==================== id_ex_operand_stage
### A small window of the routed layout, id_ex_operand_stage

Window x 118 to 148, y 29 to 59 um. Cells in grey, sequential cells in the stronger grey; small squares are vias.
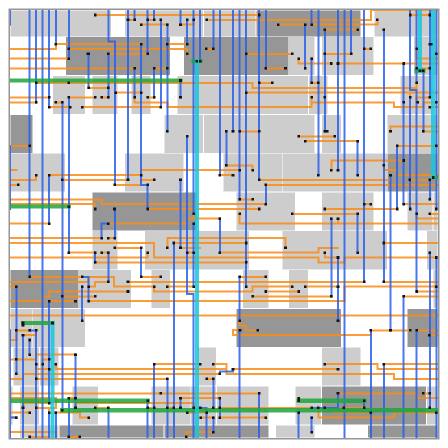
`config.mk`:
```
export PLATFORM = sky130hd
export DESIGN_NAME = id_ex_operand_stage
export DESIGN_NICKNAME = d
export VERILOG_FILES = /design/src/rtl/id_ex_operand_stage.sv
export SDC_FILE = /design/constraint.sdc
export NUM_CORES = 1
export LEC_CHECK = 0
export CAP_MARGIN = 20
export CELL_PAD_IN_SITES_DETAIL_PLACEMENT = 0
export CELL_PAD_IN_SITES_GLOBAL_PLACEMENT = 1
export CORE_UTILIZATION = 32
export DETAILED_ROUTE_END_ITERATION = 8
export PLACE_DENSITY_LB_ADDON = 0.25
export SLEW_MARGIN = 20
export SYNTH_ARGS = -nofsm -noshare
export SYNTH_HDL_FRONTEND = slang
export SYNTH_SLANG_ARGS = --single-unit
```
`constraint.sdc`:
```
create_clock -name clk -period 2.7 [get_ports clk]
set_input_delay 0.405 -clock clk [delete_from_list [all_inputs] [get_ports clk]]
set_output_delay 0.405 -clock clk [all_outputs]
set_load 0.01 [all_outputs]
```
`src/rtl/id_ex_operand_stage.sv`:
```
// ID/EX pipeline register with EX-side operand forwarding and load-use hazard detection.
// Produces the final ALU operands, ALU code and forwarded store data for the EX stage.
module id_ex_operand_stage #(
  parameter int XLEN    = 32,
  parameter int RADDR_W = 5
) (
  input  logic               clk,
  input  logic               rst,
  input  logic               stall,
  input  logic               flush,
  input  logic               id_valid,
  input  logic [XLEN-1:0]    id_pc,
  input  logic [XLEN-1:0]    id_rs1_data,
  input  logic [XLEN-1:0]    id_rs2_data,
  input  logic [XLEN-1:0]    id_imm,
  input  logic [RADDR_W-1:0] id_rs1_addr,
  input  logic [RADDR_W-1:0] id_rs2_addr,
  input  logic [RADDR_W-1:0] id_rd_addr,
  input  logic [3:0]         id_alu_ctrl,
  input  logic               id_a_sel,
  input  logic               id_b_sel,
  input  logic               id_reg_write,
  input  logic               id_mem_read,
  input  logic               id_mem_write,
  input  logic               exmem_reg_write,
  input  logic [RADDR_W-1:0] exmem_rd_addr,
  input  logic [XLEN-1:0]    exmem_result,
  input  logic               memwb_reg_write,
  input  logic [RADDR_W-1:0] memwb_rd_addr,
  input  logic [XLEN-1:0]    memwb_result,
  output logic               load_use_stall,
  output logic               ex_valid,
  output logic               ex_reg_write,
  output logic               ex_mem_read,
  output logic               ex_mem_write,
  output logic [XLEN-1:0]    ex_pc,
  output logic [RADDR_W-1:0] ex_rd_addr,
  output logic [XLEN-1:0]    alu_a,
  output logic [XLEN-1:0]    alu_b,
  output logic [3:0]         alu_ctrl,
  output logic [XLEN-1:0]    ex_store_data
);

  typedef struct packed {
    logic               valid;
    logic               reg_write;
    logic               mem_read;
    logic               mem_write;
    logic               a_sel;
    logic               b_sel;
    logic [XLEN-1:0]    pc;
    logic [XLEN-1:0]    rs1_data;
    logic [XLEN-1:0]    rs2_data;
    logic [XLEN-1:0]    imm;
    logic [RADDR_W-1:0] rs1_addr;
    logic [RADDR_W-1:0] rs2_addr;
    logic [RADDR_W-1:0] rd_addr;
    logic [3:0]         alu_ctrl;
  } slot_t;

  slot_t ex_q;
  slot_t id_d;

  logic [XLEN-1:0] fwd_rs1;
  logic [XLEN-1:0] fwd_rs2;

  // A source register matches a producer only if that producer writes a non-x0 register.
  function automatic logic hit(input logic               wr,
                               input logic [RADDR_W-1:0] rd,
                               input logic [RADDR_W-1:0] rs);
    return wr && (rd != '0) && (rd == rs);
  endfunction

  always_comb begin
    id_d           = '0;
    id_d.valid     = id_valid;
    id_d.reg_write = id_reg_write;
    id_d.mem_read  = id_mem_read;
    id_d.mem_write = id_mem_write;
    id_d.a_sel     = id_a_sel;
    id_d.b_sel     = id_b_sel;
    id_d.pc        = id_pc;
    id_d.imm       = id_imm;
    id_d.rs1_addr  = id_rs1_addr;
    id_d.rs2_addr  = id_rs2_addr;
    id_d.rd_addr   = id_rd_addr;
    id_d.alu_ctrl  = id_alu_ctrl;
    // The register file is written at the end of this cycle, so take the WB value directly.
    id_d.rs1_data  = hit(memwb_reg_write, memwb_rd_addr, id_rs1_addr) ? memwb_result : id_rs1_data;
    id_d.rs2_data  = hit(memwb_reg_write, memwb_rd_addr, id_rs2_addr) ? memwb_result : id_rs2_data;
  end

  assign load_use_stall = id_valid && ex_q.valid && ex_q.mem_read && (ex_q.rd_addr != '0) &&
                          ((ex_q.rd_addr == id_rs1_addr) || (ex_q.rd_addr == id_rs2_addr));

  always_ff @(posedge clk) begin
    if (rst || flush) begin
      ex_q <= '0;
    end else if (!stall) begin
      ex_q <= load_use_stall ? '0 : id_d;
    end
  end

  // EX/MEM is the younger producer, so it wins over MEM/WB.
  always_comb begin
    fwd_rs1 = ex_q.rs1_data;
    if (hit(exmem_reg_write, exmem_rd_addr, ex_q.rs1_addr)) begin
      fwd_rs1 = exmem_result;
    end else if (hit(memwb_reg_write, memwb_rd_addr, ex_q.rs1_addr)) begin
      fwd_rs1 = memwb_result;
    end
    fwd_rs2 = ex_q.rs2_data;
    if (hit(exmem_reg_write, exmem_rd_addr, ex_q.rs2_addr)) begin
      fwd_rs2 = exmem_result;
    end else if (hit(memwb_reg_write, memwb_rd_addr, ex_q.rs2_addr)) begin
      fwd_rs2 = memwb_result;
    end
  end

  assign alu_a         = ex_q.a_sel ? ex_q.pc  : fwd_rs1;
  assign alu_b         = ex_q.b_sel ? ex_q.imm : fwd_rs2;
  assign ex_store_data = fwd_rs2;
  assign alu_ctrl      = ex_q.alu_ctrl;
  assign ex_valid      = ex_q.valid;
  assign ex_reg_write  = ex_q.reg_write;
  assign ex_mem_read   = ex_q.mem_read;
  assign ex_mem_write  = ex_q.mem_write;
  assign ex_pc         = ex_q.pc;
  assign ex_rd_addr    = ex_q.rd_addr;

endmodule

```
==> flow_summary.toml <==
# synthesis and place-and-route metrics
[worst_hold_path]
hold_path_end = "ex_q[48]$_SDFFE_PP0N_"

[outcome]
violations = "setup timing"
status = "complete, but fails checks"

[worst_setup_path]
cp_data_required_time_ns = 2.30
worstSetupEndpointType = "output pin"
arrival_ns = 2.45
r2r-end = "ex_q[52]$_SDFFE_PP0N_"
worstPathCellList = "buf_6 > or4_4 > o21a_4 > and3_4 > buf_12 > a211oi_4 > buf_4 > o31ai_2 > buf_2"

[layout]
comb_cells = 890
fin_nets = 1888
postLayoutCoreUtil = 0.5687
comb_area_share = 0.4114
clock_cell_area_share = 0.03586
layout_top_cell = "clkdlybuf4s50_1"
num-clock-buffers = 19

[power]
p_per_area_nw_per_um2 = 392.4
pwr-share-comb = 0.255
swShare = 0.3002
maxPowerGroup = "the clock network"
net-switching-power_mw = 2.002

[yosys]
yosys.area.top_type = "dfxtp_1"
ys_sh_mux = 0.06545
yosys_cells = 1228
logic_family = "AND-OR/OR-AND gates"
yosys_warnings = 0
simple_gate_share = 0.1721
compound_area_frac = 0.3161
netlist_area_um2 = 9788

[global_route]
grt_pass1_wl_um = 67390
antenna_found_initial = 2
gr-total-overflow = 0
grt_pass1_vias = 10890

[final_timing]
hold_ws_ns = 0.3086
finClkSkew_ns = 0.01422
finalWorstSetupSlack_ns = -0.1534
setup_violations = 58

[floorplan]
dieArea_um2 = 31290
die_y_um = 176.9

[place]
hpwl_um = 29610
dpl-instance-area_um2 = 14400
gp_congestion = 0.8652
placedCellCount = 1930

[clock_network]
htree_levels = 4

[drt]
vias_per_cell = 5.464
## Picture notes: 'A small window of the routed layout' of id_ex_operand_stage
- green: met3
- orange: met1
- blue: met2
- cyan: met4
- sequential cells in the window: 7
- cells with their middle in the window: 51
- most frequent: nand2_1 (9), dfxtp_1 (7)
- netlist names of flops here include: ex_q (7)

==> worst reg2reg max path: stages (launching register included) <==
cell and delay, ns:
dfxtp_1 0.36, or4_4 0.57, o2111ai_4 0.23, buf_12 0.41, o21ai_4 0.18, buf_12 0.19
o21ai_0 0.21
==> timing repair <==
action | in CTS | in global routing
endpoints found under the setup margin | 97 | 94
resized | 580 | 104
cloned | 12 | 5
pin swaps | 104 | 69
buffers inserted | 54 | 33
==> layer usage <==
layer | vias up | part of all wire
met5 | - | 0.00028
met4 | 2 | 0.025
met3 | 62 | 0.064
met2 | 474 | 0.48
met1 | 5494 | 0.43
li1 | 5212 | -

==================== demand_call_manager
File: config.mk
export PLATFORM = sky130hd
export DESIGN_NAME = demand_call_manager
export DESIGN_NICKNAME = d
export VERILOG_FILES = /design/src/rtl/light_package.sv /design/src/rtl/call_latch.sv /design/src/rtl/demand_call_manager.sv
export SDC_FILE = /design/constraint.sdc
export NUM_CORES = 1
export LEC_CHECK = 0
export CAP_MARGIN = 0
export CORE_MARGIN = 2
export CORE_UTILIZATION = 38
export CTS_CLUSTER_DIAMETER = 120
export CTS_CLUSTER_SIZE = 30
export DETAILED_ROUTE_END_ITERATION = 10
export GPL_TIMING_DRIVEN = 1
export HOLD_SLACK_MARGIN = 0.1
export PLACE_DENSITY = 0.64
export SLEW_MARGIN = 25
export SYNTH_ARGS = -nofsm -noshare
export SYNTH_HDL_FRONTEND = slang
export SYNTH_SLANG_ARGS = --single-unit
File: constraint.sdc
create_clock -name clk -period 3.7 [get_ports clk]
set_input_delay 0.74 -clock clk [delete_from_list [all_inputs] [get_ports clk]]
set_output_delay 0.74 -clock clk [all_outputs]
set_load 0.05 [all_outputs]
File: src/rtl/light_package.sv
// Shared types for the intersection: light colours, approach encoding and
// the preemption FSM states.
package light_package;

    typedef enum logic [1:0] {
        red    = 2'd0,
        yellow = 2'd1,
        green  = 2'd2
    } colors;

    localparam int N_APPROACH = 5;

    typedef enum logic [2:0] {
        E_STR  = 3'd0,
        W_STR  = 3'd1,
        E_LEFT = 3'd2,
        W_LEFT = 3'd3,
        NS     = 3'd4
    } approach_t;

    typedef enum logic [1:0] {
        IDLE    = 2'd0,
        DRAIN   = 2'd1,
        HOLD    = 2'd2,
        RELEASE = 2'd3
    } preempt_state_t;

endpackage

File: src/rtl/call_latch.sv
// One approach's demand latch. The call is held until the approach has been
// green for HOLD_CYC cycles with its detector quiet. The next-state value is
// also exported so the top can register sensors in lock-step with the call.
module call_latch
    import light_package::*;
#(
    parameter int HOLD_CYC = 3
) (
    input  logic  clk,
    input  logic  reset,
    input  logic  i_det,
    input  colors i_light,
    output logic  o_call_d,
    output logic  o_call
);

    localparam int DW_W = $clog2(HOLD_CYC + 1);

    logic [DW_W-1:0] r_dwell;
    logic            r_call;
    logic            w_served;

    assign w_served = (r_dwell == DW_W'(HOLD_CYC));
    // Detector set has priority over the served-clear.
    assign o_call_d = i_det | (r_call & ~w_served);
    assign o_call   = r_call;

    // Dwell counter: count green cycles, saturate, zero on any non-green.
    always_ff @(posedge clk or negedge reset) begin
        if (!reset) begin
            r_dwell <= '0;
        end else if (i_light != green) begin
            r_dwell <= '0;
        end else if (!w_served) begin
            r_dwell <= r_dwell + 1'b1;
        end
    end

    // Call register.
    always_ff @(posedge clk or negedge reset) begin
        if (!reset) begin
            r_call <= 1'b0;
        end else begin
            r_call <= o_call_d;
        end
    end

endmodule

File: src/rtl/demand_call_manager.sv
// Front-end scheduler between the detector loops and the light controller:
// latches per-approach calls and applies emergency-vehicle preemption by
// masking every sensor except the preempted approach.
module demand_call_manager
    import light_package::*;
#(
    parameter int HOLD_CYC    = 3,
    parameter int PREEMPT_MAX = 30
) (
    input  logic       clk,
    input  logic       reset,
    input  logic       det_e_str,
    input  logic       det_w_str,
    input  logic       det_e_left,
    input  logic       det_w_left,
    input  logic       det_ns,
    input  logic       ev_req,
    input  logic [2:0] ev_dir,
    input  colors      e_str_light,
    input  colors      w_str_light,
    input  colors      e_left_light,
    input  colors      w_left_light,
    input  colors      ns_light,
    output logic       e_str_sensor,
    output logic       w_str_sensor,
    output logic       e_left_sensor,
    output logic       w_left_sensor,
    output logic       ns_sensor,
    output logic [4:0] call_pending,
    output logic       ev_active,
    output logic       ev_ack
);

    localparam int PW = $clog2(PREEMPT_MAX);

    logic [N_APPROACH-1:0] w_det;
    logic [N_APPROACH-1:0] w_call;
    logic [N_APPROACH-1:0] w_call_d;
    logic [N_APPROACH-1:0] w_sens_d;
    colors                 w_light [N_APPROACH];

    preempt_state_t r_state, w_state_d;
    approach_t      r_pdir, w_pdir_d;
    logic [PW-1:0]  r_pctr;
    logic           r_armed;
    logic [N_APPROACH-1:0] r_sensor;
    logic           w_capture;
    logic           w_timeout;
    logic           w_masked_d;

    assign w_det      = {det_ns, det_w_left, det_e_left, det_w_str, det_e_str};
    assign w_light[0] = e_str_light;
    assign w_light[1] = w_str_light;
    assign w_light[2] = e_left_light;
    assign w_light[3] = w_left_light;
    assign w_light[4] = ns_light;

    for (genvar g = 0; g < N_APPROACH; g++) begin : g_lat
        call_latch #(.HOLD_CYC(HOLD_CYC)) u_latch (
            .clk     (clk),
            .reset   (reset),
            .i_det   (w_det[g]),
            .i_light (w_light[g]),
            .o_call_d(w_call_d[g]),
            .o_call  (w_call[g])
        );
    end

    assign w_capture = (r_state == IDLE) && ev_req && r_armed && (ev_dir <= 3'd4);
    assign w_timeout = (r_pctr == PW'(PREEMPT_MAX - 1));
    assign w_pdir_d  = w_capture ? approach_t'(ev_dir) : r_pdir;

    // Next-state logic for the preemption FSM.
    always_comb begin
        w_state_d = r_state;
        case (r_state)
            IDLE:    if (w_capture) w_state_d = DRAIN;
            DRAIN: begin
                if (w_timeout || !ev_req)          w_state_d = RELEASE;
                else if (w_light[r_pdir] == green) w_state_d = HOLD;
            end
            HOLD:    if (w_timeout || !ev_req) w_state_d = RELEASE;
            RELEASE: w_state_d = IDLE;
            default: w_state_d = IDLE;
        endcase
    end

    // Sensors are registered from the same next-state as the calls, masked
    // to the preempted approach whenever the FSM is heading into DRAIN/HOLD.
    assign w_masked_d = (w_state_d == DRAIN) || (w_state_d == HOLD);
    assign w_sens_d   = w_masked_d ? (N_APPROACH'(1) << w_pdir_d) : w_call_d;

    // FSM state, captured direction, preempt counter, edge detector, sensors.
    always_ff @(posedge clk or negedge reset) begin
        if (!reset) begin
            r_state  <= IDLE;
            r_pdir   <= E_STR;
            r_pctr   <= '0;
            r_armed  <= 1'b1;
            r_sensor <= '0;
        end else begin
            r_state  <= w_state_d;
            r_pdir   <= w_pdir_d;
            r_armed  <= ~ev_req;
            r_sensor <= w_sens_d;
            if (w_capture)
                r_pctr <= '0;
            else if (r_state == DRAIN || r_state == HOLD)
                r_pctr <= r_pctr + 1'b1;
        end
    end

    assign {ns_sensor, w_left_sensor, e_left_sensor, w_str_sensor, e_str_sensor} = r_sensor;
    assign call_pending = w_call;
    assign ev_active    = (r_state == DRAIN) || (r_state == HOLD);
    assign ev_ack       = (r_state == HOLD);

endmodule

==> flow_summary.toml <==
# synthesis and place-and-route metrics
[drt]
dr_wl_met3_um = 149
wl_met1_um = 1406
ant_nets = 0
drt_wl_total_um = 3288
drc_errors = 0
routedWlPerCell_um = 13.53
dr.pass1.iters = 5

[clock_network]
postCtsSetupRepairBufs = 0
cts_root_buffer = "clkbuf_8"
cts_hold_buf = 0
clkTransAtPathRegs_ns = 0.06
cts_resized = 0

[worst_setup_path]
r2r_setup_slack_ns = 1.41
critPathSlowestCell = "clkdlybuf4s50_1"
crit_start = "r_state[0]$_DFF_PN0_"
crit_family = "buffers and inverters"
reg2reg_depth = 7
worstPathCellList = "inv_1 > ha_1 > clkdlybuf4s50_1"
worstSetupEndpointType = "output pin"
cp.depth = 3
worstSetupEndpoint = "ev_active"
critPathLaunchType = "flip-flop"

[layout]
comb_cells = 106
nNonClkBuffers = 34
non_clock_inverter_count = 12
seq_area_um2 = 777.0
largestClassByArea = "multi-input combinational cells"
layout_top_cell = "clkdlybuf4s50_1"
comb_area_share = 0.3984
buf_share = 0.1543
area_delta_synth_final_pct = 25.69

[final_timing]
setup_violations = 0
rsz0062_at_grt = "no"
finClkSkew_ns = 0.01132
tns_ns = 0
worst_pin_slew_ns = 0.5335
hold_violations = 0
hold_ws_ns = 0.5032
period_minus_slack_ns = 2.827
finalWorstSetupSlack_ns = 0.8727

[yosys]
syn_avg_cell_area_um2 = 11.16
common_cells = "dfrtp_1, nor2_1, inv_1"
logic_family = "simple AND/OR/NAND/NOR gates"
adder_share = 0.07959
ys_dominant_reg_cell = "dfrtp_1"
compound_area_frac = 0.1201
syn_nets = 187
netlist_area_um2 = 1729

[outcome]
status = "complete, no violations"

[worst_hold_path]
worstHoldStart = "g_lat[1].u_latch.o_call$_DFF_PN0_"
hold_class = "reg2reg"

[floorplan]
boundaryPins = 33
core_area_um2 = 4354
die_y_um = 71.46

[power]
swShare = 0.4122
p_comb_mw = 0.951
internal_power_mw = 1.016
p_per_area_nw_per_um2 = 795.7

[global_route]
grt_util_all_layers = 0.1416
gr-usage-met1 = 0.1695
grt_pass1_wl_um = 5561
gr-total-overflow = 0
==> state kept, by name, indices dropped and copies added (netlist names) <==
signal                 count
r_sensor                   5
g_lat.u_latch.r_dwell     10
r_pdir                     3
r_armed                    1
r_state                    2
g_lat.u_latch.o_call       5
r_pctr                     5
==> stage by stage <==
step | cell area, um2 | power (mW) | instances
after CTS | 2173 | 1.744 | 243
after global placement | 2088 | 1.438 | 235
after global routing | 2173 | 1.831 | 243
after floorplan | 1729 | 1.252 | 155
after detailed placement | 2088 | 1.477 | 235
final | 2173 | 1.729 | 243
### Clock nets, demand_call_manager

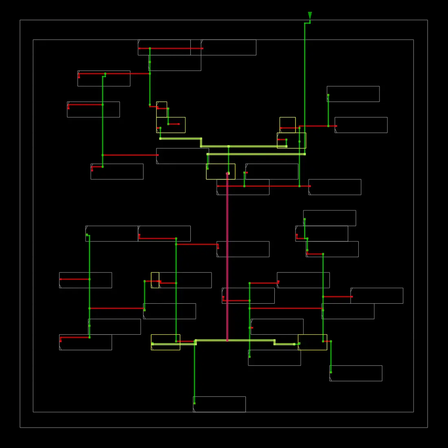
seq_cells: 31
CTS Buf Count: 5


==================== frame_byte_serializer
### src/rtl/frame_pkg.sv
// Shared definitions for the frame byte serializer slice: default frame
// geometry, the serializer state encoding, the pixel type and the colour-bar
// helper used by the optional test pattern generator (TEST_PATTERN_EN).
package frame_pkg;

  localparam int H_PIXELS_DEF = 110;
  localparam int V_LINES_DEF  = 110;
  localparam int CW_DEF       = 10;

  typedef enum logic [1:0] {IDLE, B0, B1, B2} ser_state_t;

  typedef logic [23:0] rgb24_t;

  // Expand a 3-bit bar index into {B,G,R}, each channel fully on or off
  function automatic rgb24_t bar_colour(input logic [2:0] bar);
    return {{8{bar[2]}}, {8{bar[1]}}, {8{bar[0]}}};
  endfunction

endpackage

### src/rtl/frame_pos_counter.sv
// Raster position tracker for the serializer. Holds the position the next
// loaded pixel will take, latches the coordinates of the pixel currently being
// serialized, forces start-of-frame pixels to the origin and flags frame
// completion and misplaced start-of-frame markers.
// With TEST_PATTERN_EN defined, the upcoming column is exported for the
// test pattern generator.
module frame_pos_counter
  import frame_pkg::*;
#(
  parameter int H_PIXELS = H_PIXELS_DEF,
  parameter int V_LINES  = V_LINES_DEF,
  parameter int CW       = CW_DEF
) (
  input  logic          clk,
  input  logic          reset,
  input  logic          load,
  input  logic          sof,
  input  logic          last_byte,
  output logic [CW-1:0] px_out,
  output logic [CW-1:0] line_out,
`ifdef TEST_PATTERN_EN
  output logic [CW-1:0] next_px,
`endif
  output logic          frame_done,
  output logic          sof_err
);

  logic [CW-1:0] pos_px;
  logic [CW-1:0] pos_line;
  logic [CW-1:0] cur_px;
  logic [CW-1:0] cur_line;
  logic          pos_at_origin;

  // Coordinate the loading pixel will take; a start-of-frame marker forces the origin
  always_comb begin
    pos_at_origin = (pos_px == '0) && (pos_line == '0);
    cur_px        = sof ? '0 : pos_px;
    cur_line      = sof ? '0 : pos_line;
  end

  // Latch the loaded pixel's coordinates and step the raster position past it
  always_ff @(posedge clk) begin
    if (reset) begin
      px_out   <= '0;
      line_out <= '0;
      pos_px   <= '0;
      pos_line <= '0;
    end else if (load) begin
      px_out   <= cur_px;
      line_out <= cur_line;
      if (cur_px == CW'(H_PIXELS - 1)) begin
        pos_px   <= '0;
        pos_line <= (cur_line == CW'(V_LINES - 1)) ? '0 : cur_line + CW'(1);
      end else begin
        pos_px   <= cur_px + CW'(1);
        pos_line <= cur_line;
      end
    end
  end

  // Registered so the error lands in the first byte cycle of the forced pixel
  always_ff @(posedge clk) begin
    if (reset) begin
      sof_err <= 1'b0;
    end else begin
      sof_err <= load && sof && !pos_at_origin;
    end
  end

  // Frame is complete while the last byte of the bottom-right pixel is on the bus
  always_comb begin
    frame_done = last_byte && (px_out == CW'(H_PIXELS - 1)) &&
                 (line_out == CW'(V_LINES - 1));
  end

`ifdef TEST_PATTERN_EN
  assign next_px = pos_px;
`endif

endmodule

### src/rtl/frame_byte_serializer.sv
// Frame byte serializer: accepts 24-bit RGB pixels on a valid/ready handshake
// and emits each as three bytes (R, G, B) with coordinates for the
// frame-buffer writer. Back-to-back pixels stream one byte per cycle.
// Optional feature macro TEST_PATTERN_EN adds a test_mode input which replaces
// the input stream with self-generated 8 vertical colour bars.
module frame_byte_serializer
  import frame_pkg::*;
#(
  parameter int H_PIXELS = H_PIXELS_DEF,
  parameter int V_LINES  = V_LINES_DEF,
  parameter int CW       = CW_DEF
) (
  input  logic          clk,
  input  logic          reset,
  input  logic          pix_valid,
  output logic          pix_ready,
  input  logic [23:0]   pix_data,
  input  logic          pix_sof,
  output logic [7:0]    byte_out,
  output logic          byte_valid,
  output logic [CW-1:0] px_out,
  output logic [CW-1:0] line_out,
  output logic          frame_done,
  output logic          sof_err
`ifdef TEST_PATTERN_EN
  ,
  input  logic          test_mode
`endif
);

  ser_state_t state;
  ser_state_t state_next;
  rgb24_t     data_reg;
  rgb24_t     load_data;
  logic       accept;
  logic       load;
  logic       load_sof;

`ifdef TEST_PATTERN_EN
  logic [CW-1:0] next_px;
  logic [2:0]    bar_idx;
  logic          gen_load;
`endif

  // Decide whether a pixel enters the serializer this cycle and from where
  always_comb begin
    accept   = pix_valid && pix_ready;
    load_sof = accept && pix_sof;
`ifdef TEST_PATTERN_EN
    bar_idx   = 3'(({next_px, 3'b000}) / (CW + 3)'(H_PIXELS));
    gen_load  = test_mode && ((state == IDLE) || (state == B2));
    load      = accept || gen_load;
    load_data = gen_load ? bar_colour(bar_idx) : pix_data;
`else
    load      = accept;
    load_data = pix_data;
`endif
  end

  // Capture the pixel being serialized
  always_ff @(posedge clk) begin
    if (reset) begin
      data_reg <= '0;
    end else if (load) begin
      data_reg <= load_data;
    end
  end

  // State register
  always_ff @(posedge clk) begin
    if (reset) begin
      state <= IDLE;
    end else begin
      state <= state_next;
    end
  end

  // Byte sequencing: three byte cycles per pixel, chaining straight into the next
  always_comb begin
    state_next = state;
    case (state)
      IDLE:    state_next = load ? B0 : IDLE;
      B0:      state_next = B1;
      B1:      state_next = B2;
      B2:      state_next = load ? B0 : IDLE;
      default: state_next = IDLE;
    endcase
  end

  // Handshake and byte mux, low byte first
  always_comb begin
    pix_ready  = 1'b0;
    byte_valid = 1'b0;
    byte_out   = '0;
    case (state)
      IDLE: pix_ready = 1'b1;
      B0: begin
        byte_valid = 1'b1;
        byte_out   = data_reg[7:0];
      end
      B1: begin
        byte_valid = 1'b1;
        byte_out   = data_reg[15:8];
      end
      B2: begin
        pix_ready  = 1'b1;
        byte_valid = 1'b1;
        byte_out   = data_reg[23:16];
      end
      default: ;
    endcase
`ifdef TEST_PATTERN_EN
    if (test_mode) pix_ready = 1'b0;
`endif
  end

  frame_pos_counter #(
    .H_PIXELS (H_PIXELS),
    .V_LINES  (V_LINES),
    .CW       (CW)
  ) u_pos (
    .clk        (clk),
    .reset      (reset),
    .load       (load),
    .sof        (load_sof),
    .last_byte  (state == B2),
    .px_out     (px_out),
    .line_out   (line_out),
`ifdef TEST_PATTERN_EN
    .next_px    (next_px),
`endif
    .frame_done (frame_done),
    .sof_err    (sof_err)
  );

endmodule

### config.mk
export PLATFORM = sky130hd
export DESIGN_NAME = frame_byte_serializer
export DESIGN_NICKNAME = d
export VERILOG_FILES = /design/src/rtl/frame_pkg.sv /design/src/rtl/frame_pos_counter.sv /design/src/rtl/frame_byte_serializer.sv
export SDC_FILE = /design/constraint.sdc
export NUM_CORES = 1
export LEC_CHECK = 0
export ABC_AREA = 1
export CAP_MARGIN = 20
export CORE_MARGIN = 3
export CORE_UTILIZATION = 40
export CTS_CLUSTER_SIZE = 20
export DETAILED_ROUTE_END_ITERATION = 12
export MAX_ROUTING_LAYER = met4
export PLACE_DENSITY = 0.7
export SETUP_SLACK_MARGIN = 0.05
export SLEW_MARGIN = 20
export SYNTH_ARGS = -nofsm -noshare
export SYNTH_HDL_FRONTEND = slang
export SYNTH_SLANG_ARGS = --single-unit
### constraint.sdc
create_clock -name clk -period 4.37 [get_ports clk]
set_clock_uncertainty 0.15 [all_clocks]
set_input_delay 0.6555 -clock clk [delete_from_list [all_inputs] [get_ports clk]]
set_output_delay 0.6555 -clock clk [all_outputs]
set_load 0.01 [all_outputs]
==> flow_summary.toml <==
# synthesis and place-and-route metrics
[outcome]
status = "complete, no violations"

[yosys]
simple_gate_share = 0.3297
synth_cells = 480
ys_sh_mux = 0
ys_seq_share = 0.4039
area_leaders = "dfxtp_1, nand2_1, nor2_1"
yosysMostFrequentCell = "nand2_1"
yosys_cells = 480
logic_family = "simple AND/OR/NAND/NOR gates"
ys_dominant_reg_cell = "dfxtp_1"
numSynthFlops = 67
ys_area_um2 = 3321
yosys_warnings = 0
top_cell_area_share = 0.4039

[floorplan]
dieArea_um2 = 9431
rows = 32
tapCellCount = 102
fp.dieW_um = 97.12

[run]
maxCapViolations = 0

[worst_setup_path]
critPathLaunchType = "flip-flop"
arrival_ns = 2.33
max_stage_delay_ns = 0.61
cp.depth = 6
crit_family = "simple AND/OR/NAND/NOR gates"
reg2reg_depth = 18

[final_timing]
hold_ws_ns = 0.3373
rsz0062_at_grt = "no"
timing.final.crit_share = 0.7174

[place]
placedCellCount = 620
portBuffers = 59

[layout]
diodes = 0
comb_area_um2 = 1707
nFillCells = 768
layout_top_cell = "nand2_1"
non_clock_inverter_count = 41
largest_register_ffs = 24

[drt]
routedWlPerCell_um = 14.00
drtIter0Drc = 221

[global_route]
grt_max_degree = 47

[clock_network]
cts_resized = 0
postCtsSetupRepairBufs = 0

[worst_hold_path]
min_path_cells = 2

[power]
vdd_drop_max_uv = 159.0
where the power goes:
part | total, mW | switching [mW] | internal, mW
Combinational | 0.574 | 0.344 | 0.229
Sequential | 0.780 | 0.0653 | 0.715
Clock | 0.494 | 0.223 | 0.271
Total | 1.85 | 0.633 | 1.22
per-stage QoR:
step | power [mW] | worst slack [ns]
detailed placement | 1.368 | 1.013
global placement | 1.354 | 1.125
global route | 1.963 | 0.9762
CTS | 1.861 | 1.164
floorplan | 1.135 | 1.733
finish | 1.848 | 1.235
### Clock network drawn from the DEF, frame_byte_serializer

Bar = 20 um.
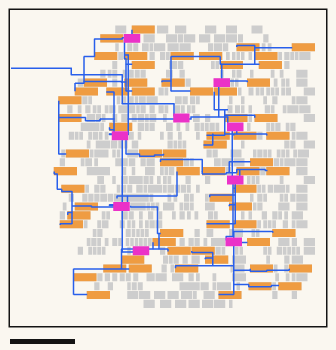
- blue: clock wires (length 860 um)
- magenta: cells driving clock nets (count 9)
- orange: flip-flops (count 67)
- routed clock nets: 10

### Clock nets, frame_byte_serializer

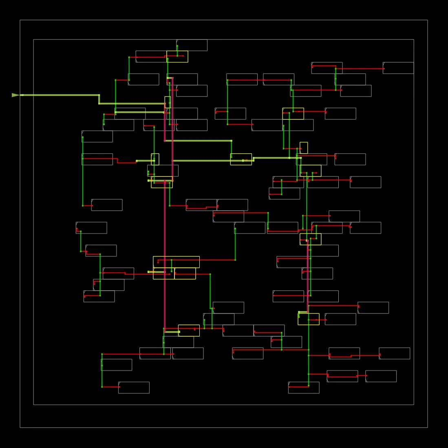
CTS Buf Count: 9
clock sinks: 67


==================== debug_halt_sequencer
--- src/rtl/debug_halt_sequencer.sv ---
// Debug halt entry/exit sequencer between the debug module and the pipeline
// control unit. Drains the pipeline before reporting halted, and serialises
// debug PC writes, GPR writes and resume requests one per cycle.
// Optional feature macro: DEBUG_SINGLE_STEP_EN (adds step_req_i and a STEP state).
module debug_halt_sequencer #(
  parameter int unsigned XLEN          = 64,
  parameter int unsigned DRAIN_TIMEOUT = 64,
  parameter int unsigned CNT_W         = $clog2(DRAIN_TIMEOUT) + 1
) (
  input  logic            clk_i,
  input  logic            rstn_i,
  input  logic            halt_req_i,
  input  logic            resume_req_i,
  input  logic            change_pc_req_i,
  input  logic [XLEN-1:0] change_pc_addr_i,
  input  logic            reg_wr_req_i,
  input  logic [4:0]      reg_wr_addr_i,
  input  logic [XLEN-1:0] reg_wr_data_i,
  input  logic            pipe_empty_i,
  input  logic            exception_pending_i,
  input  logic            wb_commit_i,
`ifdef DEBUG_SINGLE_STEP_EN
  input  logic            step_req_i,
`endif
  output logic            debug_halt_o,
  output logic            debug_change_pc_o,
  output logic [XLEN-1:0] debug_pc_o,
  output logic            debug_wr_valid_o,
  output logic [4:0]      debug_wr_addr_o,
  output logic [XLEN-1:0] debug_wr_data_o,
  output logic            halted_o,
  output logic            ack_o,
  output logic            drain_timeout_o
);

  localparam logic [2:0] RUN    = 3'd0;
  localparam logic [2:0] DRAIN  = 3'd1;
  localparam logic [2:0] HALTED = 3'd2;
  localparam logic [2:0] CHG_PC = 3'd3;
  localparam logic [2:0] REG_WR = 3'd4;
  localparam logic [2:0] RESUME = 3'd5;
  localparam logic [2:0] STEP   = 3'd6;

  localparam logic [CNT_W-1:0] CNT_MAX  = CNT_W'(DRAIN_TIMEOUT);
  localparam logic [CNT_W-1:0] CNT_FLAG = CNT_W'(DRAIN_TIMEOUT - 1);

  logic [2:0]       state_q, state_d;
  logic [CNT_W-1:0] cnt_q, cnt_d;
  logic             step_done_q, step_done_d;
  logic             debug_halt_q, debug_halt_d;
  logic             debug_change_pc_q, debug_change_pc_d;
  logic [XLEN-1:0]  debug_pc_q, debug_pc_d;
  logic             debug_wr_valid_q, debug_wr_valid_d;
  logic [4:0]       debug_wr_addr_q, debug_wr_addr_d;
  logic [XLEN-1:0]  debug_wr_data_q, debug_wr_data_d;
  logic             halted_q, halted_d;
  logic             ack_q, ack_d;
  logic             drain_timeout_q, drain_timeout_d;

  logic step_req;
`ifdef DEBUG_SINGLE_STEP_EN
  assign step_req = step_req_i;
`else
  // Commit strobe only matters while stepping.
  logic unused_wb_commit;
  assign unused_wb_commit = wb_commit_i;
  assign step_req         = 1'b0;
`endif

  // Next-state, counter, sticky flag and registered-output computation.
  always_comb begin
    state_d         = state_q;
    cnt_d           = '0;
    step_done_d     = 1'b0;
    drain_timeout_d = drain_timeout_q;
    debug_pc_d      = debug_pc_q;
    debug_wr_addr_d = debug_wr_addr_q;
    debug_wr_data_d = debug_wr_data_q;

    case (state_q)
      RUN: begin
        if (halt_req_i && !exception_pending_i) state_d = DRAIN;
      end
      DRAIN: begin
        if (!halt_req_i) begin
          state_d = RUN;
        end else if (pipe_empty_i && !exception_pending_i) begin
          state_d = HALTED;
        end
      end
      HALTED: begin
        if (change_pc_req_i) begin
          state_d    = CHG_PC;
          debug_pc_d = change_pc_addr_i;
        end else if (reg_wr_req_i) begin
          state_d         = REG_WR;
          debug_wr_addr_d = reg_wr_addr_i;
          debug_wr_data_d = reg_wr_data_i;
        end else if (step_req) begin
          state_d = STEP;
        end else if (resume_req_i && !halt_req_i) begin
          state_d = RESUME;
        end
      end
      CHG_PC:  state_d = HALTED;
      REG_WR:  state_d = HALTED;
      RESUME:  state_d = RUN;
      STEP: begin
        // Once one instruction retires, fetch is re-stalled while any flush settles.
        if ((wb_commit_i || step_done_q) && !exception_pending_i) begin
          state_d = DRAIN;
        end else begin
          step_done_d = step_done_q | wb_commit_i;
        end
      end
      default: state_d = RUN;
    endcase

    // Drain counter restarts on DRAIN entry and saturates at the timeout.
    if (state_q == DRAIN && state_d == DRAIN) begin
      cnt_d = (cnt_q == CNT_MAX) ? cnt_q : cnt_q + CNT_W'(1);
      if (cnt_d == CNT_FLAG) drain_timeout_d = 1'b1;
    end

    if (state_d == RESUME) drain_timeout_d = 1'b0;

    debug_halt_d      = (state_d == DRAIN) || (state_d == HALTED) ||
                        (state_d == CHG_PC) || (state_d == REG_WR) ||
                        ((state_d == STEP) && step_done_d);
    halted_d          = (state_d == HALTED) || (state_d == CHG_PC) || (state_d == REG_WR);
    debug_change_pc_d = (state_d == CHG_PC);
    debug_wr_valid_d  = (state_d == REG_WR);
    ack_d             = ((state_q == DRAIN) && (state_d == HALTED)) ||
                        (state_d == CHG_PC) || (state_d == REG_WR) || (state_d == RESUME);
  end

  // State and output registers.
  always_ff @(posedge clk_i or negedge rstn_i) begin
    if (!rstn_i) begin
      state_q           <= RUN;
      cnt_q             <= '0;
      step_done_q       <= 1'b0;
      debug_halt_q      <= 1'b0;
      debug_change_pc_q <= 1'b0;
      debug_pc_q        <= '0;
      debug_wr_valid_q  <= 1'b0;
      debug_wr_addr_q   <= '0;
      debug_wr_data_q   <= '0;
      halted_q          <= 1'b0;
      ack_q             <= 1'b0;
      drain_timeout_q   <= 1'b0;
    end else begin
      state_q           <= state_d;
      cnt_q             <= cnt_d;
      step_done_q       <= step_done_d;
      debug_halt_q      <= debug_halt_d;
      debug_change_pc_q <= debug_change_pc_d;
      debug_pc_q        <= debug_pc_d;
      debug_wr_valid_q  <= debug_wr_valid_d;
      debug_wr_addr_q   <= debug_wr_addr_d;
      debug_wr_data_q   <= debug_wr_data_d;
      halted_q          <= halted_d;
      ack_q             <= ack_d;
      drain_timeout_q   <= drain_timeout_d;
    end
  end

  assign debug_halt_o      = debug_halt_q;
  assign debug_change_pc_o = debug_change_pc_q;
  assign debug_pc_o        = debug_pc_q;
  assign debug_wr_valid_o  = debug_wr_valid_q;
  assign debug_wr_addr_o   = debug_wr_addr_q;
  assign debug_wr_data_o   = debug_wr_data_q;
  assign halted_o          = halted_q;
  assign ack_o             = ack_q;
  assign drain_timeout_o   = drain_timeout_q;

endmodule

--- config.mk ---
export PLATFORM = sky130hd
export DESIGN_NAME = debug_halt_sequencer
export DESIGN_NICKNAME = d
export VERILOG_FILES = /design/src/rtl/debug_halt_sequencer.sv
export SDC_FILE = /design/constraint.sdc
export NUM_CORES = 1
export LEC_CHECK = 0
export CAP_MARGIN = 40
export CORE_UTILIZATION = 44
export DETAILED_ROUTE_END_ITERATION = 10
export MAX_ROUTING_LAYER = met4
export PLACE_DENSITY = 0.86
export SLEW_MARGIN = 20
export SYNTH_ARGS = -nofsm -noshare
export SYNTH_HDL_FRONTEND = slang
export SYNTH_SLANG_ARGS = --single-unit
--- constraint.sdc ---
create_clock -name clk_i -period 3 [get_ports clk_i]
set_input_delay 0.3 -clock clk_i [delete_from_list [all_inputs] [get_ports clk_i]]
set_output_delay 0.3 -clock clk_i [all_outputs]
set_load 0.005 [all_outputs]
### Sequential cells coloured by netlist name, debug_halt_sequencer

Bar = 20 um. Other sequential cells in the stronger grey, the rest of the logic in the fainter grey.
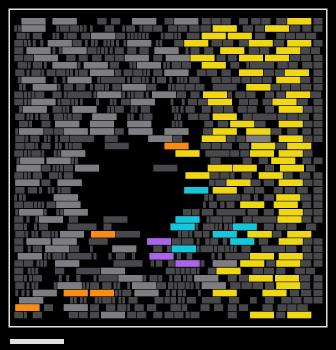
- orange: debug_wr_addr_o (flops 5)
- purple: state_q (flops 3)
- yellow: debug_pc_o (flops 64)
- cyan: cnt_q (flops 7)
- not coloured: 71

### A small window of the routed layout, debug_halt_sequencer

Window x 73 to 103, y 14 to 44 um. Cells in grey, sequential cells in the stronger grey; small squares are vias.
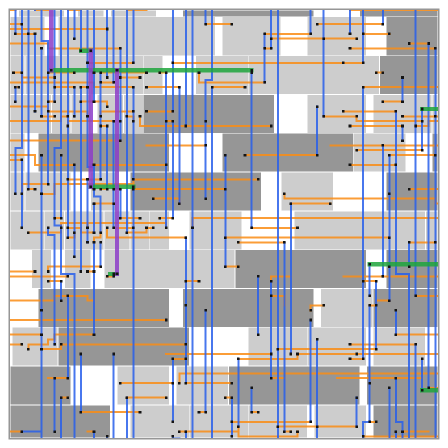
- green: met3
- purple: met4
- orange: met1
- blue: met2
- cells with their middle in the window: 54
- most frequent: dfrtp_1 (11), mux2_2 (9), clkdlybuf4s50_1 (9)
- sequential cells in the window: 11
- netlist names of flops here include: debug_pc_o (6), cnt_q (3)

==> flip-flops by register name, indices dropped and copies added (netlist names) <==
signal and cells:
step_done_q 1, state_q 3, debug_wr_valid_o 1, drain_timeout_o 1, debug_halt_o 1, cnt_q 7, debug_change_pc_o 1, ack_o 1
debug_wr_addr_o 5, debug_wr_data_o 64, halted_o 1, debug_pc_o 64
==> power breakdown <==
part | internal (mW) | switching [mW] | leakage [nW]
clock | 1.34 | 0.777 | 0.295
sequential | 2.95 | 0.508 | 1.84
combinational | 2.33 | 1.28 | 2.11
==> flow_summary.toml <==
# synthesis and place-and-route metrics
[clock_network]
cts_hold_buf = 1
clk_path_buf_depth = 2

[yosys]
ys_dominant_reg_cell = "dfrtp_1"
ys_types = 35
synth_cells = 521

[worst_hold_path]
worstHoldStart = "reg_wr_data_i[19]"

[final_timing]
setup_violations = 0
maxSlewViolCount = 0
tns_ns = 0
maxSlewHeadroom = 0.5093

[floorplan]
tapCellCount = 172
fp.dieW_um = 117.1
fp_util = 0.4560

[layout]
nFillCells = 829
buf_share = 0.3073
area_delta_synth_final_pct = 61.83

[global_route]
gr-total-overflow = 0

[place]
placedCellCount = 958

[outcome]
status = "complete, no violations"

[worst_setup_path]
cp_max_fo = 65
crit_family = "simple AND/OR/NAND/NOR gates"

[power]
power.total_mw = 9.190
p_per_area_nw_per_um2 = 975.0

[drt]
top_layer_used = "met4"

==================== flash_access_arbiter_flat
`config.mk`:
```
export PLATFORM = sky130hd
export DESIGN_NAME = flash_access_arbiter_flat
export DESIGN_NICKNAME = d
export VERILOG_FILES = /design/src/rtl/flash_pkg.sv /design/src/rtl/flash_access_arbiter_if.sv /design/src/rtl/flash_pace_counter.sv /design/src/rtl/flash_access_arbiter.sv /design/src/flat_wrapper.sv
export SDC_FILE = /design/constraint.sdc
export NUM_CORES = 1
export LEC_CHECK = 0
export ABC_AREA = 0
export CORE_ASPECT_RATIO = 1.5
export CORE_MARGIN = 5
export CORE_UTILIZATION = 50
export CTS_CLUSTER_DIAMETER = 60
export DETAILED_ROUTE_END_ITERATION = 7
export PLACE_DENSITY = 0.87
export SKIP_LAST_GASP = 1
export SLEW_MARGIN = 20
export SYNTH_ARGS = -nofsm -noshare
export SYNTH_HDL_FRONTEND = slang
export SYNTH_SLANG_ARGS = --single-unit
```
`constraint.sdc`:
```
create_clock -name ACLK -period 10.45 [get_ports ACLK]
set_input_delay 3.135 -clock ACLK [delete_from_list [all_inputs] [get_ports ACLK]]
set_output_delay 3.135 -clock ACLK [all_outputs]
set_load 0.01 [all_outputs]
```
`src/rtl/flash_pkg.sv`:
```
// rtl/flash_pkg.sv - shared encodings and defaults for the flash access arbiter
package flash_pkg;

   typedef enum logic [1:0] {
      FLASH_OP_READ   = 2'b00,
      FLASH_OP_WRITE  = 2'b01,
      FLASH_OP_ERASE0 = 2'b10,
      FLASH_OP_ERASE1 = 2'b11
   } flash_op_e;

   typedef enum logic [1:0] {
      IDLE,
      ISSUE,
      WAIT,
      RESP
   } flash_state_e;

   localparam int FLASH_PRESCALE      = 5;
   localparam int FLASH_STARVE_LIMIT  = 4;
   localparam int FLASH_TIMEOUT_TICKS = 4096;

   function automatic logic op_is_read(input flash_op_e op);
      return op == FLASH_OP_READ;
   endfunction

endpackage

```
`src/rtl/flash_access_arbiter_if.sv`:
```
// rtl/flash_access_arbiter_if.sv - requester and low-level controller signals of the arbiter
interface flash_access_arbiter_if;

   logic        i_fetch_valid;
   logic [23:0] i_fetch_addr;
   logic        o_fetch_ready;
   logic        o_fetch_rvalid;
   logic [31:0] o_fetch_rdata;
   logic        o_fetch_err;

   logic        i_data_valid;
   logic [1:0]  i_data_op;
   logic [23:0] i_data_addr;
   logic [31:0] i_data_wdata;
   logic        o_data_ready;
   logic        o_data_rvalid;
   logic [31:0] o_data_rdata;
   logic        o_data_bvalid;
   logic        o_data_err;

   logic        o_llc_start;
   logic [23:0] o_llc_address;
   logic [31:0] o_llc_word;
   logic        o_llc_dir;
   logic        o_llc_erase;
   logic [31:0] o_llc_clock_ctr;
   logic [31:0] i_llc_word;
   logic        i_llc_valid;
   logic        i_llc_busy;

   modport slave (
      input  i_fetch_valid, i_fetch_addr,
      output o_fetch_ready, o_fetch_rvalid, o_fetch_rdata, o_fetch_err,
      input  i_data_valid, i_data_op, i_data_addr, i_data_wdata,
      output o_data_ready, o_data_rvalid, o_data_rdata, o_data_bvalid, o_data_err,
      output o_llc_start, o_llc_address, o_llc_word, o_llc_dir, o_llc_erase, o_llc_clock_ctr,
      input  i_llc_word, i_llc_valid, i_llc_busy
   );

   modport master (
      output i_fetch_valid, i_fetch_addr,
      input  o_fetch_ready, o_fetch_rvalid, o_fetch_rdata, o_fetch_err,
      output i_data_valid, i_data_op, i_data_addr, i_data_wdata,
      input  o_data_ready, o_data_rvalid, o_data_rdata, o_data_bvalid, o_data_err,
      input  o_llc_start, o_llc_address, o_llc_word, o_llc_dir, o_llc_erase, o_llc_clock_ctr,
      output i_llc_word, i_llc_valid, i_llc_busy
   );

endinterface

```
`src/rtl/flash_pace_counter.sv`:
```
// rtl/flash_pace_counter.sv - prescale counter pacing command-side decisions to controller ticks
module flash_pace_counter
   import flash_pkg::*;
#(
   parameter int PRESCALE = FLASH_PRESCALE
) (
   input  logic        ACLK,
   input  logic        ARESET,
   input  logic        load,
   output logic        tick,
   output logic [31:0] ctr
);

   always_ff @(posedge ACLK or posedge ARESET) begin
      if (ARESET) begin
         ctr <= '0;
      end else if (load) begin
         ctr <= 32'(PRESCALE - 1);
      end else if (ctr != '0) begin
         ctr <= ctr - 32'd1;
      end
   end

   assign tick = (ctr == '0);

endmodule

```
`src/rtl/flash_access_arbiter.sv`:
```
// rtl/flash_access_arbiter.sv - shares the QSPI low-level controller between fetch and data ports
module flash_access_arbiter
   import flash_pkg::*;
#(
   parameter int PRESCALE      = FLASH_PRESCALE,
   parameter int STARVE_LIMIT  = FLASH_STARVE_LIMIT,
   parameter int TIMEOUT_TICKS = FLASH_TIMEOUT_TICKS
) (
   input  logic                  ACLK,
   input  logic                  ARESET,
   flash_access_arbiter_if.slave bus
);

   localparam int SW = $clog2(STARVE_LIMIT + 1);
   localparam int TW = $clog2(TIMEOUT_TICKS + 1);

   flash_state_e  state;
   flash_op_e     op;
   logic          owner_data;
   logic [SW-1:0] streak;
   logic [TW-1:0] to_cnt;

   logic tick;
   logic pace_load;
   logic grant;
   logic pick_data;
   logic starved;
   logic last_tick;
   logic wait_done;
   logic timed_out;

   always_comb begin
      starved   = (streak == SW'(STARVE_LIMIT));
      grant     = (state == IDLE) && !bus.i_llc_busy && (bus.i_fetch_valid || bus.i_data_valid);
      pick_data = bus.i_data_valid && (!bus.i_fetch_valid || starved);
      last_tick = (to_cnt == TW'(TIMEOUT_TICKS - 1));
      wait_done = (state == WAIT) && tick && (bus.i_llc_valid || last_tick);
      timed_out = !bus.i_llc_valid;
      // The tick that ends WAIT does not reload, so the counter rests at 0 through RESP and IDLE.
      pace_load = grant || (tick && ((state == ISSUE) || ((state == WAIT) && !wait_done)));
   end

   flash_pace_counter #(.PRESCALE(PRESCALE)) u_pace (
      .ACLK   (ACLK),
      .ARESET (ARESET),
      .load   (pace_load),
      .tick   (tick),
      .ctr    (bus.o_llc_clock_ctr)
   );

   always_ff @(posedge ACLK or posedge ARESET) begin
      if (ARESET) begin
         state              <= IDLE;
         op                 <= FLASH_OP_READ;
         owner_data         <= 1'b0;
         streak             <= '0;
         to_cnt             <= '0;
         bus.o_fetch_ready  <= 1'b0;
         bus.o_fetch_rvalid <= 1'b0;
         bus.o_fetch_rdata  <= '0;
         bus.o_fetch_err    <= 1'b0;
         bus.o_data_ready   <= 1'b0;
         bus.o_data_rvalid  <= 1'b0;
         bus.o_data_rdata   <= '0;
         bus.o_data_bvalid  <= 1'b0;
         bus.o_data_err     <= 1'b0;
         bus.o_llc_start    <= 1'b0;
         bus.o_llc_address  <= '0;
         bus.o_llc_word     <= '0;
         bus.o_llc_dir      <= 1'b0;
         bus.o_llc_erase    <= 1'b0;
      end else begin
         bus.o_fetch_ready  <= 1'b0;
         bus.o_fetch_rvalid <= 1'b0;
         bus.o_fetch_err    <= 1'b0;
         bus.o_data_ready   <= 1'b0;
         bus.o_data_rvalid  <= 1'b0;
         bus.o_data_bvalid  <= 1'b0;
         bus.o_data_err     <= 1'b0;
         case (state)
            IDLE: begin
               if (grant) begin
                  state           <= ISSUE;
                  bus.o_llc_start <= 1'b1;
                  owner_data      <= pick_data;
                  if (pick_data) begin
                     op                <= flash_op_e'(bus.i_data_op);
                     bus.o_data_ready  <= 1'b1;
                     bus.o_llc_address <= bus.i_data_addr;
                     bus.o_llc_dir     <= bus.i_data_op[0];
                     bus.o_llc_erase   <= bus.i_data_op[1];
                     if (flash_op_e'(bus.i_data_op) == FLASH_OP_WRITE) begin
                        bus.o_llc_word <= bus.i_data_wdata;
                     end
                     streak <= '0;
                  end else begin
                     op                <= FLASH_OP_READ;
                     bus.o_fetch_ready <= 1'b1;
                     bus.o_llc_address <= bus.i_fetch_addr;
                     bus.o_llc_dir     <= 1'b0;
                     bus.o_llc_erase   <= 1'b0;
                     if (bus.i_data_valid && !starved) begin
                        streak <= streak + SW'(1);
                     end
                  end
               end
            end
            ISSUE: begin
               if (tick) begin
                  bus.o_llc_start <= 1'b0;
                  state           <= WAIT;
               end
            end
            WAIT: begin
               if (wait_done) begin
                  state <= RESP;
                  if (owner_data) begin
                     if (op_is_read(op)) begin
                        bus.o_data_rvalid <= 1'b1;
                        bus.o_data_rdata  <= timed_out ? '0 : bus.i_llc_word;
                     end else begin
                        bus.o_data_bvalid <= 1'b1;
                     end
                     bus.o_data_err <= timed_out;
                  end else begin
                     bus.o_fetch_rvalid <= 1'b1;
                     bus.o_fetch_rdata  <= timed_out ? '0 : bus.i_llc_word;
                     bus.o_fetch_err    <= timed_out;
                  end
               end else if (tick) begin
                  to_cnt <= to_cnt + TW'(1);
               end
            end
            RESP: begin
               bus.o_llc_dir     <= 1'b0;
               bus.o_llc_erase   <= 1'b0;
               bus.o_llc_address <= '0;
               to_cnt            <= '0;
               state             <= IDLE;
            end
            default: state <= IDLE;
         endcase
      end
   end

endmodule

```
`src/flat_wrapper.sv`:
```
// flat-port wrapper written by rule: the top's interface ports become plain ports
module flash_access_arbiter_flat import flash_pkg::*;
#(
   parameter int PRESCALE      = FLASH_PRESCALE,
   parameter int STARVE_LIMIT  = FLASH_STARVE_LIMIT,
   parameter int TIMEOUT_TICKS = FLASH_TIMEOUT_TICKS
)
  (ACLK, ARESET, bus_i_fetch_valid, bus_i_fetch_addr, bus_o_fetch_ready, bus_o_fetch_rvalid, bus_o_fetch_rdata, bus_o_fetch_err, bus_i_data_valid, bus_i_data_op, bus_i_data_addr, bus_i_data_wdata, bus_o_data_ready, bus_o_data_rvalid, bus_o_data_rdata, bus_o_data_bvalid, bus_o_data_err, bus_o_llc_start, bus_o_llc_address, bus_o_llc_word, bus_o_llc_dir, bus_o_llc_erase, bus_o_llc_clock_ctr, bus_i_llc_word, bus_i_llc_valid, bus_i_llc_busy);
  flash_access_arbiter_if bus_i ();
  input  logic ACLK;
  input  logic ARESET;
  input wire logic [$bits(bus_i.i_fetch_valid)-1:0] bus_i_fetch_valid;
  input wire logic [$bits(bus_i.i_fetch_addr)-1:0] bus_i_fetch_addr;
  output wire logic [$bits(bus_i.o_fetch_ready)-1:0] bus_o_fetch_ready;
  output wire logic [$bits(bus_i.o_fetch_rvalid)-1:0] bus_o_fetch_rvalid;
  output wire logic [$bits(bus_i.o_fetch_rdata)-1:0] bus_o_fetch_rdata;
  output wire logic [$bits(bus_i.o_fetch_err)-1:0] bus_o_fetch_err;
  input wire logic [$bits(bus_i.i_data_valid)-1:0] bus_i_data_valid;
  input wire logic [$bits(bus_i.i_data_op)-1:0] bus_i_data_op;
  input wire logic [$bits(bus_i.i_data_addr)-1:0] bus_i_data_addr;
  input wire logic [$bits(bus_i.i_data_wdata)-1:0] bus_i_data_wdata;
  output wire logic [$bits(bus_i.o_data_ready)-1:0] bus_o_data_ready;
  output wire logic [$bits(bus_i.o_data_rvalid)-1:0] bus_o_data_rvalid;
  output wire logic [$bits(bus_i.o_data_rdata)-1:0] bus_o_data_rdata;
  output wire logic [$bits(bus_i.o_data_bvalid)-1:0] bus_o_data_bvalid;
  output wire logic [$bits(bus_i.o_data_err)-1:0] bus_o_data_err;
  output wire logic [$bits(bus_i.o_llc_start)-1:0] bus_o_llc_start;
  output wire logic [$bits(bus_i.o_llc_address)-1:0] bus_o_llc_address;
  output wire logic [$bits(bus_i.o_llc_word)-1:0] bus_o_llc_word;
  output wire logic [$bits(bus_i.o_llc_dir)-1:0] bus_o_llc_dir;
  output wire logic [$bits(bus_i.o_llc_erase)-1:0] bus_o_llc_erase;
  output wire logic [$bits(bus_i.o_llc_clock_ctr)-1:0] bus_o_llc_clock_ctr;
  input wire logic [$bits(bus_i.i_llc_word)-1:0] bus_i_llc_word;
  input wire logic [$bits(bus_i.i_llc_valid)-1:0] bus_i_llc_valid;
  input wire logic [$bits(bus_i.i_llc_busy)-1:0] bus_i_llc_busy;
  assign bus_i.i_fetch_valid = bus_i_fetch_valid;
  assign bus_i.i_fetch_addr = bus_i_fetch_addr;
  assign bus_o_fetch_ready = bus_i.o_fetch_ready;
  assign bus_o_fetch_rvalid = bus_i.o_fetch_rvalid;
  assign bus_o_fetch_rdata = bus_i.o_fetch_rdata;
  assign bus_o_fetch_err = bus_i.o_fetch_err;
  assign bus_i.i_data_valid = bus_i_data_valid;
  assign bus_i.i_data_op = bus_i_data_op;
  assign bus_i.i_data_addr = bus_i_data_addr;
  assign bus_i.i_data_wdata = bus_i_data_wdata;
  assign bus_o_data_ready = bus_i.o_data_ready;
  assign bus_o_data_rvalid = bus_i.o_data_rvalid;
  assign bus_o_data_rdata = bus_i.o_data_rdata;
  assign bus_o_data_bvalid = bus_i.o_data_bvalid;
  assign bus_o_data_err = bus_i.o_data_err;
  assign bus_o_llc_start = bus_i.o_llc_start;
  assign bus_o_llc_address = bus_i.o_llc_address;
  assign bus_o_llc_word = bus_i.o_llc_word;
  assign bus_o_llc_dir = bus_i.o_llc_dir;
  assign bus_o_llc_erase = bus_i.o_llc_erase;
  assign bus_o_llc_clock_ctr = bus_i.o_llc_clock_ctr;
  assign bus_i.i_llc_word = bus_i_llc_word;
  assign bus_i.i_llc_valid = bus_i_llc_valid;
  assign bus_i.i_llc_busy = bus_i_llc_busy;
  flash_access_arbiter #(.PRESCALE(PRESCALE), .STARVE_LIMIT(STARVE_LIMIT), .TIMEOUT_TICKS(TIMEOUT_TICKS)) u_core (.ACLK(ACLK), .ARESET(ARESET), .bus(bus_i));
endmodule
```
### A small window of the routed layout, flash_access_arbiter_flat

Window x 72 to 102, y 27 to 57 um. Cells in grey, sequential cells in the stronger grey; small squares are vias.
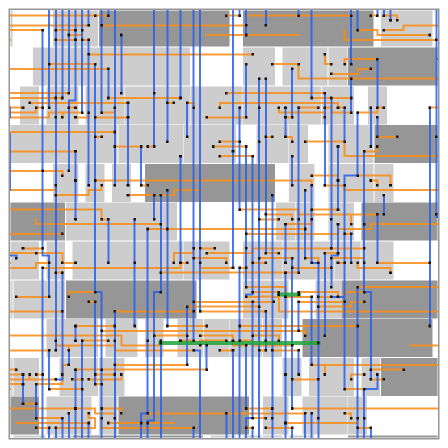
- orange: met1
- blue: met2
- green: met3
- netlist names of flops here include: u_core.u_pace.ctr (8), u_core.bus.o_fetch_rdata (1)
- cells with their middle in the window: 68
- sequential cells in the window: 9
- most frequent: nor2_1 (11), dfrtp_1 (9)

==> flow_summary.toml <==
# synthesis and place-and-route metrics
[place]
hpwl_um = 15630
gp_congestion = 0.8233
placedCellCount = 1226

[clock_network]
cts_hold_buf = 0
clk_path_buf_depth = 2
clkTransAtPathRegs_ns = 0.07
postCtsSetupRepairBufs = 0
htree_levels = 4
clk_latency_ns = 0.43

[yosys]
top_cell_area_share = 0.5495
synthArstFlopShare = 1.000
simple_gate_share = 0.1435
ys_dominant_reg_cell = "dfrtp_1"
ys_sh_xor = 0.02417
syn_nets = 895
yosysMostFrequentCell = "dfrtp_1"

[worst_setup_path]
worstPathCellList = "clkdlybuf4s50_1 > buf_4 > nand2b_1 > nand3_1 > nor2_4 > buf_4 > mux2i_1"
cp_data_required_time_ns = 10.79
critPathSlowestCell = "clkdlybuf4s50_1"
crit_top_cell = "buf_4"
critPathKind = "in2reg"
arrival_ns = 5.56
critPathLaunchType = "input pin"
r2r-end = "u_core.bus.o_data_rdata[29]$_DFFE_PP0P_"
worst-path-buf-inv = 3
r2r_start = "u_core.u_pace.ctr[0]$_DFFE_PP0P_"

[drt]
routedWlPerCell_um = 17.02
top_layer_used = "met4"
drtIter0Drc = 365
wl_met1_um = 7990
vias_per_cell = 5.231

[outcome]
status = "complete, no violations"

[floorplan]
fp_util = 0.5102
die_y_um = 168.1
core_area_um2 = 16330

[power]
p_comb_mw = 0.100
internal_power_mw = 1.114
p_per_area_nw_per_um2 = 122.4
power.total_mw = 1.459
swShare = 0.2365
seqPwrFrac = 0.492

[run]
warning_count = 33

[layout]
stdcell_area_um2 = 11920
finalNonFillerCells = 1258
drive_gt1_frac = 0.08935
diodes = 0

[final_timing]
period_minus_slack_ns = 5.222
hold_ws_ns = 0.4810
timing.final.crit_share = 0.4997

[global_route]
gr-total-overflow = 0
use_met3 = 0.05853

[worst_hold_path]
hold_path_end = "u_core.bus.o_llc_address[21]$_DFFE_PP0P_"
### Clock nets, flash_access_arbiter_flat

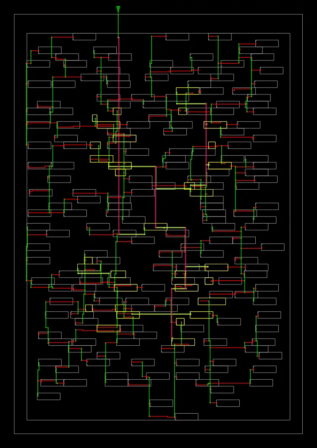
clock sinks: 183
CTS Buf Count: 17
seq_cells: 183

[final cells by class]
class	instances	area [um2]
multi-input combinational	473	3328
fill	1190	4417
inverter	76	292.8
timing repair buffer	288	2865
clock buffer	17	425.4
tap	206	257.7
clock inverter	15	166.4
sequential	183	4579
[worst register-to-register path: stages (launching register included)]
cell,delay [ns]
dfrtp_1,0.40
inv_1,0.12
ha_1,0.16
or4b_2,0.58
nor4_1,0.32
and4_1,0.39
nand2_1,0.21
nor2_4,0.43
buf_4,0.45
mux2i_1,0.26

==================== march_bist_ctrl
### Clock nets, march_bist_ctrl

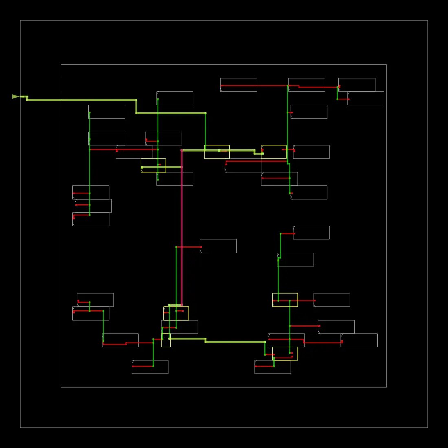
### Sequential cells coloured by netlist name, march_bist_ctrl

Bar = 20 um. Other sequential cells in the stronger grey, the rest of the logic in the fainter grey.
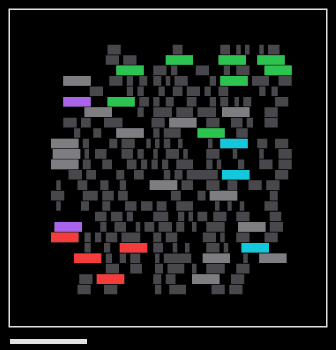
### A small window of the routed layout, march_bist_ctrl

Window x 47 to 77, y 6 to 36 um. Cells in grey, sequential cells in the stronger grey; small squares are vias.
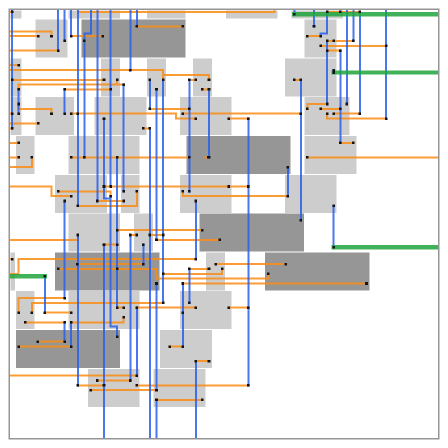
--- src/rtl/march_bist_ctrl.sv ---
// ---------------------------------------------------------------------------
// march_bist_ctrl
//
// March C- sequencer for a single-port memory under BIST. One memory
// operation is issued per cycle while running. Read data is compared in the
// same cycle. The first failing address and element are captured, and a
// saturating mismatch count is kept.
//
// Element schedule (0 = all-zeros word, 1 = all-ones word):
//   E0 up w0 | E1 up r0,w1 | E2 up r1,w0 | E3 down r0,w1 | E4 down r1,w0 | E5 up r0
//
// Ports
//   clk        in   rising-edge clock
//   rst        in   synchronous active-high reset
//   start      in   single-cycle pulse; begins a run from IDLE or DONE
//   mem_addr   out  memory address (AW)
//   mem_wr     out  write strobe
//   mem_rd     out  read strobe; mem_rdata is valid in the same cycle
//   mem_wdata  out  write data, all-0 or all-1 (DW)
//   mem_rdata  in   read data (DW)
//   busy       out  high while a run is in progress
//   done       out  high once a run has finished, until start or rst
//   fail       out  sticky mismatch flag for the current run
//   fail_addr  out  address of the first mismatch (AW)
//   fail_elem  out  March element (0-5) of the first mismatch
//   err_count  out  saturating count of mismatching reads (CW)
// ---------------------------------------------------------------------------
module march_bist_ctrl #(
  parameter int DW           = 4,
  parameter int AW           = 4,
  parameter int CW           = 8,
  parameter int STOP_ON_FAIL = 0
) (
  input  logic          clk,
  input  logic          rst,
  input  logic          start,
  output logic [AW-1:0] mem_addr,
  output logic          mem_wr,
  output logic          mem_rd,
  output logic [DW-1:0] mem_wdata,
  input  logic [DW-1:0] mem_rdata,
  output logic          busy,
  output logic          done,
  output logic          fail,
  output logic [AW-1:0] fail_addr,
  output logic [2:0]    fail_elem,
  output logic [CW-1:0] err_count
);

  typedef enum logic [1:0] {
    S_IDLE = 2'd0,
    S_RUN  = 2'd1,
    S_DONE = 2'd2
  } state_t;

  localparam logic [AW-1:0] ADDR_ONE  = {{(AW-1){1'b0}}, 1'b1};
  localparam logic [2:0]    ELEM_LAST = 3'd5;

  state_t        r_state;
  state_t        w_state_nxt;

  // r_elem/r_op/r_addr describe the operation currently on the memory pins.
  logic [2:0]    r_elem;
  logic          r_op;
  logic [AW-1:0] r_addr;
  logic          r_wr;
  logic          r_rd;
  logic [DW-1:0] r_wdata;
  logic          r_busy;
  logic          r_done;
  logic          r_fail;
  logic [AW-1:0] r_fail_addr;
  logic [2:0]    r_fail_elem;
  logic [CW-1:0] r_err_count;

  logic [2:0]    w_elem_nxt;
  logic          w_op_nxt;
  logic [AW-1:0] w_addr_nxt;
  logic          w_wr_nxt;
  logic          w_rd_nxt;
  logic [DW-1:0] w_wdata_nxt;
  logic          w_issue;
  logic          w_start_ok;
  logic [DW-1:0] w_exp;
  logic          w_mismatch;

  // ---- element decode helpers ----
  // Op 0 of every element except E0 is a read; everything else is a write.
  function automatic logic is_read(input logic [2:0] e, input logic op);
    return (e != 3'd0) && (op == 1'b0);
  endfunction

  // E0 and E5 have a single op per address; the others have two.
  function automatic logic is_last_op(input logic [2:0] e, input logic op);
    return ((e == 3'd0) || (e == ELEM_LAST)) ? 1'b1 : op;
  endfunction

  function automatic logic is_down(input logic [2:0] e);
    return (e == 3'd3) || (e == 3'd4);
  endfunction

  // Expected read word: ones in E2/E4, zeros in E1/E3/E5.
  function automatic logic rd_bit(input logic [2:0] e);
    return (e == 3'd2) || (e == 3'd4);
  endfunction

  // Written word: ones in E1/E3, zeros in E0/E2/E4.
  function automatic logic wr_bit(input logic [2:0] e);
    return e[0];
  endfunction

  function automatic logic [AW-1:0] addr_first(input logic [2:0] e);
    return is_down(e) ? {AW{1'b1}} : {AW{1'b0}};
  endfunction

  function automatic logic [AW-1:0] addr_last(input logic [2:0] e);
    return is_down(e) ? {AW{1'b0}} : {AW{1'b1}};
  endfunction

  function automatic logic [CW-1:0] sat_inc(input logic [CW-1:0] c);
    return (c == {CW{1'b1}}) ? c : c + {{(CW-1){1'b0}}, 1'b1};
  endfunction

  // Read check is combinational on the returned data.
  assign w_exp      = {DW{rd_bit(r_elem)}};
  assign w_mismatch = r_rd && (mem_rdata != w_exp);
  assign w_start_ok = start && (r_state != S_RUN);

  // ---- state register ----
  always_ff @(posedge clk) begin
    if (rst) begin
      r_state <= S_IDLE;
    end else begin
      r_state <= w_state_nxt;
    end
  end

  // ---- next-state and next-operation logic ----
  always_comb begin
    w_state_nxt = r_state;
    w_elem_nxt  = r_elem;
    w_op_nxt    = r_op;
    w_addr_nxt  = r_addr;
    w_wr_nxt    = 1'b0;
    w_rd_nxt    = 1'b0;
    w_wdata_nxt = '0;
    w_issue     = 1'b0;

    case (r_state)
      S_IDLE, S_DONE: begin
        if (start) begin
          w_state_nxt = S_RUN;
          w_elem_nxt  = 3'd0;
          w_op_nxt    = 1'b0;
          w_addr_nxt  = '0;
          w_issue     = 1'b1;
        end
      end
      S_RUN: begin
        if ((STOP_ON_FAIL != 0) && w_mismatch) begin
          w_state_nxt = S_DONE;
        end else if (!is_last_op(r_elem, r_op)) begin
          w_op_nxt = 1'b1;
          w_issue  = 1'b1;
        end else if (r_addr != addr_last(r_elem)) begin
          // Step only while short of the end value; no wrap inside an element.
          w_op_nxt   = 1'b0;
          w_addr_nxt = is_down(r_elem) ? (r_addr - ADDR_ONE) : (r_addr + ADDR_ONE);
          w_issue    = 1'b1;
        end else if (r_elem == ELEM_LAST) begin
          w_state_nxt = S_DONE;
        end else begin
          w_elem_nxt = r_elem + 3'd1;
          w_op_nxt   = 1'b0;
          w_addr_nxt = addr_first(r_elem + 3'd1);
          w_issue    = 1'b1;
        end
      end
      default: begin
        w_state_nxt = S_IDLE;
      end
    endcase

    if (w_issue) begin
      w_rd_nxt    = is_read(w_elem_nxt, w_op_nxt);
      w_wr_nxt    = !is_read(w_elem_nxt, w_op_nxt);
      w_wdata_nxt = is_read(w_elem_nxt, w_op_nxt) ? {DW{1'b0}} : {DW{wr_bit(w_elem_nxt)}};
    end
  end

  // ---- registered sequencer and result state ----
  always_ff @(posedge clk) begin
    if (rst) begin
      r_elem      <= '0;
      r_op        <= 1'b0;
      r_addr      <= '0;
      r_wr        <= 1'b0;
      r_rd        <= 1'b0;
      r_wdata     <= '0;
      r_busy      <= 1'b0;
      r_done      <= 1'b0;
      r_fail      <= 1'b0;
      r_fail_addr <= '0;
      r_fail_elem <= '0;
      r_err_count <= '0;
    end else begin
      r_elem  <= w_elem_nxt;
      r_op    <= w_op_nxt;
      r_addr  <= w_addr_nxt;
      r_wr    <= w_wr_nxt;
      r_rd    <= w_rd_nxt;
      r_wdata <= w_wdata_nxt;
      r_busy  <= (w_state_nxt == S_RUN);
      r_done  <= (w_state_nxt == S_DONE);

      if (w_start_ok) begin
        r_fail      <= 1'b0;
        r_fail_addr <= '0;
        r_fail_elem <= '0;
        r_err_count <= '0;
      end else if (w_mismatch) begin
        r_err_count <= sat_inc(r_err_count);
        // Only the first mismatch of a run is recorded.
        if (!r_fail) begin
          r_fail      <= 1'b1;
          r_fail_addr <= r_addr;
          r_fail_elem <= r_elem;
        end
      end
    end
  end

  assign mem_addr  = r_addr;
  assign mem_wr    = r_wr;
  assign mem_rd    = r_rd;
  assign mem_wdata = r_wdata;
  assign busy      = r_busy;
  assign done      = r_done;
  assign fail      = r_fail;
  assign fail_addr = r_fail_addr;
  assign fail_elem = r_fail_elem;
  assign err_count = r_err_count;

endmodule

--- config.mk ---
export PLATFORM = sky130hd
export DESIGN_NAME = march_bist_ctrl
export DESIGN_NICKNAME = d
export VERILOG_FILES = /design/src/rtl/march_bist_ctrl.sv
export SDC_FILE = /design/constraint.sdc
export NUM_CORES = 1
export LEC_CHECK = 0
export CELL_PAD_IN_SITES_DETAIL_PLACEMENT = 1
export CELL_PAD_IN_SITES_GLOBAL_PLACEMENT = 1
export CORE_MARGIN = 8
export CORE_UTILIZATION = 38
export CTS_CLUSTER_SIZE = 16
export DETAILED_ROUTE_END_ITERATION = 7
export MAX_ROUTING_LAYER = met4
export PLACE_DENSITY_LB_ADDON = 0.3
export RECOVER_POWER = 100
export SYNTH_ARGS = -nofsm -noshare
export SYNTH_HDL_FRONTEND = slang
export SYNTH_SLANG_ARGS = --single-unit
export TNS_END_PERCENT = 100
--- constraint.sdc ---
create_clock -name clk -period 3.1 [get_ports clk]
set_input_delay 0.775 -clock clk [delete_from_list [all_inputs] [get_ports clk]]
set_output_delay 0.775 -clock clk [all_outputs]
set_load 0.02 [all_outputs]
==> flow_summary.toml <==
# synthesis and place-and-route metrics
[outcome]
status = "complete, no violations"

[final_timing]
rsz0062_at_grt = "no"

[layout]
nFillCells = 499
drive_gt1_frac = 0.08257
finalNonFillerCells = 270
comb_cells = 140
num-clock-buffers = 6
largestClassByArea = "multi-input combinational cells"
seq_area_um2 = 620.6
diodes = 0
fin_nets = 233

[global_route]
gr-usage-met1 = 0.1778
use_met2 = 0.2553
grt_util_all_layers = 0.1535
gr-total-overflow = 0
use_met3 = 0.04221

[yosys]
netlist_area_um2 = 1675
area_leaders = "dfxtp_1, mux2i_1, a21oi_1"
top_cell_area_share = 0.3704
ys_area_um2 = 1675

[drt]
routedWlPerCell_um = 17.59
vias_per_cell = 5.644

[clock_network]
cts_buffers = 5
clkTransAtPathRegs_ns = 0.06
postCtsSetupRepairBufs = 0

[worst_hold_path]
worstHoldStart = "fail_addr[1]$_SDFFE_PP0P_"
hold_path_end = "fail_addr[1]$_SDFFE_PP0P_"

[worst_setup_path]
worstSetupEndpointType = "flip-flop"
r2r_start = "r_elem[0]$_SDFF_PP0_"
crit_start = "r_elem[0]$_SDFF_PP0_"
critPathLaunchType = "flip-flop"

[floorplan]
boundaryPins = 35
core_area_um2 = 4294

[run]
warning_count = 29
## Picture notes: 'Clock nets' of march_bist_ctrl
clk ins delay skew pair: 0.28 ns
clock sinks: 31
clock skew: 0.005106 ns

## Picture notes: 'Sequential cells coloured by netlist name' of march_bist_ctrl
- green: err_count (flops 8)
- red: mem_addr (flops 4; where bottom left)
- purple: r_state (flops 2)
- cyan: fail_elem (flops 3)

## Picture notes: 'A small window of the routed layout' of march_bist_ctrl
- blue: met2
- green: met3
- orange: met1
- cells with their middle in the window: 33
- most frequent: nor2_1 (8), dfxtp_1 (6), dlygate4sd3_1 (6)
- netlist names of flops here include: fail_addr (4)
- sequential cells in the window: 6

-- state kept, by name, summed over array words and instances, names as in the netlist, 2 cells and up --
name	count
mem_addr	4
r_elem	3
r_state	2
fail_elem	3
fail_addr	4
err_count	8
-- power breakdown --
group | switching, mW | total [mW] | internal, mW | leakage, nW
clock | 0.144 | 0.318 | 0.174 | 0.0470
combinational | 0.0329 | 0.0544 | 0.0215 | 0.555
sequential | 0.00431 | 0.407 | 0.403 | 0.251
-- tightest hold or removal path: stages, from the launching register on --
cell and delay [ns]:
dfxtp_1 0.32, mux2i_1 0.07, nor2_1 0.08

==================== recon_dma_desc_arbiter_flat
### Drive-strength map, recon_dma_desc_arbiter_flat

Bar = 20 um.
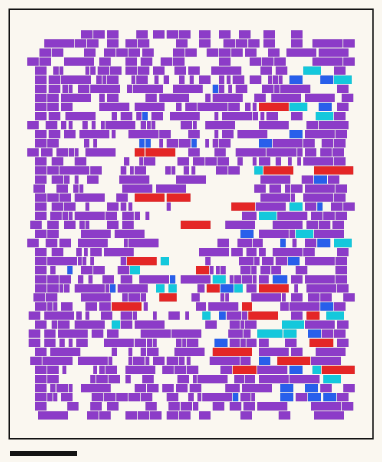
### Clock nets, recon_dma_desc_arbiter_flat

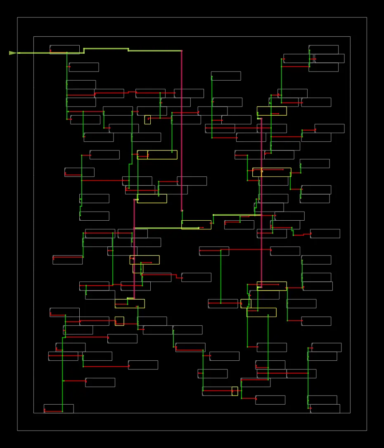
### Sequential cells coloured by netlist name, recon_dma_desc_arbiter_flat

Bar = 20 um. Other sequential cells in the stronger grey, the rest of the logic in the fainter grey.
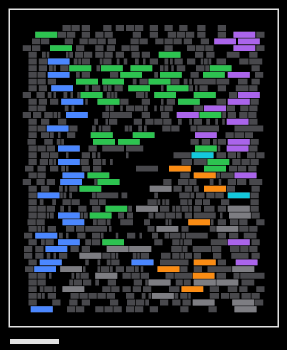
===== src/rtl/recon_dma_desc_arbiter_pkg.sv =====
// Shared definitions for the DMA read-descriptor arbiter: FSM encoding, DMA status codes
// and a small wrap-around increment helper used by the round-robin pointer.
package recon_dma_desc_arbiter_pkg;

    typedef enum logic {
        IDLE  = 1'b0,
        ISSUE = 1'b1
    } arb_state_t;

    // Completion error codes reported by the DMA read engine.
    localparam logic [3:0] DMA_ERR_OK      = 4'h0;
    localparam logic [3:0] DMA_ERR_DECODE  = 4'h1;
    localparam logic [3:0] DMA_ERR_SLAVE   = 4'h2;
    localparam logic [3:0] DMA_ERR_TIMEOUT = 4'h3;

    localparam int CNT_WIDTH = 4;

    function automatic int unsigned wrap_inc(input int unsigned v, input int unsigned n);
        return (v + 1 >= n) ? 0 : v + 1;
    endfunction

endpackage


===== src/rtl/recon_dma_desc_arbiter_if.sv =====
// Requester-side descriptor/status bus plus DMA-engine-side descriptor/status bus of the arbiter.
// master: the arbiter's view; slave: the surrounding requesters and DMA engine.
interface recon_dma_desc_arbiter_if #(
    parameter int PORTS      = 2,
    parameter int ADDR_WIDTH = 34,
    parameter int LEN_WIDTH  = 20,
    parameter int TAG_WIDTH  = 8
);
    localparam int SEL_WIDTH   = $clog2(PORTS);
    localparam int M_TAG_WIDTH = TAG_WIDTH + SEL_WIDTH;

    logic [PORTS*ADDR_WIDTH-1:0] s_desc_addr;
    logic [PORTS*LEN_WIDTH-1:0]  s_desc_len;
    logic [PORTS*TAG_WIDTH-1:0]  s_desc_tag;
    logic [PORTS-1:0]            s_desc_valid;
    logic [PORTS-1:0]            s_desc_ready;

    logic [ADDR_WIDTH-1:0]       m_desc_addr;
    logic [LEN_WIDTH-1:0]        m_desc_len;
    logic [M_TAG_WIDTH-1:0]      m_desc_tag;
    logic                        m_desc_valid;
    logic                        m_desc_ready;

    logic [M_TAG_WIDTH-1:0]      s_status_tag;
    logic [3:0]                  s_status_error;
    logic                        s_status_valid;

    logic [PORTS*TAG_WIDTH-1:0]  m_status_tag;
    logic [PORTS*4-1:0]          m_status_error;
    logic [PORTS-1:0]            m_status_valid;

    logic [PORTS*4-1:0]          outstanding;
    logic                        status_tag_err;

    modport master (
        input  s_desc_addr, s_desc_len, s_desc_tag, s_desc_valid,
        output s_desc_ready,
        output m_desc_addr, m_desc_len, m_desc_tag, m_desc_valid,
        input  m_desc_ready,
        input  s_status_tag, s_status_error, s_status_valid,
        output m_status_tag, m_status_error, m_status_valid,
        output outstanding, status_tag_err
    );

    modport slave (
        output s_desc_addr, s_desc_len, s_desc_tag, s_desc_valid,
        input  s_desc_ready,
        input  m_desc_addr, m_desc_len, m_desc_tag, m_desc_valid,
        output m_desc_ready,
        output s_status_tag, s_status_error, s_status_valid,
        input  m_status_tag, m_status_error, m_status_valid,
        input  outstanding, status_tag_err
    );

endinterface


===== src/rtl/recon_dma_desc_arbiter_rr_arbiter.sv =====
// Combinational round-robin select: first requesting port at or after ptr, wrapping at PORTS.
module recon_dma_desc_arbiter_rr_arbiter #(
    parameter int PORTS     = 2,
    parameter int SEL_WIDTH = $clog2(PORTS)
) (
    input  logic [PORTS-1:0]     req,
    input  logic [SEL_WIDTH-1:0] ptr,
    output logic [SEL_WIDTH-1:0] grant,
    output logic                 any_grant
);

    logic [SEL_WIDTH:0]   sum;
    logic [SEL_WIDTH-1:0] cand;

    // Scan from the farthest offset down so the nearest requester past ptr wins.
    always_comb begin
        grant     = '0;
        any_grant = 1'b0;
        sum       = '0;
        cand      = '0;
        for (int k = PORTS - 1; k >= 0; k--) begin
            sum = {1'b0, ptr} + (SEL_WIDTH+1)'(k);
            if (sum >= (SEL_WIDTH+1)'(PORTS)) begin
                sum = sum - (SEL_WIDTH+1)'(PORTS);
            end
            cand = sum[SEL_WIDTH-1:0];
            if (req[cand]) begin
                grant     = cand;
                any_grant = 1'b1;
            end
        end
    end

endmodule


===== src/rtl/recon_dma_desc_arbiter.sv =====
// Shares one DMA read-descriptor channel between PORTS requesters with round-robin grant,
// per-port outstanding limits and completion routing back to the issuing requester.
module recon_dma_desc_arbiter
    import recon_dma_desc_arbiter_pkg::*;
#(
    parameter int PORTS           = 2,
    parameter int ADDR_WIDTH      = 34,
    parameter int LEN_WIDTH       = 20,
    parameter int TAG_WIDTH       = 8,
    parameter int MAX_OUTSTANDING = 4
) (
    input  logic                      clk,
    input  logic                      rst_n,
    recon_dma_desc_arbiter_if.master  bus
);

    localparam int SEL_WIDTH   = $clog2(PORTS);
    localparam int M_TAG_WIDTH = TAG_WIDTH + SEL_WIDTH;

    arb_state_t state_q, state_d;

    logic [SEL_WIDTH-1:0]   rr_ptr_q;
    logic [SEL_WIDTH-1:0]   grant_q;
    logic [ADDR_WIDTH-1:0]  addr_q;
    logic [LEN_WIDTH-1:0]   len_q;
    logic [M_TAG_WIDTH-1:0] mtag_q;

    logic [CNT_WIDTH-1:0]   cnt_q   [PORTS];
    logic [TAG_WIDTH-1:0]   stag_q  [PORTS];
    logic [3:0]             serr_q  [PORTS];
    logic [PORTS-1:0]       svalid_q;
    logic                   tag_err_q;

    logic [PORTS-1:0]       eligible;
    logic [SEL_WIDTH-1:0]   arb_grant;
    logic                   any_grant;
    logic [PORTS-1:0]       desc_ready;
    logic                   accept;
    logic                   issue_done;

    logic [ADDR_WIDTH-1:0]  sel_addr;
    logic [LEN_WIDTH-1:0]   sel_len;
    logic [TAG_WIDTH-1:0]   sel_tag;

    logic [SEL_WIDTH-1:0]   st_idx;
    logic [PORTS-1:0]       inc;
    logic [PORTS-1:0]       dec;
    logic                   st_bad;

    // Requests are masked during reset so no accept strobe can leak out while rst_n is low.
    always_comb begin
        eligible = '0;
        for (int i = 0; i < PORTS; i++) begin
            eligible[i] = rst_n && bus.s_desc_valid[i] &&
                          (cnt_q[i] < CNT_WIDTH'(MAX_OUTSTANDING));
        end
    end

    recon_dma_desc_arbiter_rr_arbiter #(
        .PORTS     (PORTS),
        .SEL_WIDTH (SEL_WIDTH)
    ) u_rr (
        .req       (eligible),
        .ptr       (rr_ptr_q),
        .grant     (arb_grant),
        .any_grant (any_grant)
    );

    always_comb begin
        sel_addr = '0;
        sel_len  = '0;
        sel_tag  = '0;
        for (int i = 0; i < PORTS; i++) begin
            if (arb_grant == SEL_WIDTH'(i)) begin
                sel_addr = bus.s_desc_addr[i*ADDR_WIDTH +: ADDR_WIDTH];
                sel_len  = bus.s_desc_len[i*LEN_WIDTH +: LEN_WIDTH];
                sel_tag  = bus.s_desc_tag[i*TAG_WIDTH +: TAG_WIDTH];
            end
        end
    end

    always_comb begin
        state_d    = state_q;
        desc_ready = '0;
        accept     = 1'b0;
        issue_done = 1'b0;
        case (state_q)
            IDLE: begin
                if (any_grant) begin
                    desc_ready[arb_grant] = 1'b1;
                    accept                = 1'b1;
                    state_d               = ISSUE;
                end
            end
            ISSUE: begin
                if (bus.m_desc_ready) begin
                    issue_done = 1'b1;
                    state_d    = IDLE;
                end
            end
            default: state_d = IDLE;
        endcase
    end

    always_ff @(posedge clk or negedge rst_n) begin
        if (!rst_n) begin
            state_q  <= IDLE;
            rr_ptr_q <= '0;
            grant_q  <= '0;
            addr_q   <= '0;
            len_q    <= '0;
            mtag_q   <= '0;
        end else begin
            state_q <= state_d;
            if (accept) begin
                grant_q <= arb_grant;
                addr_q  <= sel_addr;
                len_q   <= sel_len;
                mtag_q  <= {arb_grant, sel_tag};
            end
            if (issue_done) begin
                rr_ptr_q <= SEL_WIDTH'(wrap_inc(32'(grant_q), PORTS));
            end
        end
    end

    // A completion is only honoured for a port that actually has something in flight.
    always_comb begin
        st_idx = bus.s_status_tag[M_TAG_WIDTH-1 -: SEL_WIDTH];
        inc    = '0;
        dec    = '0;
        for (int i = 0; i < PORTS; i++) begin
            inc[i] = issue_done && (grant_q == SEL_WIDTH'(i));
            dec[i] = bus.s_status_valid && (st_idx == SEL_WIDTH'(i)) && (cnt_q[i] != '0);
        end
        st_bad = bus.s_status_valid && (dec == '0);
    end

    always_ff @(posedge clk or negedge rst_n) begin
        if (!rst_n) begin
            for (int i = 0; i < PORTS; i++) begin
                cnt_q[i]  <= '0;
                stag_q[i] <= '0;
                serr_q[i] <= '0;
            end
            svalid_q  <= '0;
            tag_err_q <= 1'b0;
        end else begin
            for (int i = 0; i < PORTS; i++) begin
                case ({inc[i], dec[i]})
                    2'b10:   cnt_q[i] <= cnt_q[i] + CNT_WIDTH'(1);
                    2'b01:   cnt_q[i] <= cnt_q[i] - CNT_WIDTH'(1);
                    default: cnt_q[i] <= cnt_q[i];
                endcase
                if (dec[i]) begin
                    stag_q[i] <= bus.s_status_tag[TAG_WIDTH-1:0];
                    serr_q[i] <= bus.s_status_error;
                end
            end
            svalid_q  <= dec;
            tag_err_q <= st_bad;
        end
    end

    always_comb begin
        bus.m_status_tag   = '0;
        bus.m_status_error = '0;
        bus.outstanding    = '0;
        for (int i = 0; i < PORTS; i++) begin
            bus.m_status_tag[i*TAG_WIDTH +: TAG_WIDTH] = stag_q[i];
            bus.m_status_error[i*4 +: 4]               = serr_q[i];
            bus.outstanding[i*4 +: 4]                  = cnt_q[i];
        end
    end

    assign bus.s_desc_ready   = desc_ready;
    assign bus.m_desc_valid   = (state_q == ISSUE);
    assign bus.m_desc_addr    = addr_q;
    assign bus.m_desc_len     = len_q;
    assign bus.m_desc_tag     = mtag_q;
    assign bus.m_status_valid = svalid_q;
    assign bus.status_tag_err = tag_err_q;

endmodule


===== src/flat_wrapper.sv =====
// flat-port wrapper written by rule: the top's interface ports become plain ports
module recon_dma_desc_arbiter_flat import recon_dma_desc_arbiter_pkg::*;
#(
    parameter int PORTS           = 2,
    parameter int ADDR_WIDTH      = 34,
    parameter int LEN_WIDTH       = 20,
    parameter int TAG_WIDTH       = 8,
    parameter int MAX_OUTSTANDING = 4
)
  (clk, rst_n, bus_s_desc_addr, bus_s_desc_len, bus_s_desc_tag, bus_s_desc_valid, bus_s_desc_ready, bus_m_desc_addr, bus_m_desc_len, bus_m_desc_tag, bus_m_desc_valid, bus_m_desc_ready, bus_s_status_tag, bus_s_status_error, bus_s_status_valid, bus_m_status_tag, bus_m_status_error, bus_m_status_valid, bus_outstanding, bus_status_tag_err);
  recon_dma_desc_arbiter_if #(.PORTS(PORTS), .ADDR_WIDTH(ADDR_WIDTH), .LEN_WIDTH(LEN_WIDTH), .TAG_WIDTH(TAG_WIDTH)) bus_i ();
  input  logic clk;
  input  logic rst_n;
  input wire logic [$bits(bus_i.s_desc_addr)-1:0] bus_s_desc_addr;
  input wire logic [$bits(bus_i.s_desc_len)-1:0] bus_s_desc_len;
  input wire logic [$bits(bus_i.s_desc_tag)-1:0] bus_s_desc_tag;
  input wire logic [$bits(bus_i.s_desc_valid)-1:0] bus_s_desc_valid;
  output wire logic [$bits(bus_i.s_desc_ready)-1:0] bus_s_desc_ready;
  output wire logic [$bits(bus_i.m_desc_addr)-1:0] bus_m_desc_addr;
  output wire logic [$bits(bus_i.m_desc_len)-1:0] bus_m_desc_len;
  output wire logic [$bits(bus_i.m_desc_tag)-1:0] bus_m_desc_tag;
  output wire logic [$bits(bus_i.m_desc_valid)-1:0] bus_m_desc_valid;
  input wire logic [$bits(bus_i.m_desc_ready)-1:0] bus_m_desc_ready;
  input wire logic [$bits(bus_i.s_status_tag)-1:0] bus_s_status_tag;
  input wire logic [$bits(bus_i.s_status_error)-1:0] bus_s_status_error;
  input wire logic [$bits(bus_i.s_status_valid)-1:0] bus_s_status_valid;
  output wire logic [$bits(bus_i.m_status_tag)-1:0] bus_m_status_tag;
  output wire logic [$bits(bus_i.m_status_error)-1:0] bus_m_status_error;
  output wire logic [$bits(bus_i.m_status_valid)-1:0] bus_m_status_valid;
  output wire logic [$bits(bus_i.outstanding)-1:0] bus_outstanding;
  output wire logic [$bits(bus_i.status_tag_err)-1:0] bus_status_tag_err;
  assign bus_i.s_desc_addr = bus_s_desc_addr;
  assign bus_i.s_desc_len = bus_s_desc_len;
  assign bus_i.s_desc_tag = bus_s_desc_tag;
  assign bus_i.s_desc_valid = bus_s_desc_valid;
  assign bus_s_desc_ready = bus_i.s_desc_ready;
  assign bus_m_desc_addr = bus_i.m_desc_addr;
  assign bus_m_desc_len = bus_i.m_desc_len;
  assign bus_m_desc_tag = bus_i.m_desc_tag;
  assign bus_m_desc_valid = bus_i.m_desc_valid;
  assign bus_i.m_desc_ready = bus_m_desc_ready;
  assign bus_i.s_status_tag = bus_s_status_tag;
  assign bus_i.s_status_error = bus_s_status_error;
  assign bus_i.s_status_valid = bus_s_status_valid;
  assign bus_m_status_tag = bus_i.m_status_tag;
  assign bus_m_status_error = bus_i.m_status_error;
  assign bus_m_status_valid = bus_i.m_status_valid;
  assign bus_outstanding = bus_i.outstanding;
  assign bus_status_tag_err = bus_i.status_tag_err;
  recon_dma_desc_arbiter #(.PORTS(PORTS), .ADDR_WIDTH(ADDR_WIDTH), .LEN_WIDTH(LEN_WIDTH), .TAG_WIDTH(TAG_WIDTH), .MAX_OUTSTANDING(MAX_OUTSTANDING)) u_core (.clk(clk), .rst_n(rst_n), .bus(bus_i));
endmodule

===== config.mk =====
export PLATFORM = sky130hd
export DESIGN_NAME = recon_dma_desc_arbiter_flat
export DESIGN_NICKNAME = d
export VERILOG_FILES = /design/src/rtl/recon_dma_desc_arbiter_pkg.sv /design/src/rtl/recon_dma_desc_arbiter_if.sv /design/src/rtl/recon_dma_desc_arbiter_rr_arbiter.sv /design/src/rtl/recon_dma_desc_arbiter.sv /design/src/flat_wrapper.sv
export SDC_FILE = /design/constraint.sdc
export NUM_CORES = 1
export LEC_CHECK = 0
export CORE_ASPECT_RATIO = 1.2
export CORE_MARGIN = 5
export CORE_UTILIZATION = 39
export CTS_CLUSTER_DIAMETER = 120
export CTS_CLUSTER_SIZE = 25
export DETAILED_ROUTE_END_ITERATION = 8
export GPL_TIMING_DRIVEN = 0
export PLACE_DENSITY_LB_ADDON = 0.1
export SETUP_SLACK_MARGIN = 0.05
export SLEW_MARGIN = 20
export SYNTH_ARGS = -nofsm -noshare
export SYNTH_HDL_FRONTEND = slang
export SYNTH_HIERARCHICAL = 1
export SYNTH_SLANG_ARGS = --single-unit

===== constraint.sdc =====
create_clock -name clk -period 2.9 [get_ports clk]
set_clock_uncertainty 0.2 [all_clocks]
set_input_delay 0.58 -clock clk [delete_from_list [all_inputs] [get_ports clk]]
set_output_delay 0.58 -clock clk [all_outputs]
set_load 0.005 [all_outputs]

==> flow_summary.toml <==
# synthesis and place-and-route metrics
[yosys]
ys_sh_xor = 0.01924
adder_share = 0.01649
synth_cells = 391
simple_gate_share = 0.09013
ys_dominant_reg_cell = "dfrtp_1"
yosys_cells = 391

[drt]
dr.pass1.iters = 4
vias = 3929
wl_met1_um = 5062

[worst_setup_path]
cp.depth = 8
cp_max_fo = 2
worst-path-buf-inv = 4
worstPathCellList = "clkdlybuf4s50_1 > nand2_1 > nor3_2 > buf_4 > a21boi_2 > buf_6 > and3_1 > dlygate4sd2_1"
crit_start = "bus_s_desc_valid[0]"
crit_family = "buffers and inverters"
cp_data_required_time_ns = 2.12
reg2reg_depth = 10

[power]
maxPowerGroup = "combinational cells"
seqPwrFrac = 0.378
p_comb_mw = 2.85
power.total_mw = 6.379
p_per_area_nw_per_um2 = 826.7

[worst_hold_path]
hold_class = "in2async"

[final_timing]
hold_violations = 0
setup_violations = 0
maxSlewViolCount = 0
max_freq_mhz = 359.3
maxSlewHeadroom = 0.6588
timing.final.crit_share = 0.9598

[place]
gp_congestion = 0.8130
hpwl_um = 10830

[layout]
comb_cells = 266
final_cell_mix = "clkdlybuf4s50_1, dfrtp_1, nand2_1"
stdcell_area_um2 = 7716
comb_area_share = 0.2526
fin_nets = 805
area_delta_synth_final_pct = 69.47

[clock_network]
cts_root_buffer = "clkbuf_16"
cts_hold_buf = 4
htree_levels = 3
clkTransAtPathRegs_ns = 0.07

[global_route]
antenna_found_initial = 0
grt_pass1_wl_um = 21660

[outcome]
status = "complete, no violations"

[floorplan]
boundaryPins = 244
fp.dieW_um = 108.6
rows = 43
## Picture notes: 'Drive-strength map' of recon_dma_desc_arbiter_flat
- red: drive 6 and up (cells 23; most used clkbuf_16)
- blue: drive 2 (cells 33; most used mux2_2)
- cyan: drive 3 to 4 (cells 23; most used mux2_4)
- purple: drive 1 or less (cells 582; most used clkdlybuf4s50_1)

## Picture notes: 'Clock nets' of recon_dma_desc_arbiter_flat
CLK BUF: 9
seq_cells: 100

## Picture notes: 'Sequential cells coloured by netlist name' of recon_dma_desc_arbiter_flat
- cyan: u_core/bus.m_status_valid (flops 2)
- orange: u_core/bus.outstanding (flops 8)
- purple: u_core/bus.m_status_tag (flops 16)
- green: u_core/bus.m_desc_addr (flops 34)
- blue: u_core/bus.m_desc_len (flops 20)

[synthesized netlist by cell type (all sizes together) (4+ instances only)]
| cell | instances |
|---|---|
| dfrtp | 100 |
| nand2 | 69 |
| mux2i | 64 |
| o21ai | 63 |
| mux2 | 26 |
| buf | 14 |
| clkbuf | 9 |
| xor2 | 8 |
| ha | 6 |
| nor2 | 4 |
| nor3 | 4 |
[metal layers]
layer / up-vias / global-route usage
met3: 22 / 0.07476
li1: 1889 / -
met4: 0 / 0.07429
met5: - / 0
met1: 1862 / 0.2189
met2: 156 / 0.3558

==================== mem_arbiter
### Sequential cells coloured by netlist name, mem_arbiter

Bar = 50 um. Other sequential cells in the stronger grey, the rest of the logic in the fainter grey.
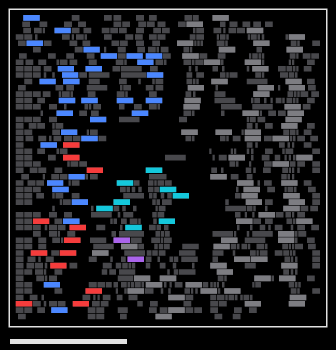
$ cat src/rtl/mem_pkg.sv
// Shared types and widths for the memory arbiter and its users.
// Holds the sequencer state encoding and the memory word/address widths.
// No logic; imported by the arbiter.
package mem_pkg;

  localparam int MEM_ADDR_W = 12;
  localparam int MEM_WORD_W = 31;

  typedef enum logic [1:0] {
    ST_IDLE  = 2'd0,
    ST_ISSUE = 2'd1,
    ST_WAIT  = 2'd2
  } state_t;

endpackage

$ cat src/rtl/mem_arbiter.sv
// Two-port round-robin arbiter/sequencer in front of the word memory.
// Latency: accept at T, strobe at T+1, done at T+4 (timeout: T+3+TIMEOUT).
// Backpressure: one access in flight; requests wait with valid held until accept.
module mem_arbiter
  import mem_pkg::*;
#(
  parameter int TIMEOUT = 15
) (
  input  logic                  clk,
  input  logic                  resetn,
  input  logic                  req0_valid,
  input  logic                  req0_write,
  input  logic [MEM_ADDR_W-1:0] req0_addr,
  input  logic [MEM_WORD_W-1:0] req0_wdata,
  output logic                  req0_accept,
  output logic                  req0_done,
  output logic                  req0_err,
  output logic [MEM_WORD_W-1:0] req0_rdata,
  input  logic                  req1_valid,
  input  logic                  req1_write,
  input  logic [MEM_ADDR_W-1:0] req1_addr,
  input  logic [MEM_WORD_W-1:0] req1_wdata,
  output logic                  req1_accept,
  output logic                  req1_done,
  output logic                  req1_err,
  output logic [MEM_WORD_W-1:0] req1_rdata,
  output logic                  mem_read_enable,
  output logic                  mem_write_enable,
  output logic [MEM_ADDR_W-1:0] mem_addr,
  output logic [MEM_WORD_W-1:0] mem_write_data,
  input  logic                  mem_finish,
  input  logic [MEM_WORD_W-1:0] mem_read_data
);

  localparam logic [7:0] WD_LIMIT = 8'(TIMEOUT);

  state_t     state;
  logic       last_grant;
  logic       owner;
  logic       op_write;
  logic [7:0] wd_cnt;

  logic                  take;
  logic                  winner;
  logic                  win_write;
  logic [MEM_ADDR_W-1:0] win_addr;
  logic [MEM_WORD_W-1:0] win_wdata;

  // On a tie the port that did not win last time gets the bus.
  function automatic logic rr_pick(input logic v0, input logic v1, input logic last);
    if (v0 && v1) return ~last;
    return v1;
  endfunction

  assign winner    = rr_pick(req0_valid, req1_valid, last_grant);
  // Gated by resetn so nothing looks accepted while reset is being applied.
  assign take      = resetn && (state == ST_IDLE) && (req0_valid || req1_valid);
  assign req0_accept = take && !winner;
  assign req1_accept = take && winner;
  assign win_write = winner ? req1_write : req0_write;
  assign win_addr  = winner ? req1_addr  : req0_addr;
  assign win_wdata = winner ? req1_wdata : req0_wdata;

  // Sequencer: grant, one-cycle strobe, wait for finish or watchdog, report.
  always_ff @(posedge clk) begin
    if (!resetn) begin
      state            <= ST_IDLE;
      last_grant       <= 1'b1;
      owner            <= 1'b0;
      op_write         <= 1'b0;
      wd_cnt           <= '0;
      mem_read_enable  <= 1'b0;
      mem_write_enable <= 1'b0;
      mem_addr         <= '0;
      mem_write_data   <= '0;
      req0_done        <= 1'b0;
      req0_err         <= 1'b0;
      req0_rdata       <= '0;
      req1_done        <= 1'b0;
      req1_err         <= 1'b0;
      req1_rdata       <= '0;
    end else begin
      mem_read_enable  <= 1'b0;
      mem_write_enable <= 1'b0;
      req0_done        <= 1'b0;
      req0_err         <= 1'b0;
      req1_done        <= 1'b0;
      req1_err         <= 1'b0;
      case (state)
        ST_IDLE: begin
          if (take) begin
            owner            <= winner;
            last_grant       <= winner;
            op_write         <= win_write;
            mem_addr         <= win_addr;
            mem_write_data   <= win_wdata;
            // Strobe is registered so it is high exactly during ISSUE.
            mem_write_enable <= win_write;
            mem_read_enable  <= !win_write;
            state            <= ST_ISSUE;
          end
        end
        ST_ISSUE: begin
          wd_cnt <= '0;
          state  <= ST_WAIT;
        end
        ST_WAIT: begin
          if (mem_finish) begin
            state <= ST_IDLE;
            if (owner) begin
              req1_done <= 1'b1;
              if (!op_write) req1_rdata <= mem_read_data;
            end else begin
              req0_done <= 1'b1;
              if (!op_write) req0_rdata <= mem_read_data;
            end
          end else if (wd_cnt == WD_LIMIT) begin
            // Memory never answered: free the bus, keep old read data.
            state <= ST_IDLE;
            if (owner) begin
              req1_done <= 1'b1;
              req1_err  <= 1'b1;
            end else begin
              req0_done <= 1'b1;
              req0_err  <= 1'b1;
            end
          end else begin
            wd_cnt <= wd_cnt + 8'd1;
          end
        end
        default: state <= ST_IDLE;
      endcase
    end
  end

endmodule
$ cat config.mk
export PLATFORM = sky130hd
export DESIGN_NAME = mem_arbiter
export DESIGN_NICKNAME = d
export VERILOG_FILES = /design/src/rtl/mem_pkg.sv /design/src/rtl/mem_arbiter.sv
export SDC_FILE = /design/constraint.sdc
export NUM_CORES = 1
export LEC_CHECK = 0
export CAP_MARGIN = 5
export CORE_MARGIN = 2
export CORE_UTILIZATION = 30
export DETAILED_ROUTE_END_ITERATION = 16
export GPL_ROUTABILITY_DRIVEN = 0
export PLACE_DENSITY_LB_ADDON = 0.12
export SLEW_MARGIN = 30
export SYNTH_ARGS = -nofsm -noshare
export SYNTH_HDL_FRONTEND = slang
export SYNTH_SLANG_ARGS = --single-unit
$ cat constraint.sdc
create_clock -name clk -period 2.1 [get_ports clk]
set_input_delay 0.42 -clock clk [delete_from_list [all_inputs] [get_ports clk]]
set_output_delay 0.42 -clock clk [all_outputs]
set_load 0.02 [all_outputs]
==> flow_summary.toml <==
# synthesis and place-and-route metrics
[final_timing]
maxSlewHeadroom = 0.4780
hold_ws_ns = 0.4496
maxSlewViolCount = 0
rsz0062_at_grt = "no"
tns_ns = 0
finClkSkew_ns = 0.005422
period_minus_slack_ns = 1.943
max_freq_mhz = 514.6
timing.final.crit_share = 0.9253
setup_violations = 0

[worst_hold_path]
worstHoldStart = "req0_rdata[4]$_SDFFE_PN0P_"

[clock_network]
cts_root_buffer = "clkbuf_16"
cts_tree = "built"
cts_buffers = 17
postCtsSetupRepairBufs = 0
clkTransAtPathRegs_ns = 0.05

[drt]
drt_wl_total_um = 14180
dr.pass1.iters = 4
drtIter0Drc = 125
ant_nets = 0

[worst_setup_path]
cp_max_fo = 3
r2r_start = "state[0]$_SDFFE_PN0P_"
worstPathCellList = "nand2b_1 > or3_4 > clkinv_4 > nand2_2 > inv_1 > buf_4"
max_stage_delay_ns = 0.38
worstSetupEndpointType = "output pin"
cp_data_required_time_ns = 1.68
crit_family = "simple AND/OR/NAND/NOR gates"

[yosys]
numSynthFlops = 124
ys_area_um2 = 5171
yosys_warnings = 0
yosys_cells = 559
ys_dominant_reg_cell = "dfxtp_1"
syn_avg_cell_area_um2 = 9.251
adder_share = 0.002420
ys_seq_share = 0.4800
top_cell_area_share = 0.4800
yosys.area.top_type = "dfxtp_1"
ys_sh_xor = 0.001694
simple_gate_share = 0.1766
synthArstFlopShare = 0

[power]
powerClk_mw = 2.88
internal_power_mw = 4.922
clkPwrFrac = 0.450
p_leak_nw = 3.443
maxPowerGroup = "the clock network"
p_comb_mw = 1.00
pwr-share-comb = 0.156

[layout]
diodes = 0
area_delta_synth_final_pct = 61.92
drive_gt1_frac = 0.07375
layout_top_cell = "clkdlybuf4s50_1"
postLayoutCoreUtil = 0.4909

[floorplan]
fp.dieW_um = 135.3
core_area_um2 = 17060
boundaryPins = 237
die_y_um = 135.3

[outcome]
status = "complete, no violations"

[global_route]
antenna_found_initial = 0
grt_max_degree = 121
grt_pass1_vias = 4565

[run]
warning_count = 28
maxCapViolations = 0

[place]
portBuffers = 236
Notes on 'Sequential cells coloured by netlist name' of mem_arbiter above:
- red: mem_addr (flops 12)
- purple: state (flops 2)
- cyan: wd_cnt (flops 8; where middle)
- blue: mem_write_data (flops 31)

routing by layer:
layer,part of all wire,vias to the layer above,track usage
li1,-,2359,-
met1,0.43,2116,0.1862
met2,0.46,189,0.2510
met3,0.096,11,0.06098
met4,0.013,0,0.05556
met5,0,-,0
cell type report:
| type | count | area [um2] |
|---|---|---|
| sequential | 124 | 2482 |
| multi-input combinational | 389 | 2442 |
| inverter | 3 | 16.27 |
| fill | 1646 | 8683 |
| timing repair buffer | 252 | 2559 |
| clock inverter | 6 | 82.58 |
| tap | 225 | 281.5 |
| clock buffer | 26 | 509.2 |

==================== mux_rr_arbiter
### Drive-strength map, mux_rr_arbiter

Bar = 20 um.
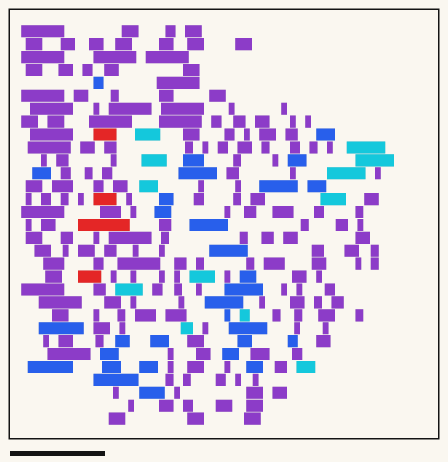
### config.mk
export PLATFORM = sky130hd
export DESIGN_NAME = mux_rr_arbiter
export DESIGN_NICKNAME = d
export VERILOG_FILES = /design/src/rtl/mux_pkg.sv /design/src/rtl/rr_priority_pick.sv /design/src/rtl/mux_rr_arbiter.sv
export SDC_FILE = /design/constraint.sdc
export NUM_CORES = 1
export LEC_CHECK = 0
export CELL_PAD_IN_SITES_DETAIL_PLACEMENT = 2
export CELL_PAD_IN_SITES_GLOBAL_PLACEMENT = 2
export CORE_UTILIZATION = 27
export DETAILED_ROUTE_END_ITERATION = 8
export PLACE_DENSITY = 0.73
export SLEW_MARGIN = 10
export SYNTH_ARGS = -nofsm -noshare
export SYNTH_HDL_FRONTEND = slang
export SYNTH_HIERARCHICAL = 1
export SYNTH_SLANG_ARGS = --single-unit
### constraint.sdc
create_clock -name clk -period 6.75 [get_ports clk]
set_input_delay 1.35 -clock clk [delete_from_list [all_inputs] [get_ports clk]]
set_output_delay 1.35 -clock clk [all_outputs]
set_load 0.03 [all_outputs]
### src/rtl/mux_pkg.sv
// Shared definitions for the round-robin mux arbiter: FSM encoding and
// default sizing parameters.
package mux_pkg;

    typedef enum logic {
        ST_IDLE = 1'b0,
        ST_BUSY = 1'b1
    } state_t;

    localparam int DEF_INPUT_COUNT = 8;
    localparam int DEF_MAX_HOLD    = 16;

endpackage

### src/rtl/rr_priority_pick.sv
// Combinational rotate-and-priority-encode: finds the first set bit of
// (i_req & i_mask) searching upward from i_start, wrapping at N-1.
module rr_priority_pick #(
    parameter int N = 8,
    parameter int W = $clog2(N)
) (
    input  logic [N-1:0] i_req,
    input  logic [N-1:0] i_mask,
    input  logic [W-1:0] i_start,
    output logic [W-1:0] o_index,
    output logic         o_found
);

    logic [N-1:0] w_cand;
    assign w_cand = i_req & i_mask;

    always_comb begin
        int          w_pos;
        logic [W-1:0] w_idx;
        o_index = '0;
        o_found = 1'b0;
        w_pos   = 0;
        w_idx   = '0;
        // Walk offsets from farthest to nearest so the nearest hit wins.
        for (int i = N - 1; i >= 0; i--) begin
            w_pos = int'(i_start) + i;
            if (w_pos >= N) begin
                w_pos = w_pos - N;
            end
            w_idx = W'(w_pos);
            if (w_cand[w_idx]) begin
                o_index = w_idx;
                o_found = 1'b1;
            end
        end
    end

endmodule

### src/rtl/mux_rr_arbiter.sv
// Round-robin arbiter driving a downstream mux select. Grants are held until
// done, owner withdrawal, or a hold limit; back-to-back handover has no bubble.
module mux_rr_arbiter
    import mux_pkg::*;
#(
    parameter  int INPUT_COUNT = DEF_INPUT_COUNT,
    parameter  int MAX_HOLD    = DEF_MAX_HOLD,
    localparam int SEL_WIDTH   = $clog2(INPUT_COUNT)
) (
    input  logic                   clk,
    input  logic                   rst,
    input  logic [INPUT_COUNT-1:0] req,
    input  logic                   done,
    output logic [SEL_WIDTH-1:0]   sel,
    output logic [INPUT_COUNT-1:0] grant,
    output logic                   grant_valid,
    output logic                   timeout
);

    localparam int HOLD_W = $clog2(MAX_HOLD + 1);
    localparam logic [HOLD_W-1:0]    HOLD_LIMIT = HOLD_W'(MAX_HOLD - 1);
    localparam logic [SEL_WIDTH-1:0] LAST_IDX   = SEL_WIDTH'(INPUT_COUNT - 1);
    localparam logic [INPUT_COUNT-1:0] ONE      = INPUT_COUNT'(1);

    state_t                 r_state;
    logic [SEL_WIDTH-1:0]   r_sel;
    logic [INPUT_COUNT-1:0] r_grant;
    logic                   r_grant_valid;
    logic                   r_timeout;
    logic [HOLD_W-1:0]      r_hold_cnt;
    logic [SEL_WIDTH-1:0]   r_last_ptr;

    state_t                 w_state_nxt;
    logic [SEL_WIDTH-1:0]   w_sel_nxt;
    logic [INPUT_COUNT-1:0] w_grant_nxt;
    logic                   w_valid_nxt;
    logic                   w_timeout_nxt;
    logic [HOLD_W-1:0]      w_hold_nxt;
    logic [SEL_WIDTH-1:0]   w_last_nxt;

    logic [SEL_WIDTH-1:0]   w_base;
    logic [SEL_WIDTH-1:0]   w_start;
    logic [INPUT_COUNT-1:0] w_mask;
    logic [SEL_WIDTH-1:0]   w_pick_idx;
    logic                   w_pick_found;
    logic                   w_limit;
    logic                   w_release;

    // In BUSY the search only matters at release, when last_ptr becomes sel,
    // so the owner is both the rotation base and the masked-out requester.
    assign w_base  = (r_state == ST_BUSY) ? r_sel : r_last_ptr;
    assign w_start = (w_base == LAST_IDX) ? '0 : w_base + SEL_WIDTH'(1);
    assign w_mask  = (r_state == ST_BUSY) ? ~(ONE << r_sel) : '1;

    rr_priority_pick #(
        .N (INPUT_COUNT),
        .W (SEL_WIDTH)
    ) u_pick (
        .i_req   (req),
        .i_mask  (w_mask),
        .i_start (w_start),
        .o_index (w_pick_idx),
        .o_found (w_pick_found)
    );

    assign w_limit   = (r_hold_cnt == HOLD_LIMIT);
    assign w_release = done | ~req[r_sel] | w_limit;

    always_comb begin
        w_state_nxt   = r_state;
        w_sel_nxt     = r_sel;
        w_grant_nxt   = r_grant;
        w_valid_nxt   = r_grant_valid;
        w_timeout_nxt = 1'b0;
        w_hold_nxt    = r_hold_cnt;
        w_last_nxt    = r_last_ptr;
        case (r_state)
            ST_IDLE: begin
                if (w_pick_found) begin
                    w_state_nxt = ST_BUSY;
                    w_sel_nxt   = w_pick_idx;
                    w_grant_nxt = ONE << w_pick_idx;
                    w_valid_nxt = 1'b1;
                    w_hold_nxt  = '0;
                end
            end
            ST_BUSY: begin
                if (w_release) begin
                    w_last_nxt    = r_sel;
                    w_timeout_nxt = w_limit & ~done;
                    w_hold_nxt    = '0;
                    if (w_pick_found) begin
                        w_sel_nxt   = w_pick_idx;
                        w_grant_nxt = ONE << w_pick_idx;
                    end else begin
                        w_state_nxt = ST_IDLE;
                        w_grant_nxt = '0;
                        w_valid_nxt = 1'b0;
                    end
                end else begin
                    w_hold_nxt = r_hold_cnt + HOLD_W'(1);
                end
            end
            default: begin
                w_state_nxt = ST_IDLE;
                w_grant_nxt = '0;
                w_valid_nxt = 1'b0;
            end
        endcase
    end

    always_ff @(posedge clk or posedge rst) begin
        if (rst) begin
            r_state       <= ST_IDLE;
            r_sel         <= '0;
            r_grant       <= '0;
            r_grant_valid <= 1'b0;
            r_timeout     <= 1'b0;
            r_hold_cnt    <= '0;
            r_last_ptr    <= LAST_IDX;
        end else begin
            r_state       <= w_state_nxt;
            r_sel         <= w_sel_nxt;
            r_grant       <= w_grant_nxt;
            r_grant_valid <= w_valid_nxt;
            r_timeout     <= w_timeout_nxt;
            r_hold_cnt    <= w_hold_nxt;
            r_last_ptr    <= w_last_nxt;
        end
    end

    assign sel         = r_sel;
    assign grant       = r_grant;
    assign grant_valid = r_grant_valid;
    assign timeout     = r_timeout;

endmodule

==> flow_summary.toml <==
# synthesis and place-and-route metrics
[drt]
vias = 1861
vias_per_cell = 5.490
routedWlPerCell_um = 19.50
dr.pass1.iters = 4
top_layer_used = "met4"

[layout]
nNonClkBuffers = 24
nFillCells = 814
comb_area_um2 = 1435
fin_nets = 259
stdcell_area_um2 = 2462
buf_share = 0.09654
area_delta_synth_final_pct = 17.35
postLayoutCoreUtil = 0.3341
largest_register_ffs = 8
finalNonFillerCells = 339
comb_area_share = 0.5828

[worst_setup_path]
arrival_ns = 4.89
crit_start = "r_state$_DFF_PP0_"
critPathLaunchType = "flip-flop"
critPathSlowestCell = "dfrtp_1"
r2r_start = "r_state$_DFF_PP0_"
r2r-end = "r_hold_cnt[3]$_DFFE_PP0P_"
cp_max_fo = 18
r2r_setup_slack_ns = 2.08
critPathKind = "reg2reg"
worst-path-buf-inv = 3
worstSetupEndpoint = "r_hold_cnt[3]$_DFFE_PP0P_"
worstSetupEndpointType = "flip-flop"
cp_data_required_time_ns = 6.96

[floorplan]
fp.dieW_um = 90.16
boundaryPins = 24
core_area_um2 = 7370

[final_timing]
hold_violations = 0
maxSlewHeadroom = 0.4395
maxSlewViolCount = 0
finClkSkew_ns = 0.006022

[yosys]
yosys_cells = 223
numSynthFlops = 22
netlist_area_um2 = 2098
synth_cells = 223
ys_area_um2 = 2098
common_cells = "nand2_1, dfrtp_1, nor2_1"
edf_count = 0
adder_share = 0.04174
syn_avg_cell_area_um2 = 9.409
top_cell_area_share = 0.2266
ys_dominant_reg_cell = "dfrtp_1"
ys_seq_share = 0.2642

[place]
dpl-instance-area_um2 = 2391
portBuffers = 23
gp_congestion = 0.7983

[clock_network]
cts_hold_buf = 0
clkTransAtPathRegs_ns = 0.08
cts_resized = 0
cts_buffers = 3

[global_route]
grt_pass1_vias = 2002
use_met2 = 0.2971
gr-total-overflow = 0
use_met3 = 0.01100
grt_util_all_layers = 0.1665
antenna_found_initial = 0
grt_pass1_wl_um = 10910

[worst_hold_path]
hold_path_end = "grant[2]$_DFFE_PP0P_"

[outcome]
status = "complete, no violations"
## Picture notes: 'Drive-strength map' of mux_rr_arbiter
- cyan: drive 3 to 4 (cells 12; most used mux2_4)
- purple: drive 1 or less (cells 194; most used nand2_1)
- red: drive 6 and up (cells 4; most used clkbuf_8)
- blue: drive 2 (cells 30; most used mux2_2)

## stage by stage
step	hold slack [ns]	setup WS (ns)
2_1_floorplan	0.4485	2.566
3_3_place_gp	0.4732	2.309
3_5_place_dp	0.4733	2.128
4_1_cts	0.4970	2.078
5_1_grt	0.5137	1.779
6_report	0.4919	2.076

==================== launch_controller
### Clock nets, launch_controller

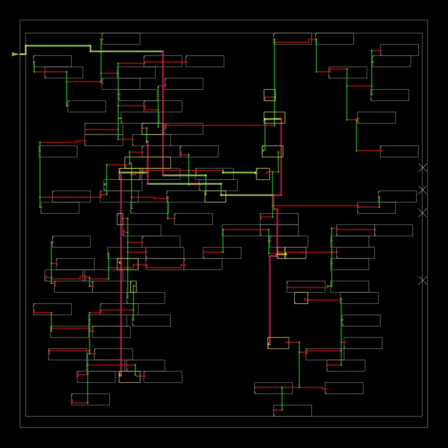
### Drive-strength map, launch_controller

Bar = 20 um.
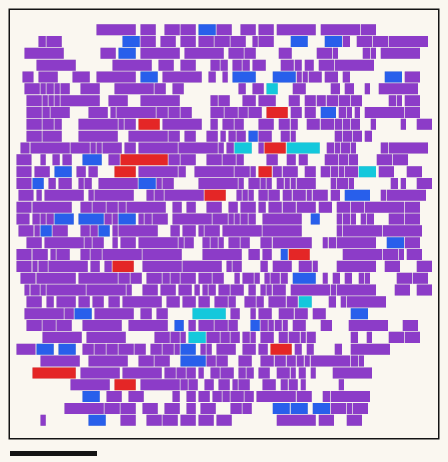
### config.mk
export PLATFORM = sky130hd
export DESIGN_NAME = launch_controller
export DESIGN_NICKNAME = d
export VERILOG_FILES = /design/src/rtl/launch_pkg.sv /design/src/rtl/aim_axis.sv /design/src/rtl/launch_controller.sv
export SDC_FILE = /design/constraint.sdc
export NUM_CORES = 1
export LEC_CHECK = 0
export CAP_MARGIN = 20
export CORE_UTILIZATION = 58
export CTS_CLUSTER_SIZE = 12
export DETAILED_ROUTE_END_ITERATION = 8
export PLACE_DENSITY = 0.92
export RECOVER_POWER = 100
export SYNTH_ARGS = -nofsm -noshare
export SYNTH_HDL_FRONTEND = slang
export SYNTH_HIERARCHICAL = 1
export SYNTH_SLANG_ARGS = --single-unit
export TNS_END_PERCENT = 100
### constraint.sdc
create_clock -name clk -period 6.45 [get_ports clk]
set_input_delay 1.29 -clock clk [delete_from_list [all_inputs] [get_ports clk]]
set_output_delay 1.29 -clock clk [all_outputs]
set_load 0.05 [all_outputs]
### src/rtl/launch_pkg.sv
// Shared encodings and defaults for the slingshot launch sequencer.
package launch_pkg;

  // Per-bird sequencing states; the encoding is visible on bird_state.
  typedef enum logic [1:0] {
    WaitForLoad = 2'd0,
    LoadingAnim = 2'd1,
    WaitForShot = 2'd2,
    Flying      = 2'd3
  } bird_state_e;

  // Main-bird selector values; NONE means every bird has been flown.
  localparam logic [2:0] MacroBird0 = 3'd0;
  localparam logic [2:0] MacroBird1 = 3'd1;
  localparam logic [2:0] MacroBird2 = 3'd2;
  localparam logic [2:0] MacroNone  = 3'd7;

  localparam int unsigned DeltaMaxDefault = 63;

  // Selector value after the current bird finishes flying.
  function automatic logic [2:0] next_macro(input logic [2:0] cur, input int unsigned num_birds);
    if ({29'd0, cur} + 32'd1 >= num_birds) begin
      return MacroNone;
    end
    return cur + 3'd1;
  endfunction

endpackage

### src/rtl/aim_axis.sv
// One signed aim axis: saturating +/-1 steps per tick, cleared and captured on launch.
module aim_axis
  import launch_pkg::*;
#(
  parameter int unsigned DW        = 17,
  parameter int unsigned DELTA_MAX = DeltaMaxDefault
) (
  input  logic                 clk,
  input  logic                 rst_n,
  input  logic                 tick,
  input  logic                 active,
  input  logic                 capture,
  input  logic                 dec,
  input  logic                 inc,
  output logic signed [DW-1:0] value,
  output logic signed [DW-1:0] captured
);

  localparam logic signed [DW-1:0] MaxPos = $signed(DW'(DELTA_MAX));
  localparam logic signed [DW-1:0] MaxNeg = -MaxPos;
  localparam logic signed [DW-1:0] One    = $signed(DW'(1));

  logic signed [DW-1:0] value_q, value_d;
  logic signed [DW-1:0] captured_q, captured_d;
  logic signed [DW-1:0] step;

  // Next value: capture beats key input; out-of-range steps are dropped.
  always_comb begin
    value_d    = value_q;
    captured_d = captured_q;
    step       = value_q;
    if (inc && !dec) begin
      step = value_q + One;
    end else if (dec && !inc) begin
      step = value_q - One;
    end
    if (tick) begin
      if (capture) begin
        captured_d = value_q;
        value_d    = '0;
      end else if (active) begin
        if (step <= MaxPos && step >= MaxNeg) begin
          value_d = step;
        end
      end else begin
        value_d = '0;
      end
    end
  end

  // Axis registers.
  always_ff @(posedge clk or negedge rst_n) begin
    if (!rst_n) begin
      value_q    <= '0;
      captured_q <= '0;
    end else begin
      value_q    <= value_d;
      captured_q <= captured_d;
    end
  end

  assign value    = value_q;
  assign captured = captured_q;

endmodule

### src/rtl/launch_controller.sv
// Frame-rate sequencer for the slingshot: bird selector, load/aim/fly FSM, launch pulse.
module launch_controller
  import launch_pkg::*;
#(
  parameter int unsigned NUM_BIRDS   = 3,
  parameter int unsigned LOAD_FRAMES = 31,
  parameter int unsigned FLY_FRAMES  = 480,
  parameter int unsigned DELTA_MAX   = DeltaMaxDefault,
  parameter int unsigned DW          = 17
) (
  input  logic                 clk,
  input  logic                 rst_n,
  input  logic                 frame_tick,
  input  logic                 key_w,
  input  logic                 key_a,
  input  logic                 key_s,
  input  logic                 key_d,
  input  logic                 key_space,
  output logic [2:0]           macro_state,
  output logic [1:0]           bird_state,
  output logic [9:0]           cnt,
  output logic signed [DW-1:0] aim_dx,
  output logic signed [DW-1:0] aim_dy,
  output logic signed [DW-1:0] launch_dx,
  output logic signed [DW-1:0] launch_dy,
  output logic                 launch,
  output logic                 birds_done
);

  localparam logic [9:0] LoadLast = 10'(LOAD_FRAMES);
  localparam logic [9:0] FlyLast  = 10'(FLY_FRAMES);

  bird_state_e state_q, state_d;
  logic [9:0]  cnt_q, cnt_d;
  logic [2:0]  macro_q, macro_d;
  logic        space_prev_q, space_prev_d;
  logic        launch_q, launch_d;
  logic        done;
  logic        space_edge;
  logic        fire;
  logic        aiming;

  assign done       = (macro_q == MacroNone);
  assign space_edge = key_space & ~space_prev_q;
  assign aiming     = (state_q == WaitForShot);
  assign fire       = frame_tick & aiming & space_edge;

  // State register plus the counters that move with it.
  always_ff @(posedge clk or negedge rst_n) begin
    if (!rst_n) begin
      state_q      <= WaitForLoad;
      cnt_q        <= '0;
      macro_q      <= MacroBird0;
      space_prev_q <= 1'b0;
      launch_q     <= 1'b0;
    end else begin
      state_q      <= state_d;
      cnt_q        <= cnt_d;
      macro_q      <= macro_d;
      space_prev_q <= space_prev_d;
      launch_q     <= launch_d;
    end
  end

  // Next state; nothing moves without a frame tick, and cnt clears on every state exit.
  always_comb begin
    state_d      = state_q;
    cnt_d        = cnt_q;
    macro_d      = macro_q;
    space_prev_d = space_prev_q;
    launch_d     = 1'b0;
    if (frame_tick) begin
      space_prev_d = key_space;
      cnt_d        = '0;
      case (state_q)
        WaitForLoad: begin
          if (!done) state_d = LoadingAnim;
        end
        LoadingAnim: begin
          if (cnt_q >= LoadLast) state_d = WaitForShot;
          else                   cnt_d   = cnt_q + 10'd1;
        end
        WaitForShot: begin
          if (space_edge) begin
            state_d  = Flying;
            launch_d = 1'b1;
          end
        end
        Flying: begin
          if (cnt_q >= FlyLast) begin
            state_d = WaitForLoad;
            macro_d = next_macro(macro_q, NUM_BIRDS);
          end else begin
            cnt_d = cnt_q + 10'd1;
          end
        end
        default: state_d = WaitForLoad;
      endcase
    end
  end

  // Outputs are straight register views.
  always_comb begin
    bird_state  = state_q;
    cnt         = cnt_q;
    macro_state = macro_q;
    launch      = launch_q;
    birds_done  = done;
  end

  aim_axis #(
    .DW       (DW),
    .DELTA_MAX(DELTA_MAX)
  ) u_aim_x (
    .clk     (clk),
    .rst_n   (rst_n),
    .tick    (frame_tick),
    .active  (aiming),
    .capture (fire),
    .dec     (key_a),
    .inc     (key_d),
    .value   (aim_dx),
    .captured(launch_dx)
  );

  aim_axis #(
    .DW       (DW),
    .DELTA_MAX(DELTA_MAX)
  ) u_aim_y (
    .clk     (clk),
    .rst_n   (rst_n),
    .tick    (frame_tick),
    .active  (aiming),
    .capture (fire),
    .dec     (key_w),
    .inc     (key_s),
    .value   (aim_dy),
    .captured(launch_dy)
  );

endmodule

==> flow_summary.toml <==
# synthesis and place-and-route metrics
[yosys]
numSynthFlops = 85
yosysMostFrequentCell = "dfrtp_1"
ys_area_um2 = 5385
synthArstFlopShare = 1.000
syn_nets = 579
yosys_cells = 557

[layout]
largestClassByArea = "multi-input combinational cells"
num-clock-buffers = 11
layout_top_cell = "dlygate4sd3_1"
finalNonFillerCells = 741
seq_area_frac = 0.3326
comb_area_um2 = 2909
stdcell_area_um2 = 6395

[drt]
top_layer_used = "met4"
drc_errors = 4
vias_per_cell = 6.526
wl_met1_um = 5900
dr_wl_met2_um = 6382

[worst_setup_path]
critPathSlowestCell = "o31ai_1"
worstSetupEndpointType = "flip-flop"
crit_family = "AND-OR/OR-AND gates"
r2r-end = "u_aim_x/value[6]$_DFFE_PN0P_"

[final_timing]
tns_ns = 0
maxSlewHeadroom = 0.01262
finClkSkew_ns = 0.01264
hold_ws_ns = 0.4770

[floorplan]
fp_util = 0.6086
tapCellCount = 108
rows = 34
boundaryPins = 93

[worst_hold_path]
min_path_cells = 2
hold_path_end = "u_aim_y/captured[3]$_DFFE_PN0P_"
hold_class = "reg2reg"
worstHoldStart = "u_aim_y/captured[3]$_DFFE_PN0P_"

[global_route]
use_met2 = 0.4567
busiest_layer = "met2"
grt_max_degree = 86

[outcome]
status = "complete, but fails checks"
violations = "DRC, capacitance limit"

[power]
pwr-share-comb = 0.447
swShare = 0.4437

[clock_network]
clkTransAtPathRegs_ns = 0.09
cts_hold_buf = 0

[run]
maxCapViolations = 1

[place]
gp_congestion = 0.9613
About 'Clock nets' of launch_controller:
power in the clock group: 0.377 mW
clk ins delay skew pair: 0.36 ns
clock sinks: 85

About 'Drive-strength map' of launch_controller:
- purple: drive 1 or less (cells 576; most used dlygate4sd3_1)
- blue: drive 2 (cells 38; most used mux2_2)
- cyan: drive 3 to 4 (cells 7)
- red: drive 6 and up (cells 12; most used clkbuf_8)

## cells by family (layout without fill, tap and decap cells)
family / Yosys count / count (layout) / synth area share
and+or+nand+nor: 201 / 201 / 0.2161
AOI/OAI and AO/OA: 153 / 153 / 0.2172
DFF: 85 / 85 / 0.3950
buffers and inverters: 57 / 133 / 0.05204
xor gates and xnor gates: 24 / 24 / 0.03903
muxes: 23 / 23 / 0.04810
adders and majority gates: 14 / 14 / 0.03253
## tightest hold or removal path, cell delays in order, from the launching register on
cell and delay, ns:
dfrtp_1 0.35, nand2_1 0.04, o21ai_0 0.06


==> gallery <==
Clock nets.
picture 1
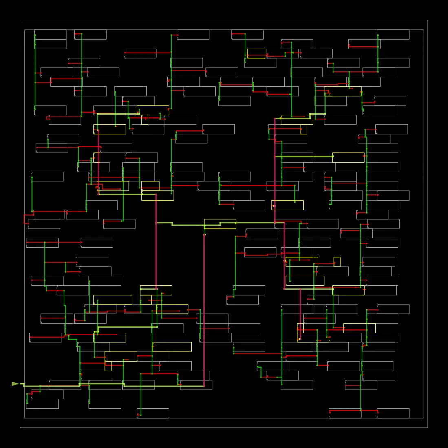
picture 2
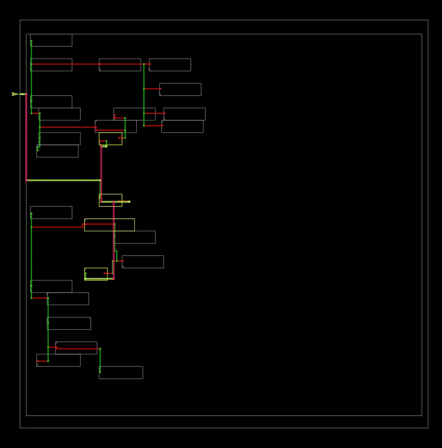
picture 3
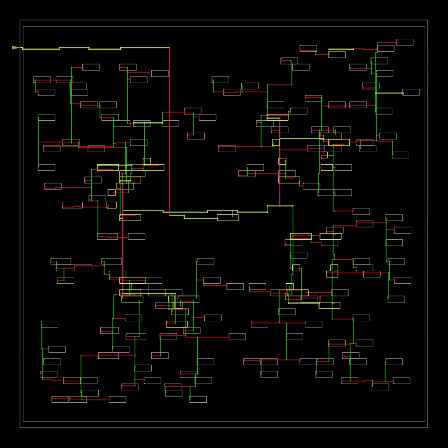
picture 4
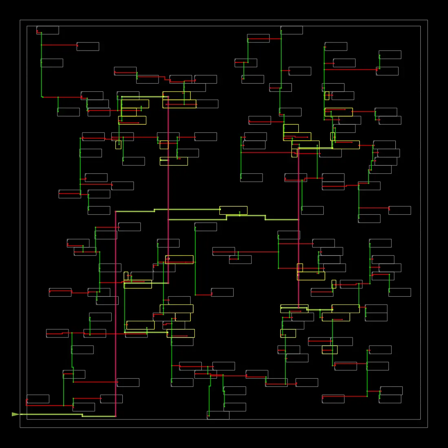
picture 2: mux_rr_arbiter
picture 4: mem_arbiter
picture 3: id_ex_operand_stage
picture 1: debug_halt_sequencer
The one with the most clock buffers is picture 4.


==> layout pictures side by side <==
Drive-strength map.
panel A
Bar = 20 um.
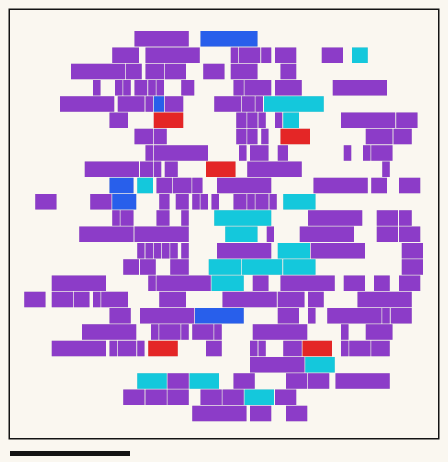
panel B
Bar = 20 um.
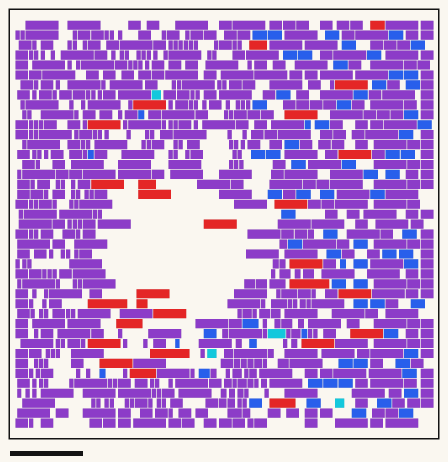
panel C
Bar = 20 um.
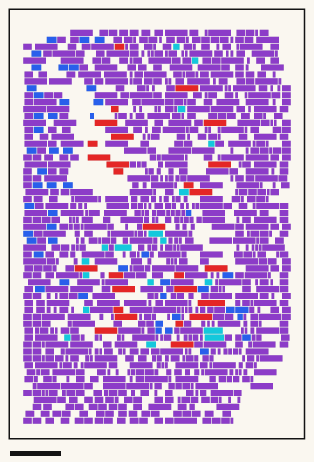
panel D
Bar = 20 um.
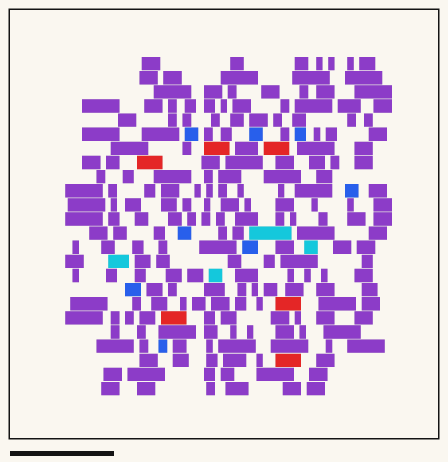
panel E
Bar = 50 um.
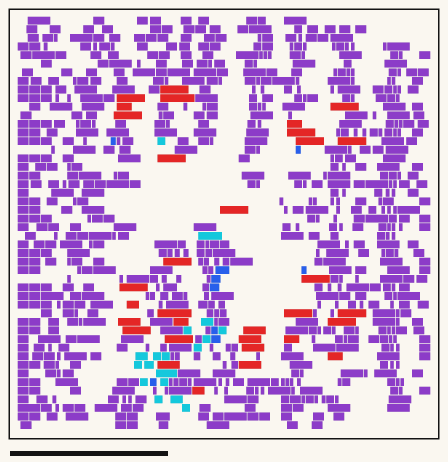
panel F
Bar = 20 um.
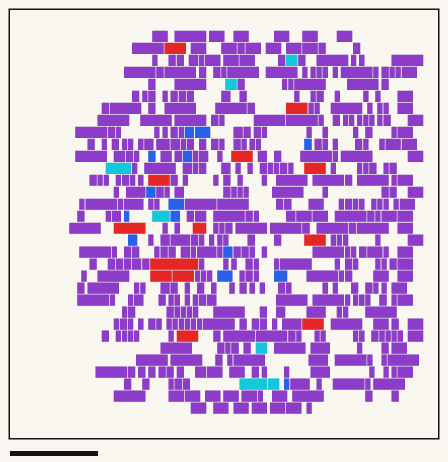
Panel F comes from frame_byte_serializer.
Panel A comes from demand_call_manager.
Panel C comes from flash_access_arbiter_flat.
Panel E comes from mem_arbiter.
Panel B comes from debug_halt_sequencer.
Panel D comes from march_bist_ctrl.
Of these, smallest die: panel A
Of these, most cells: panel C

Power is estimated from default activity; no workload was simulated.
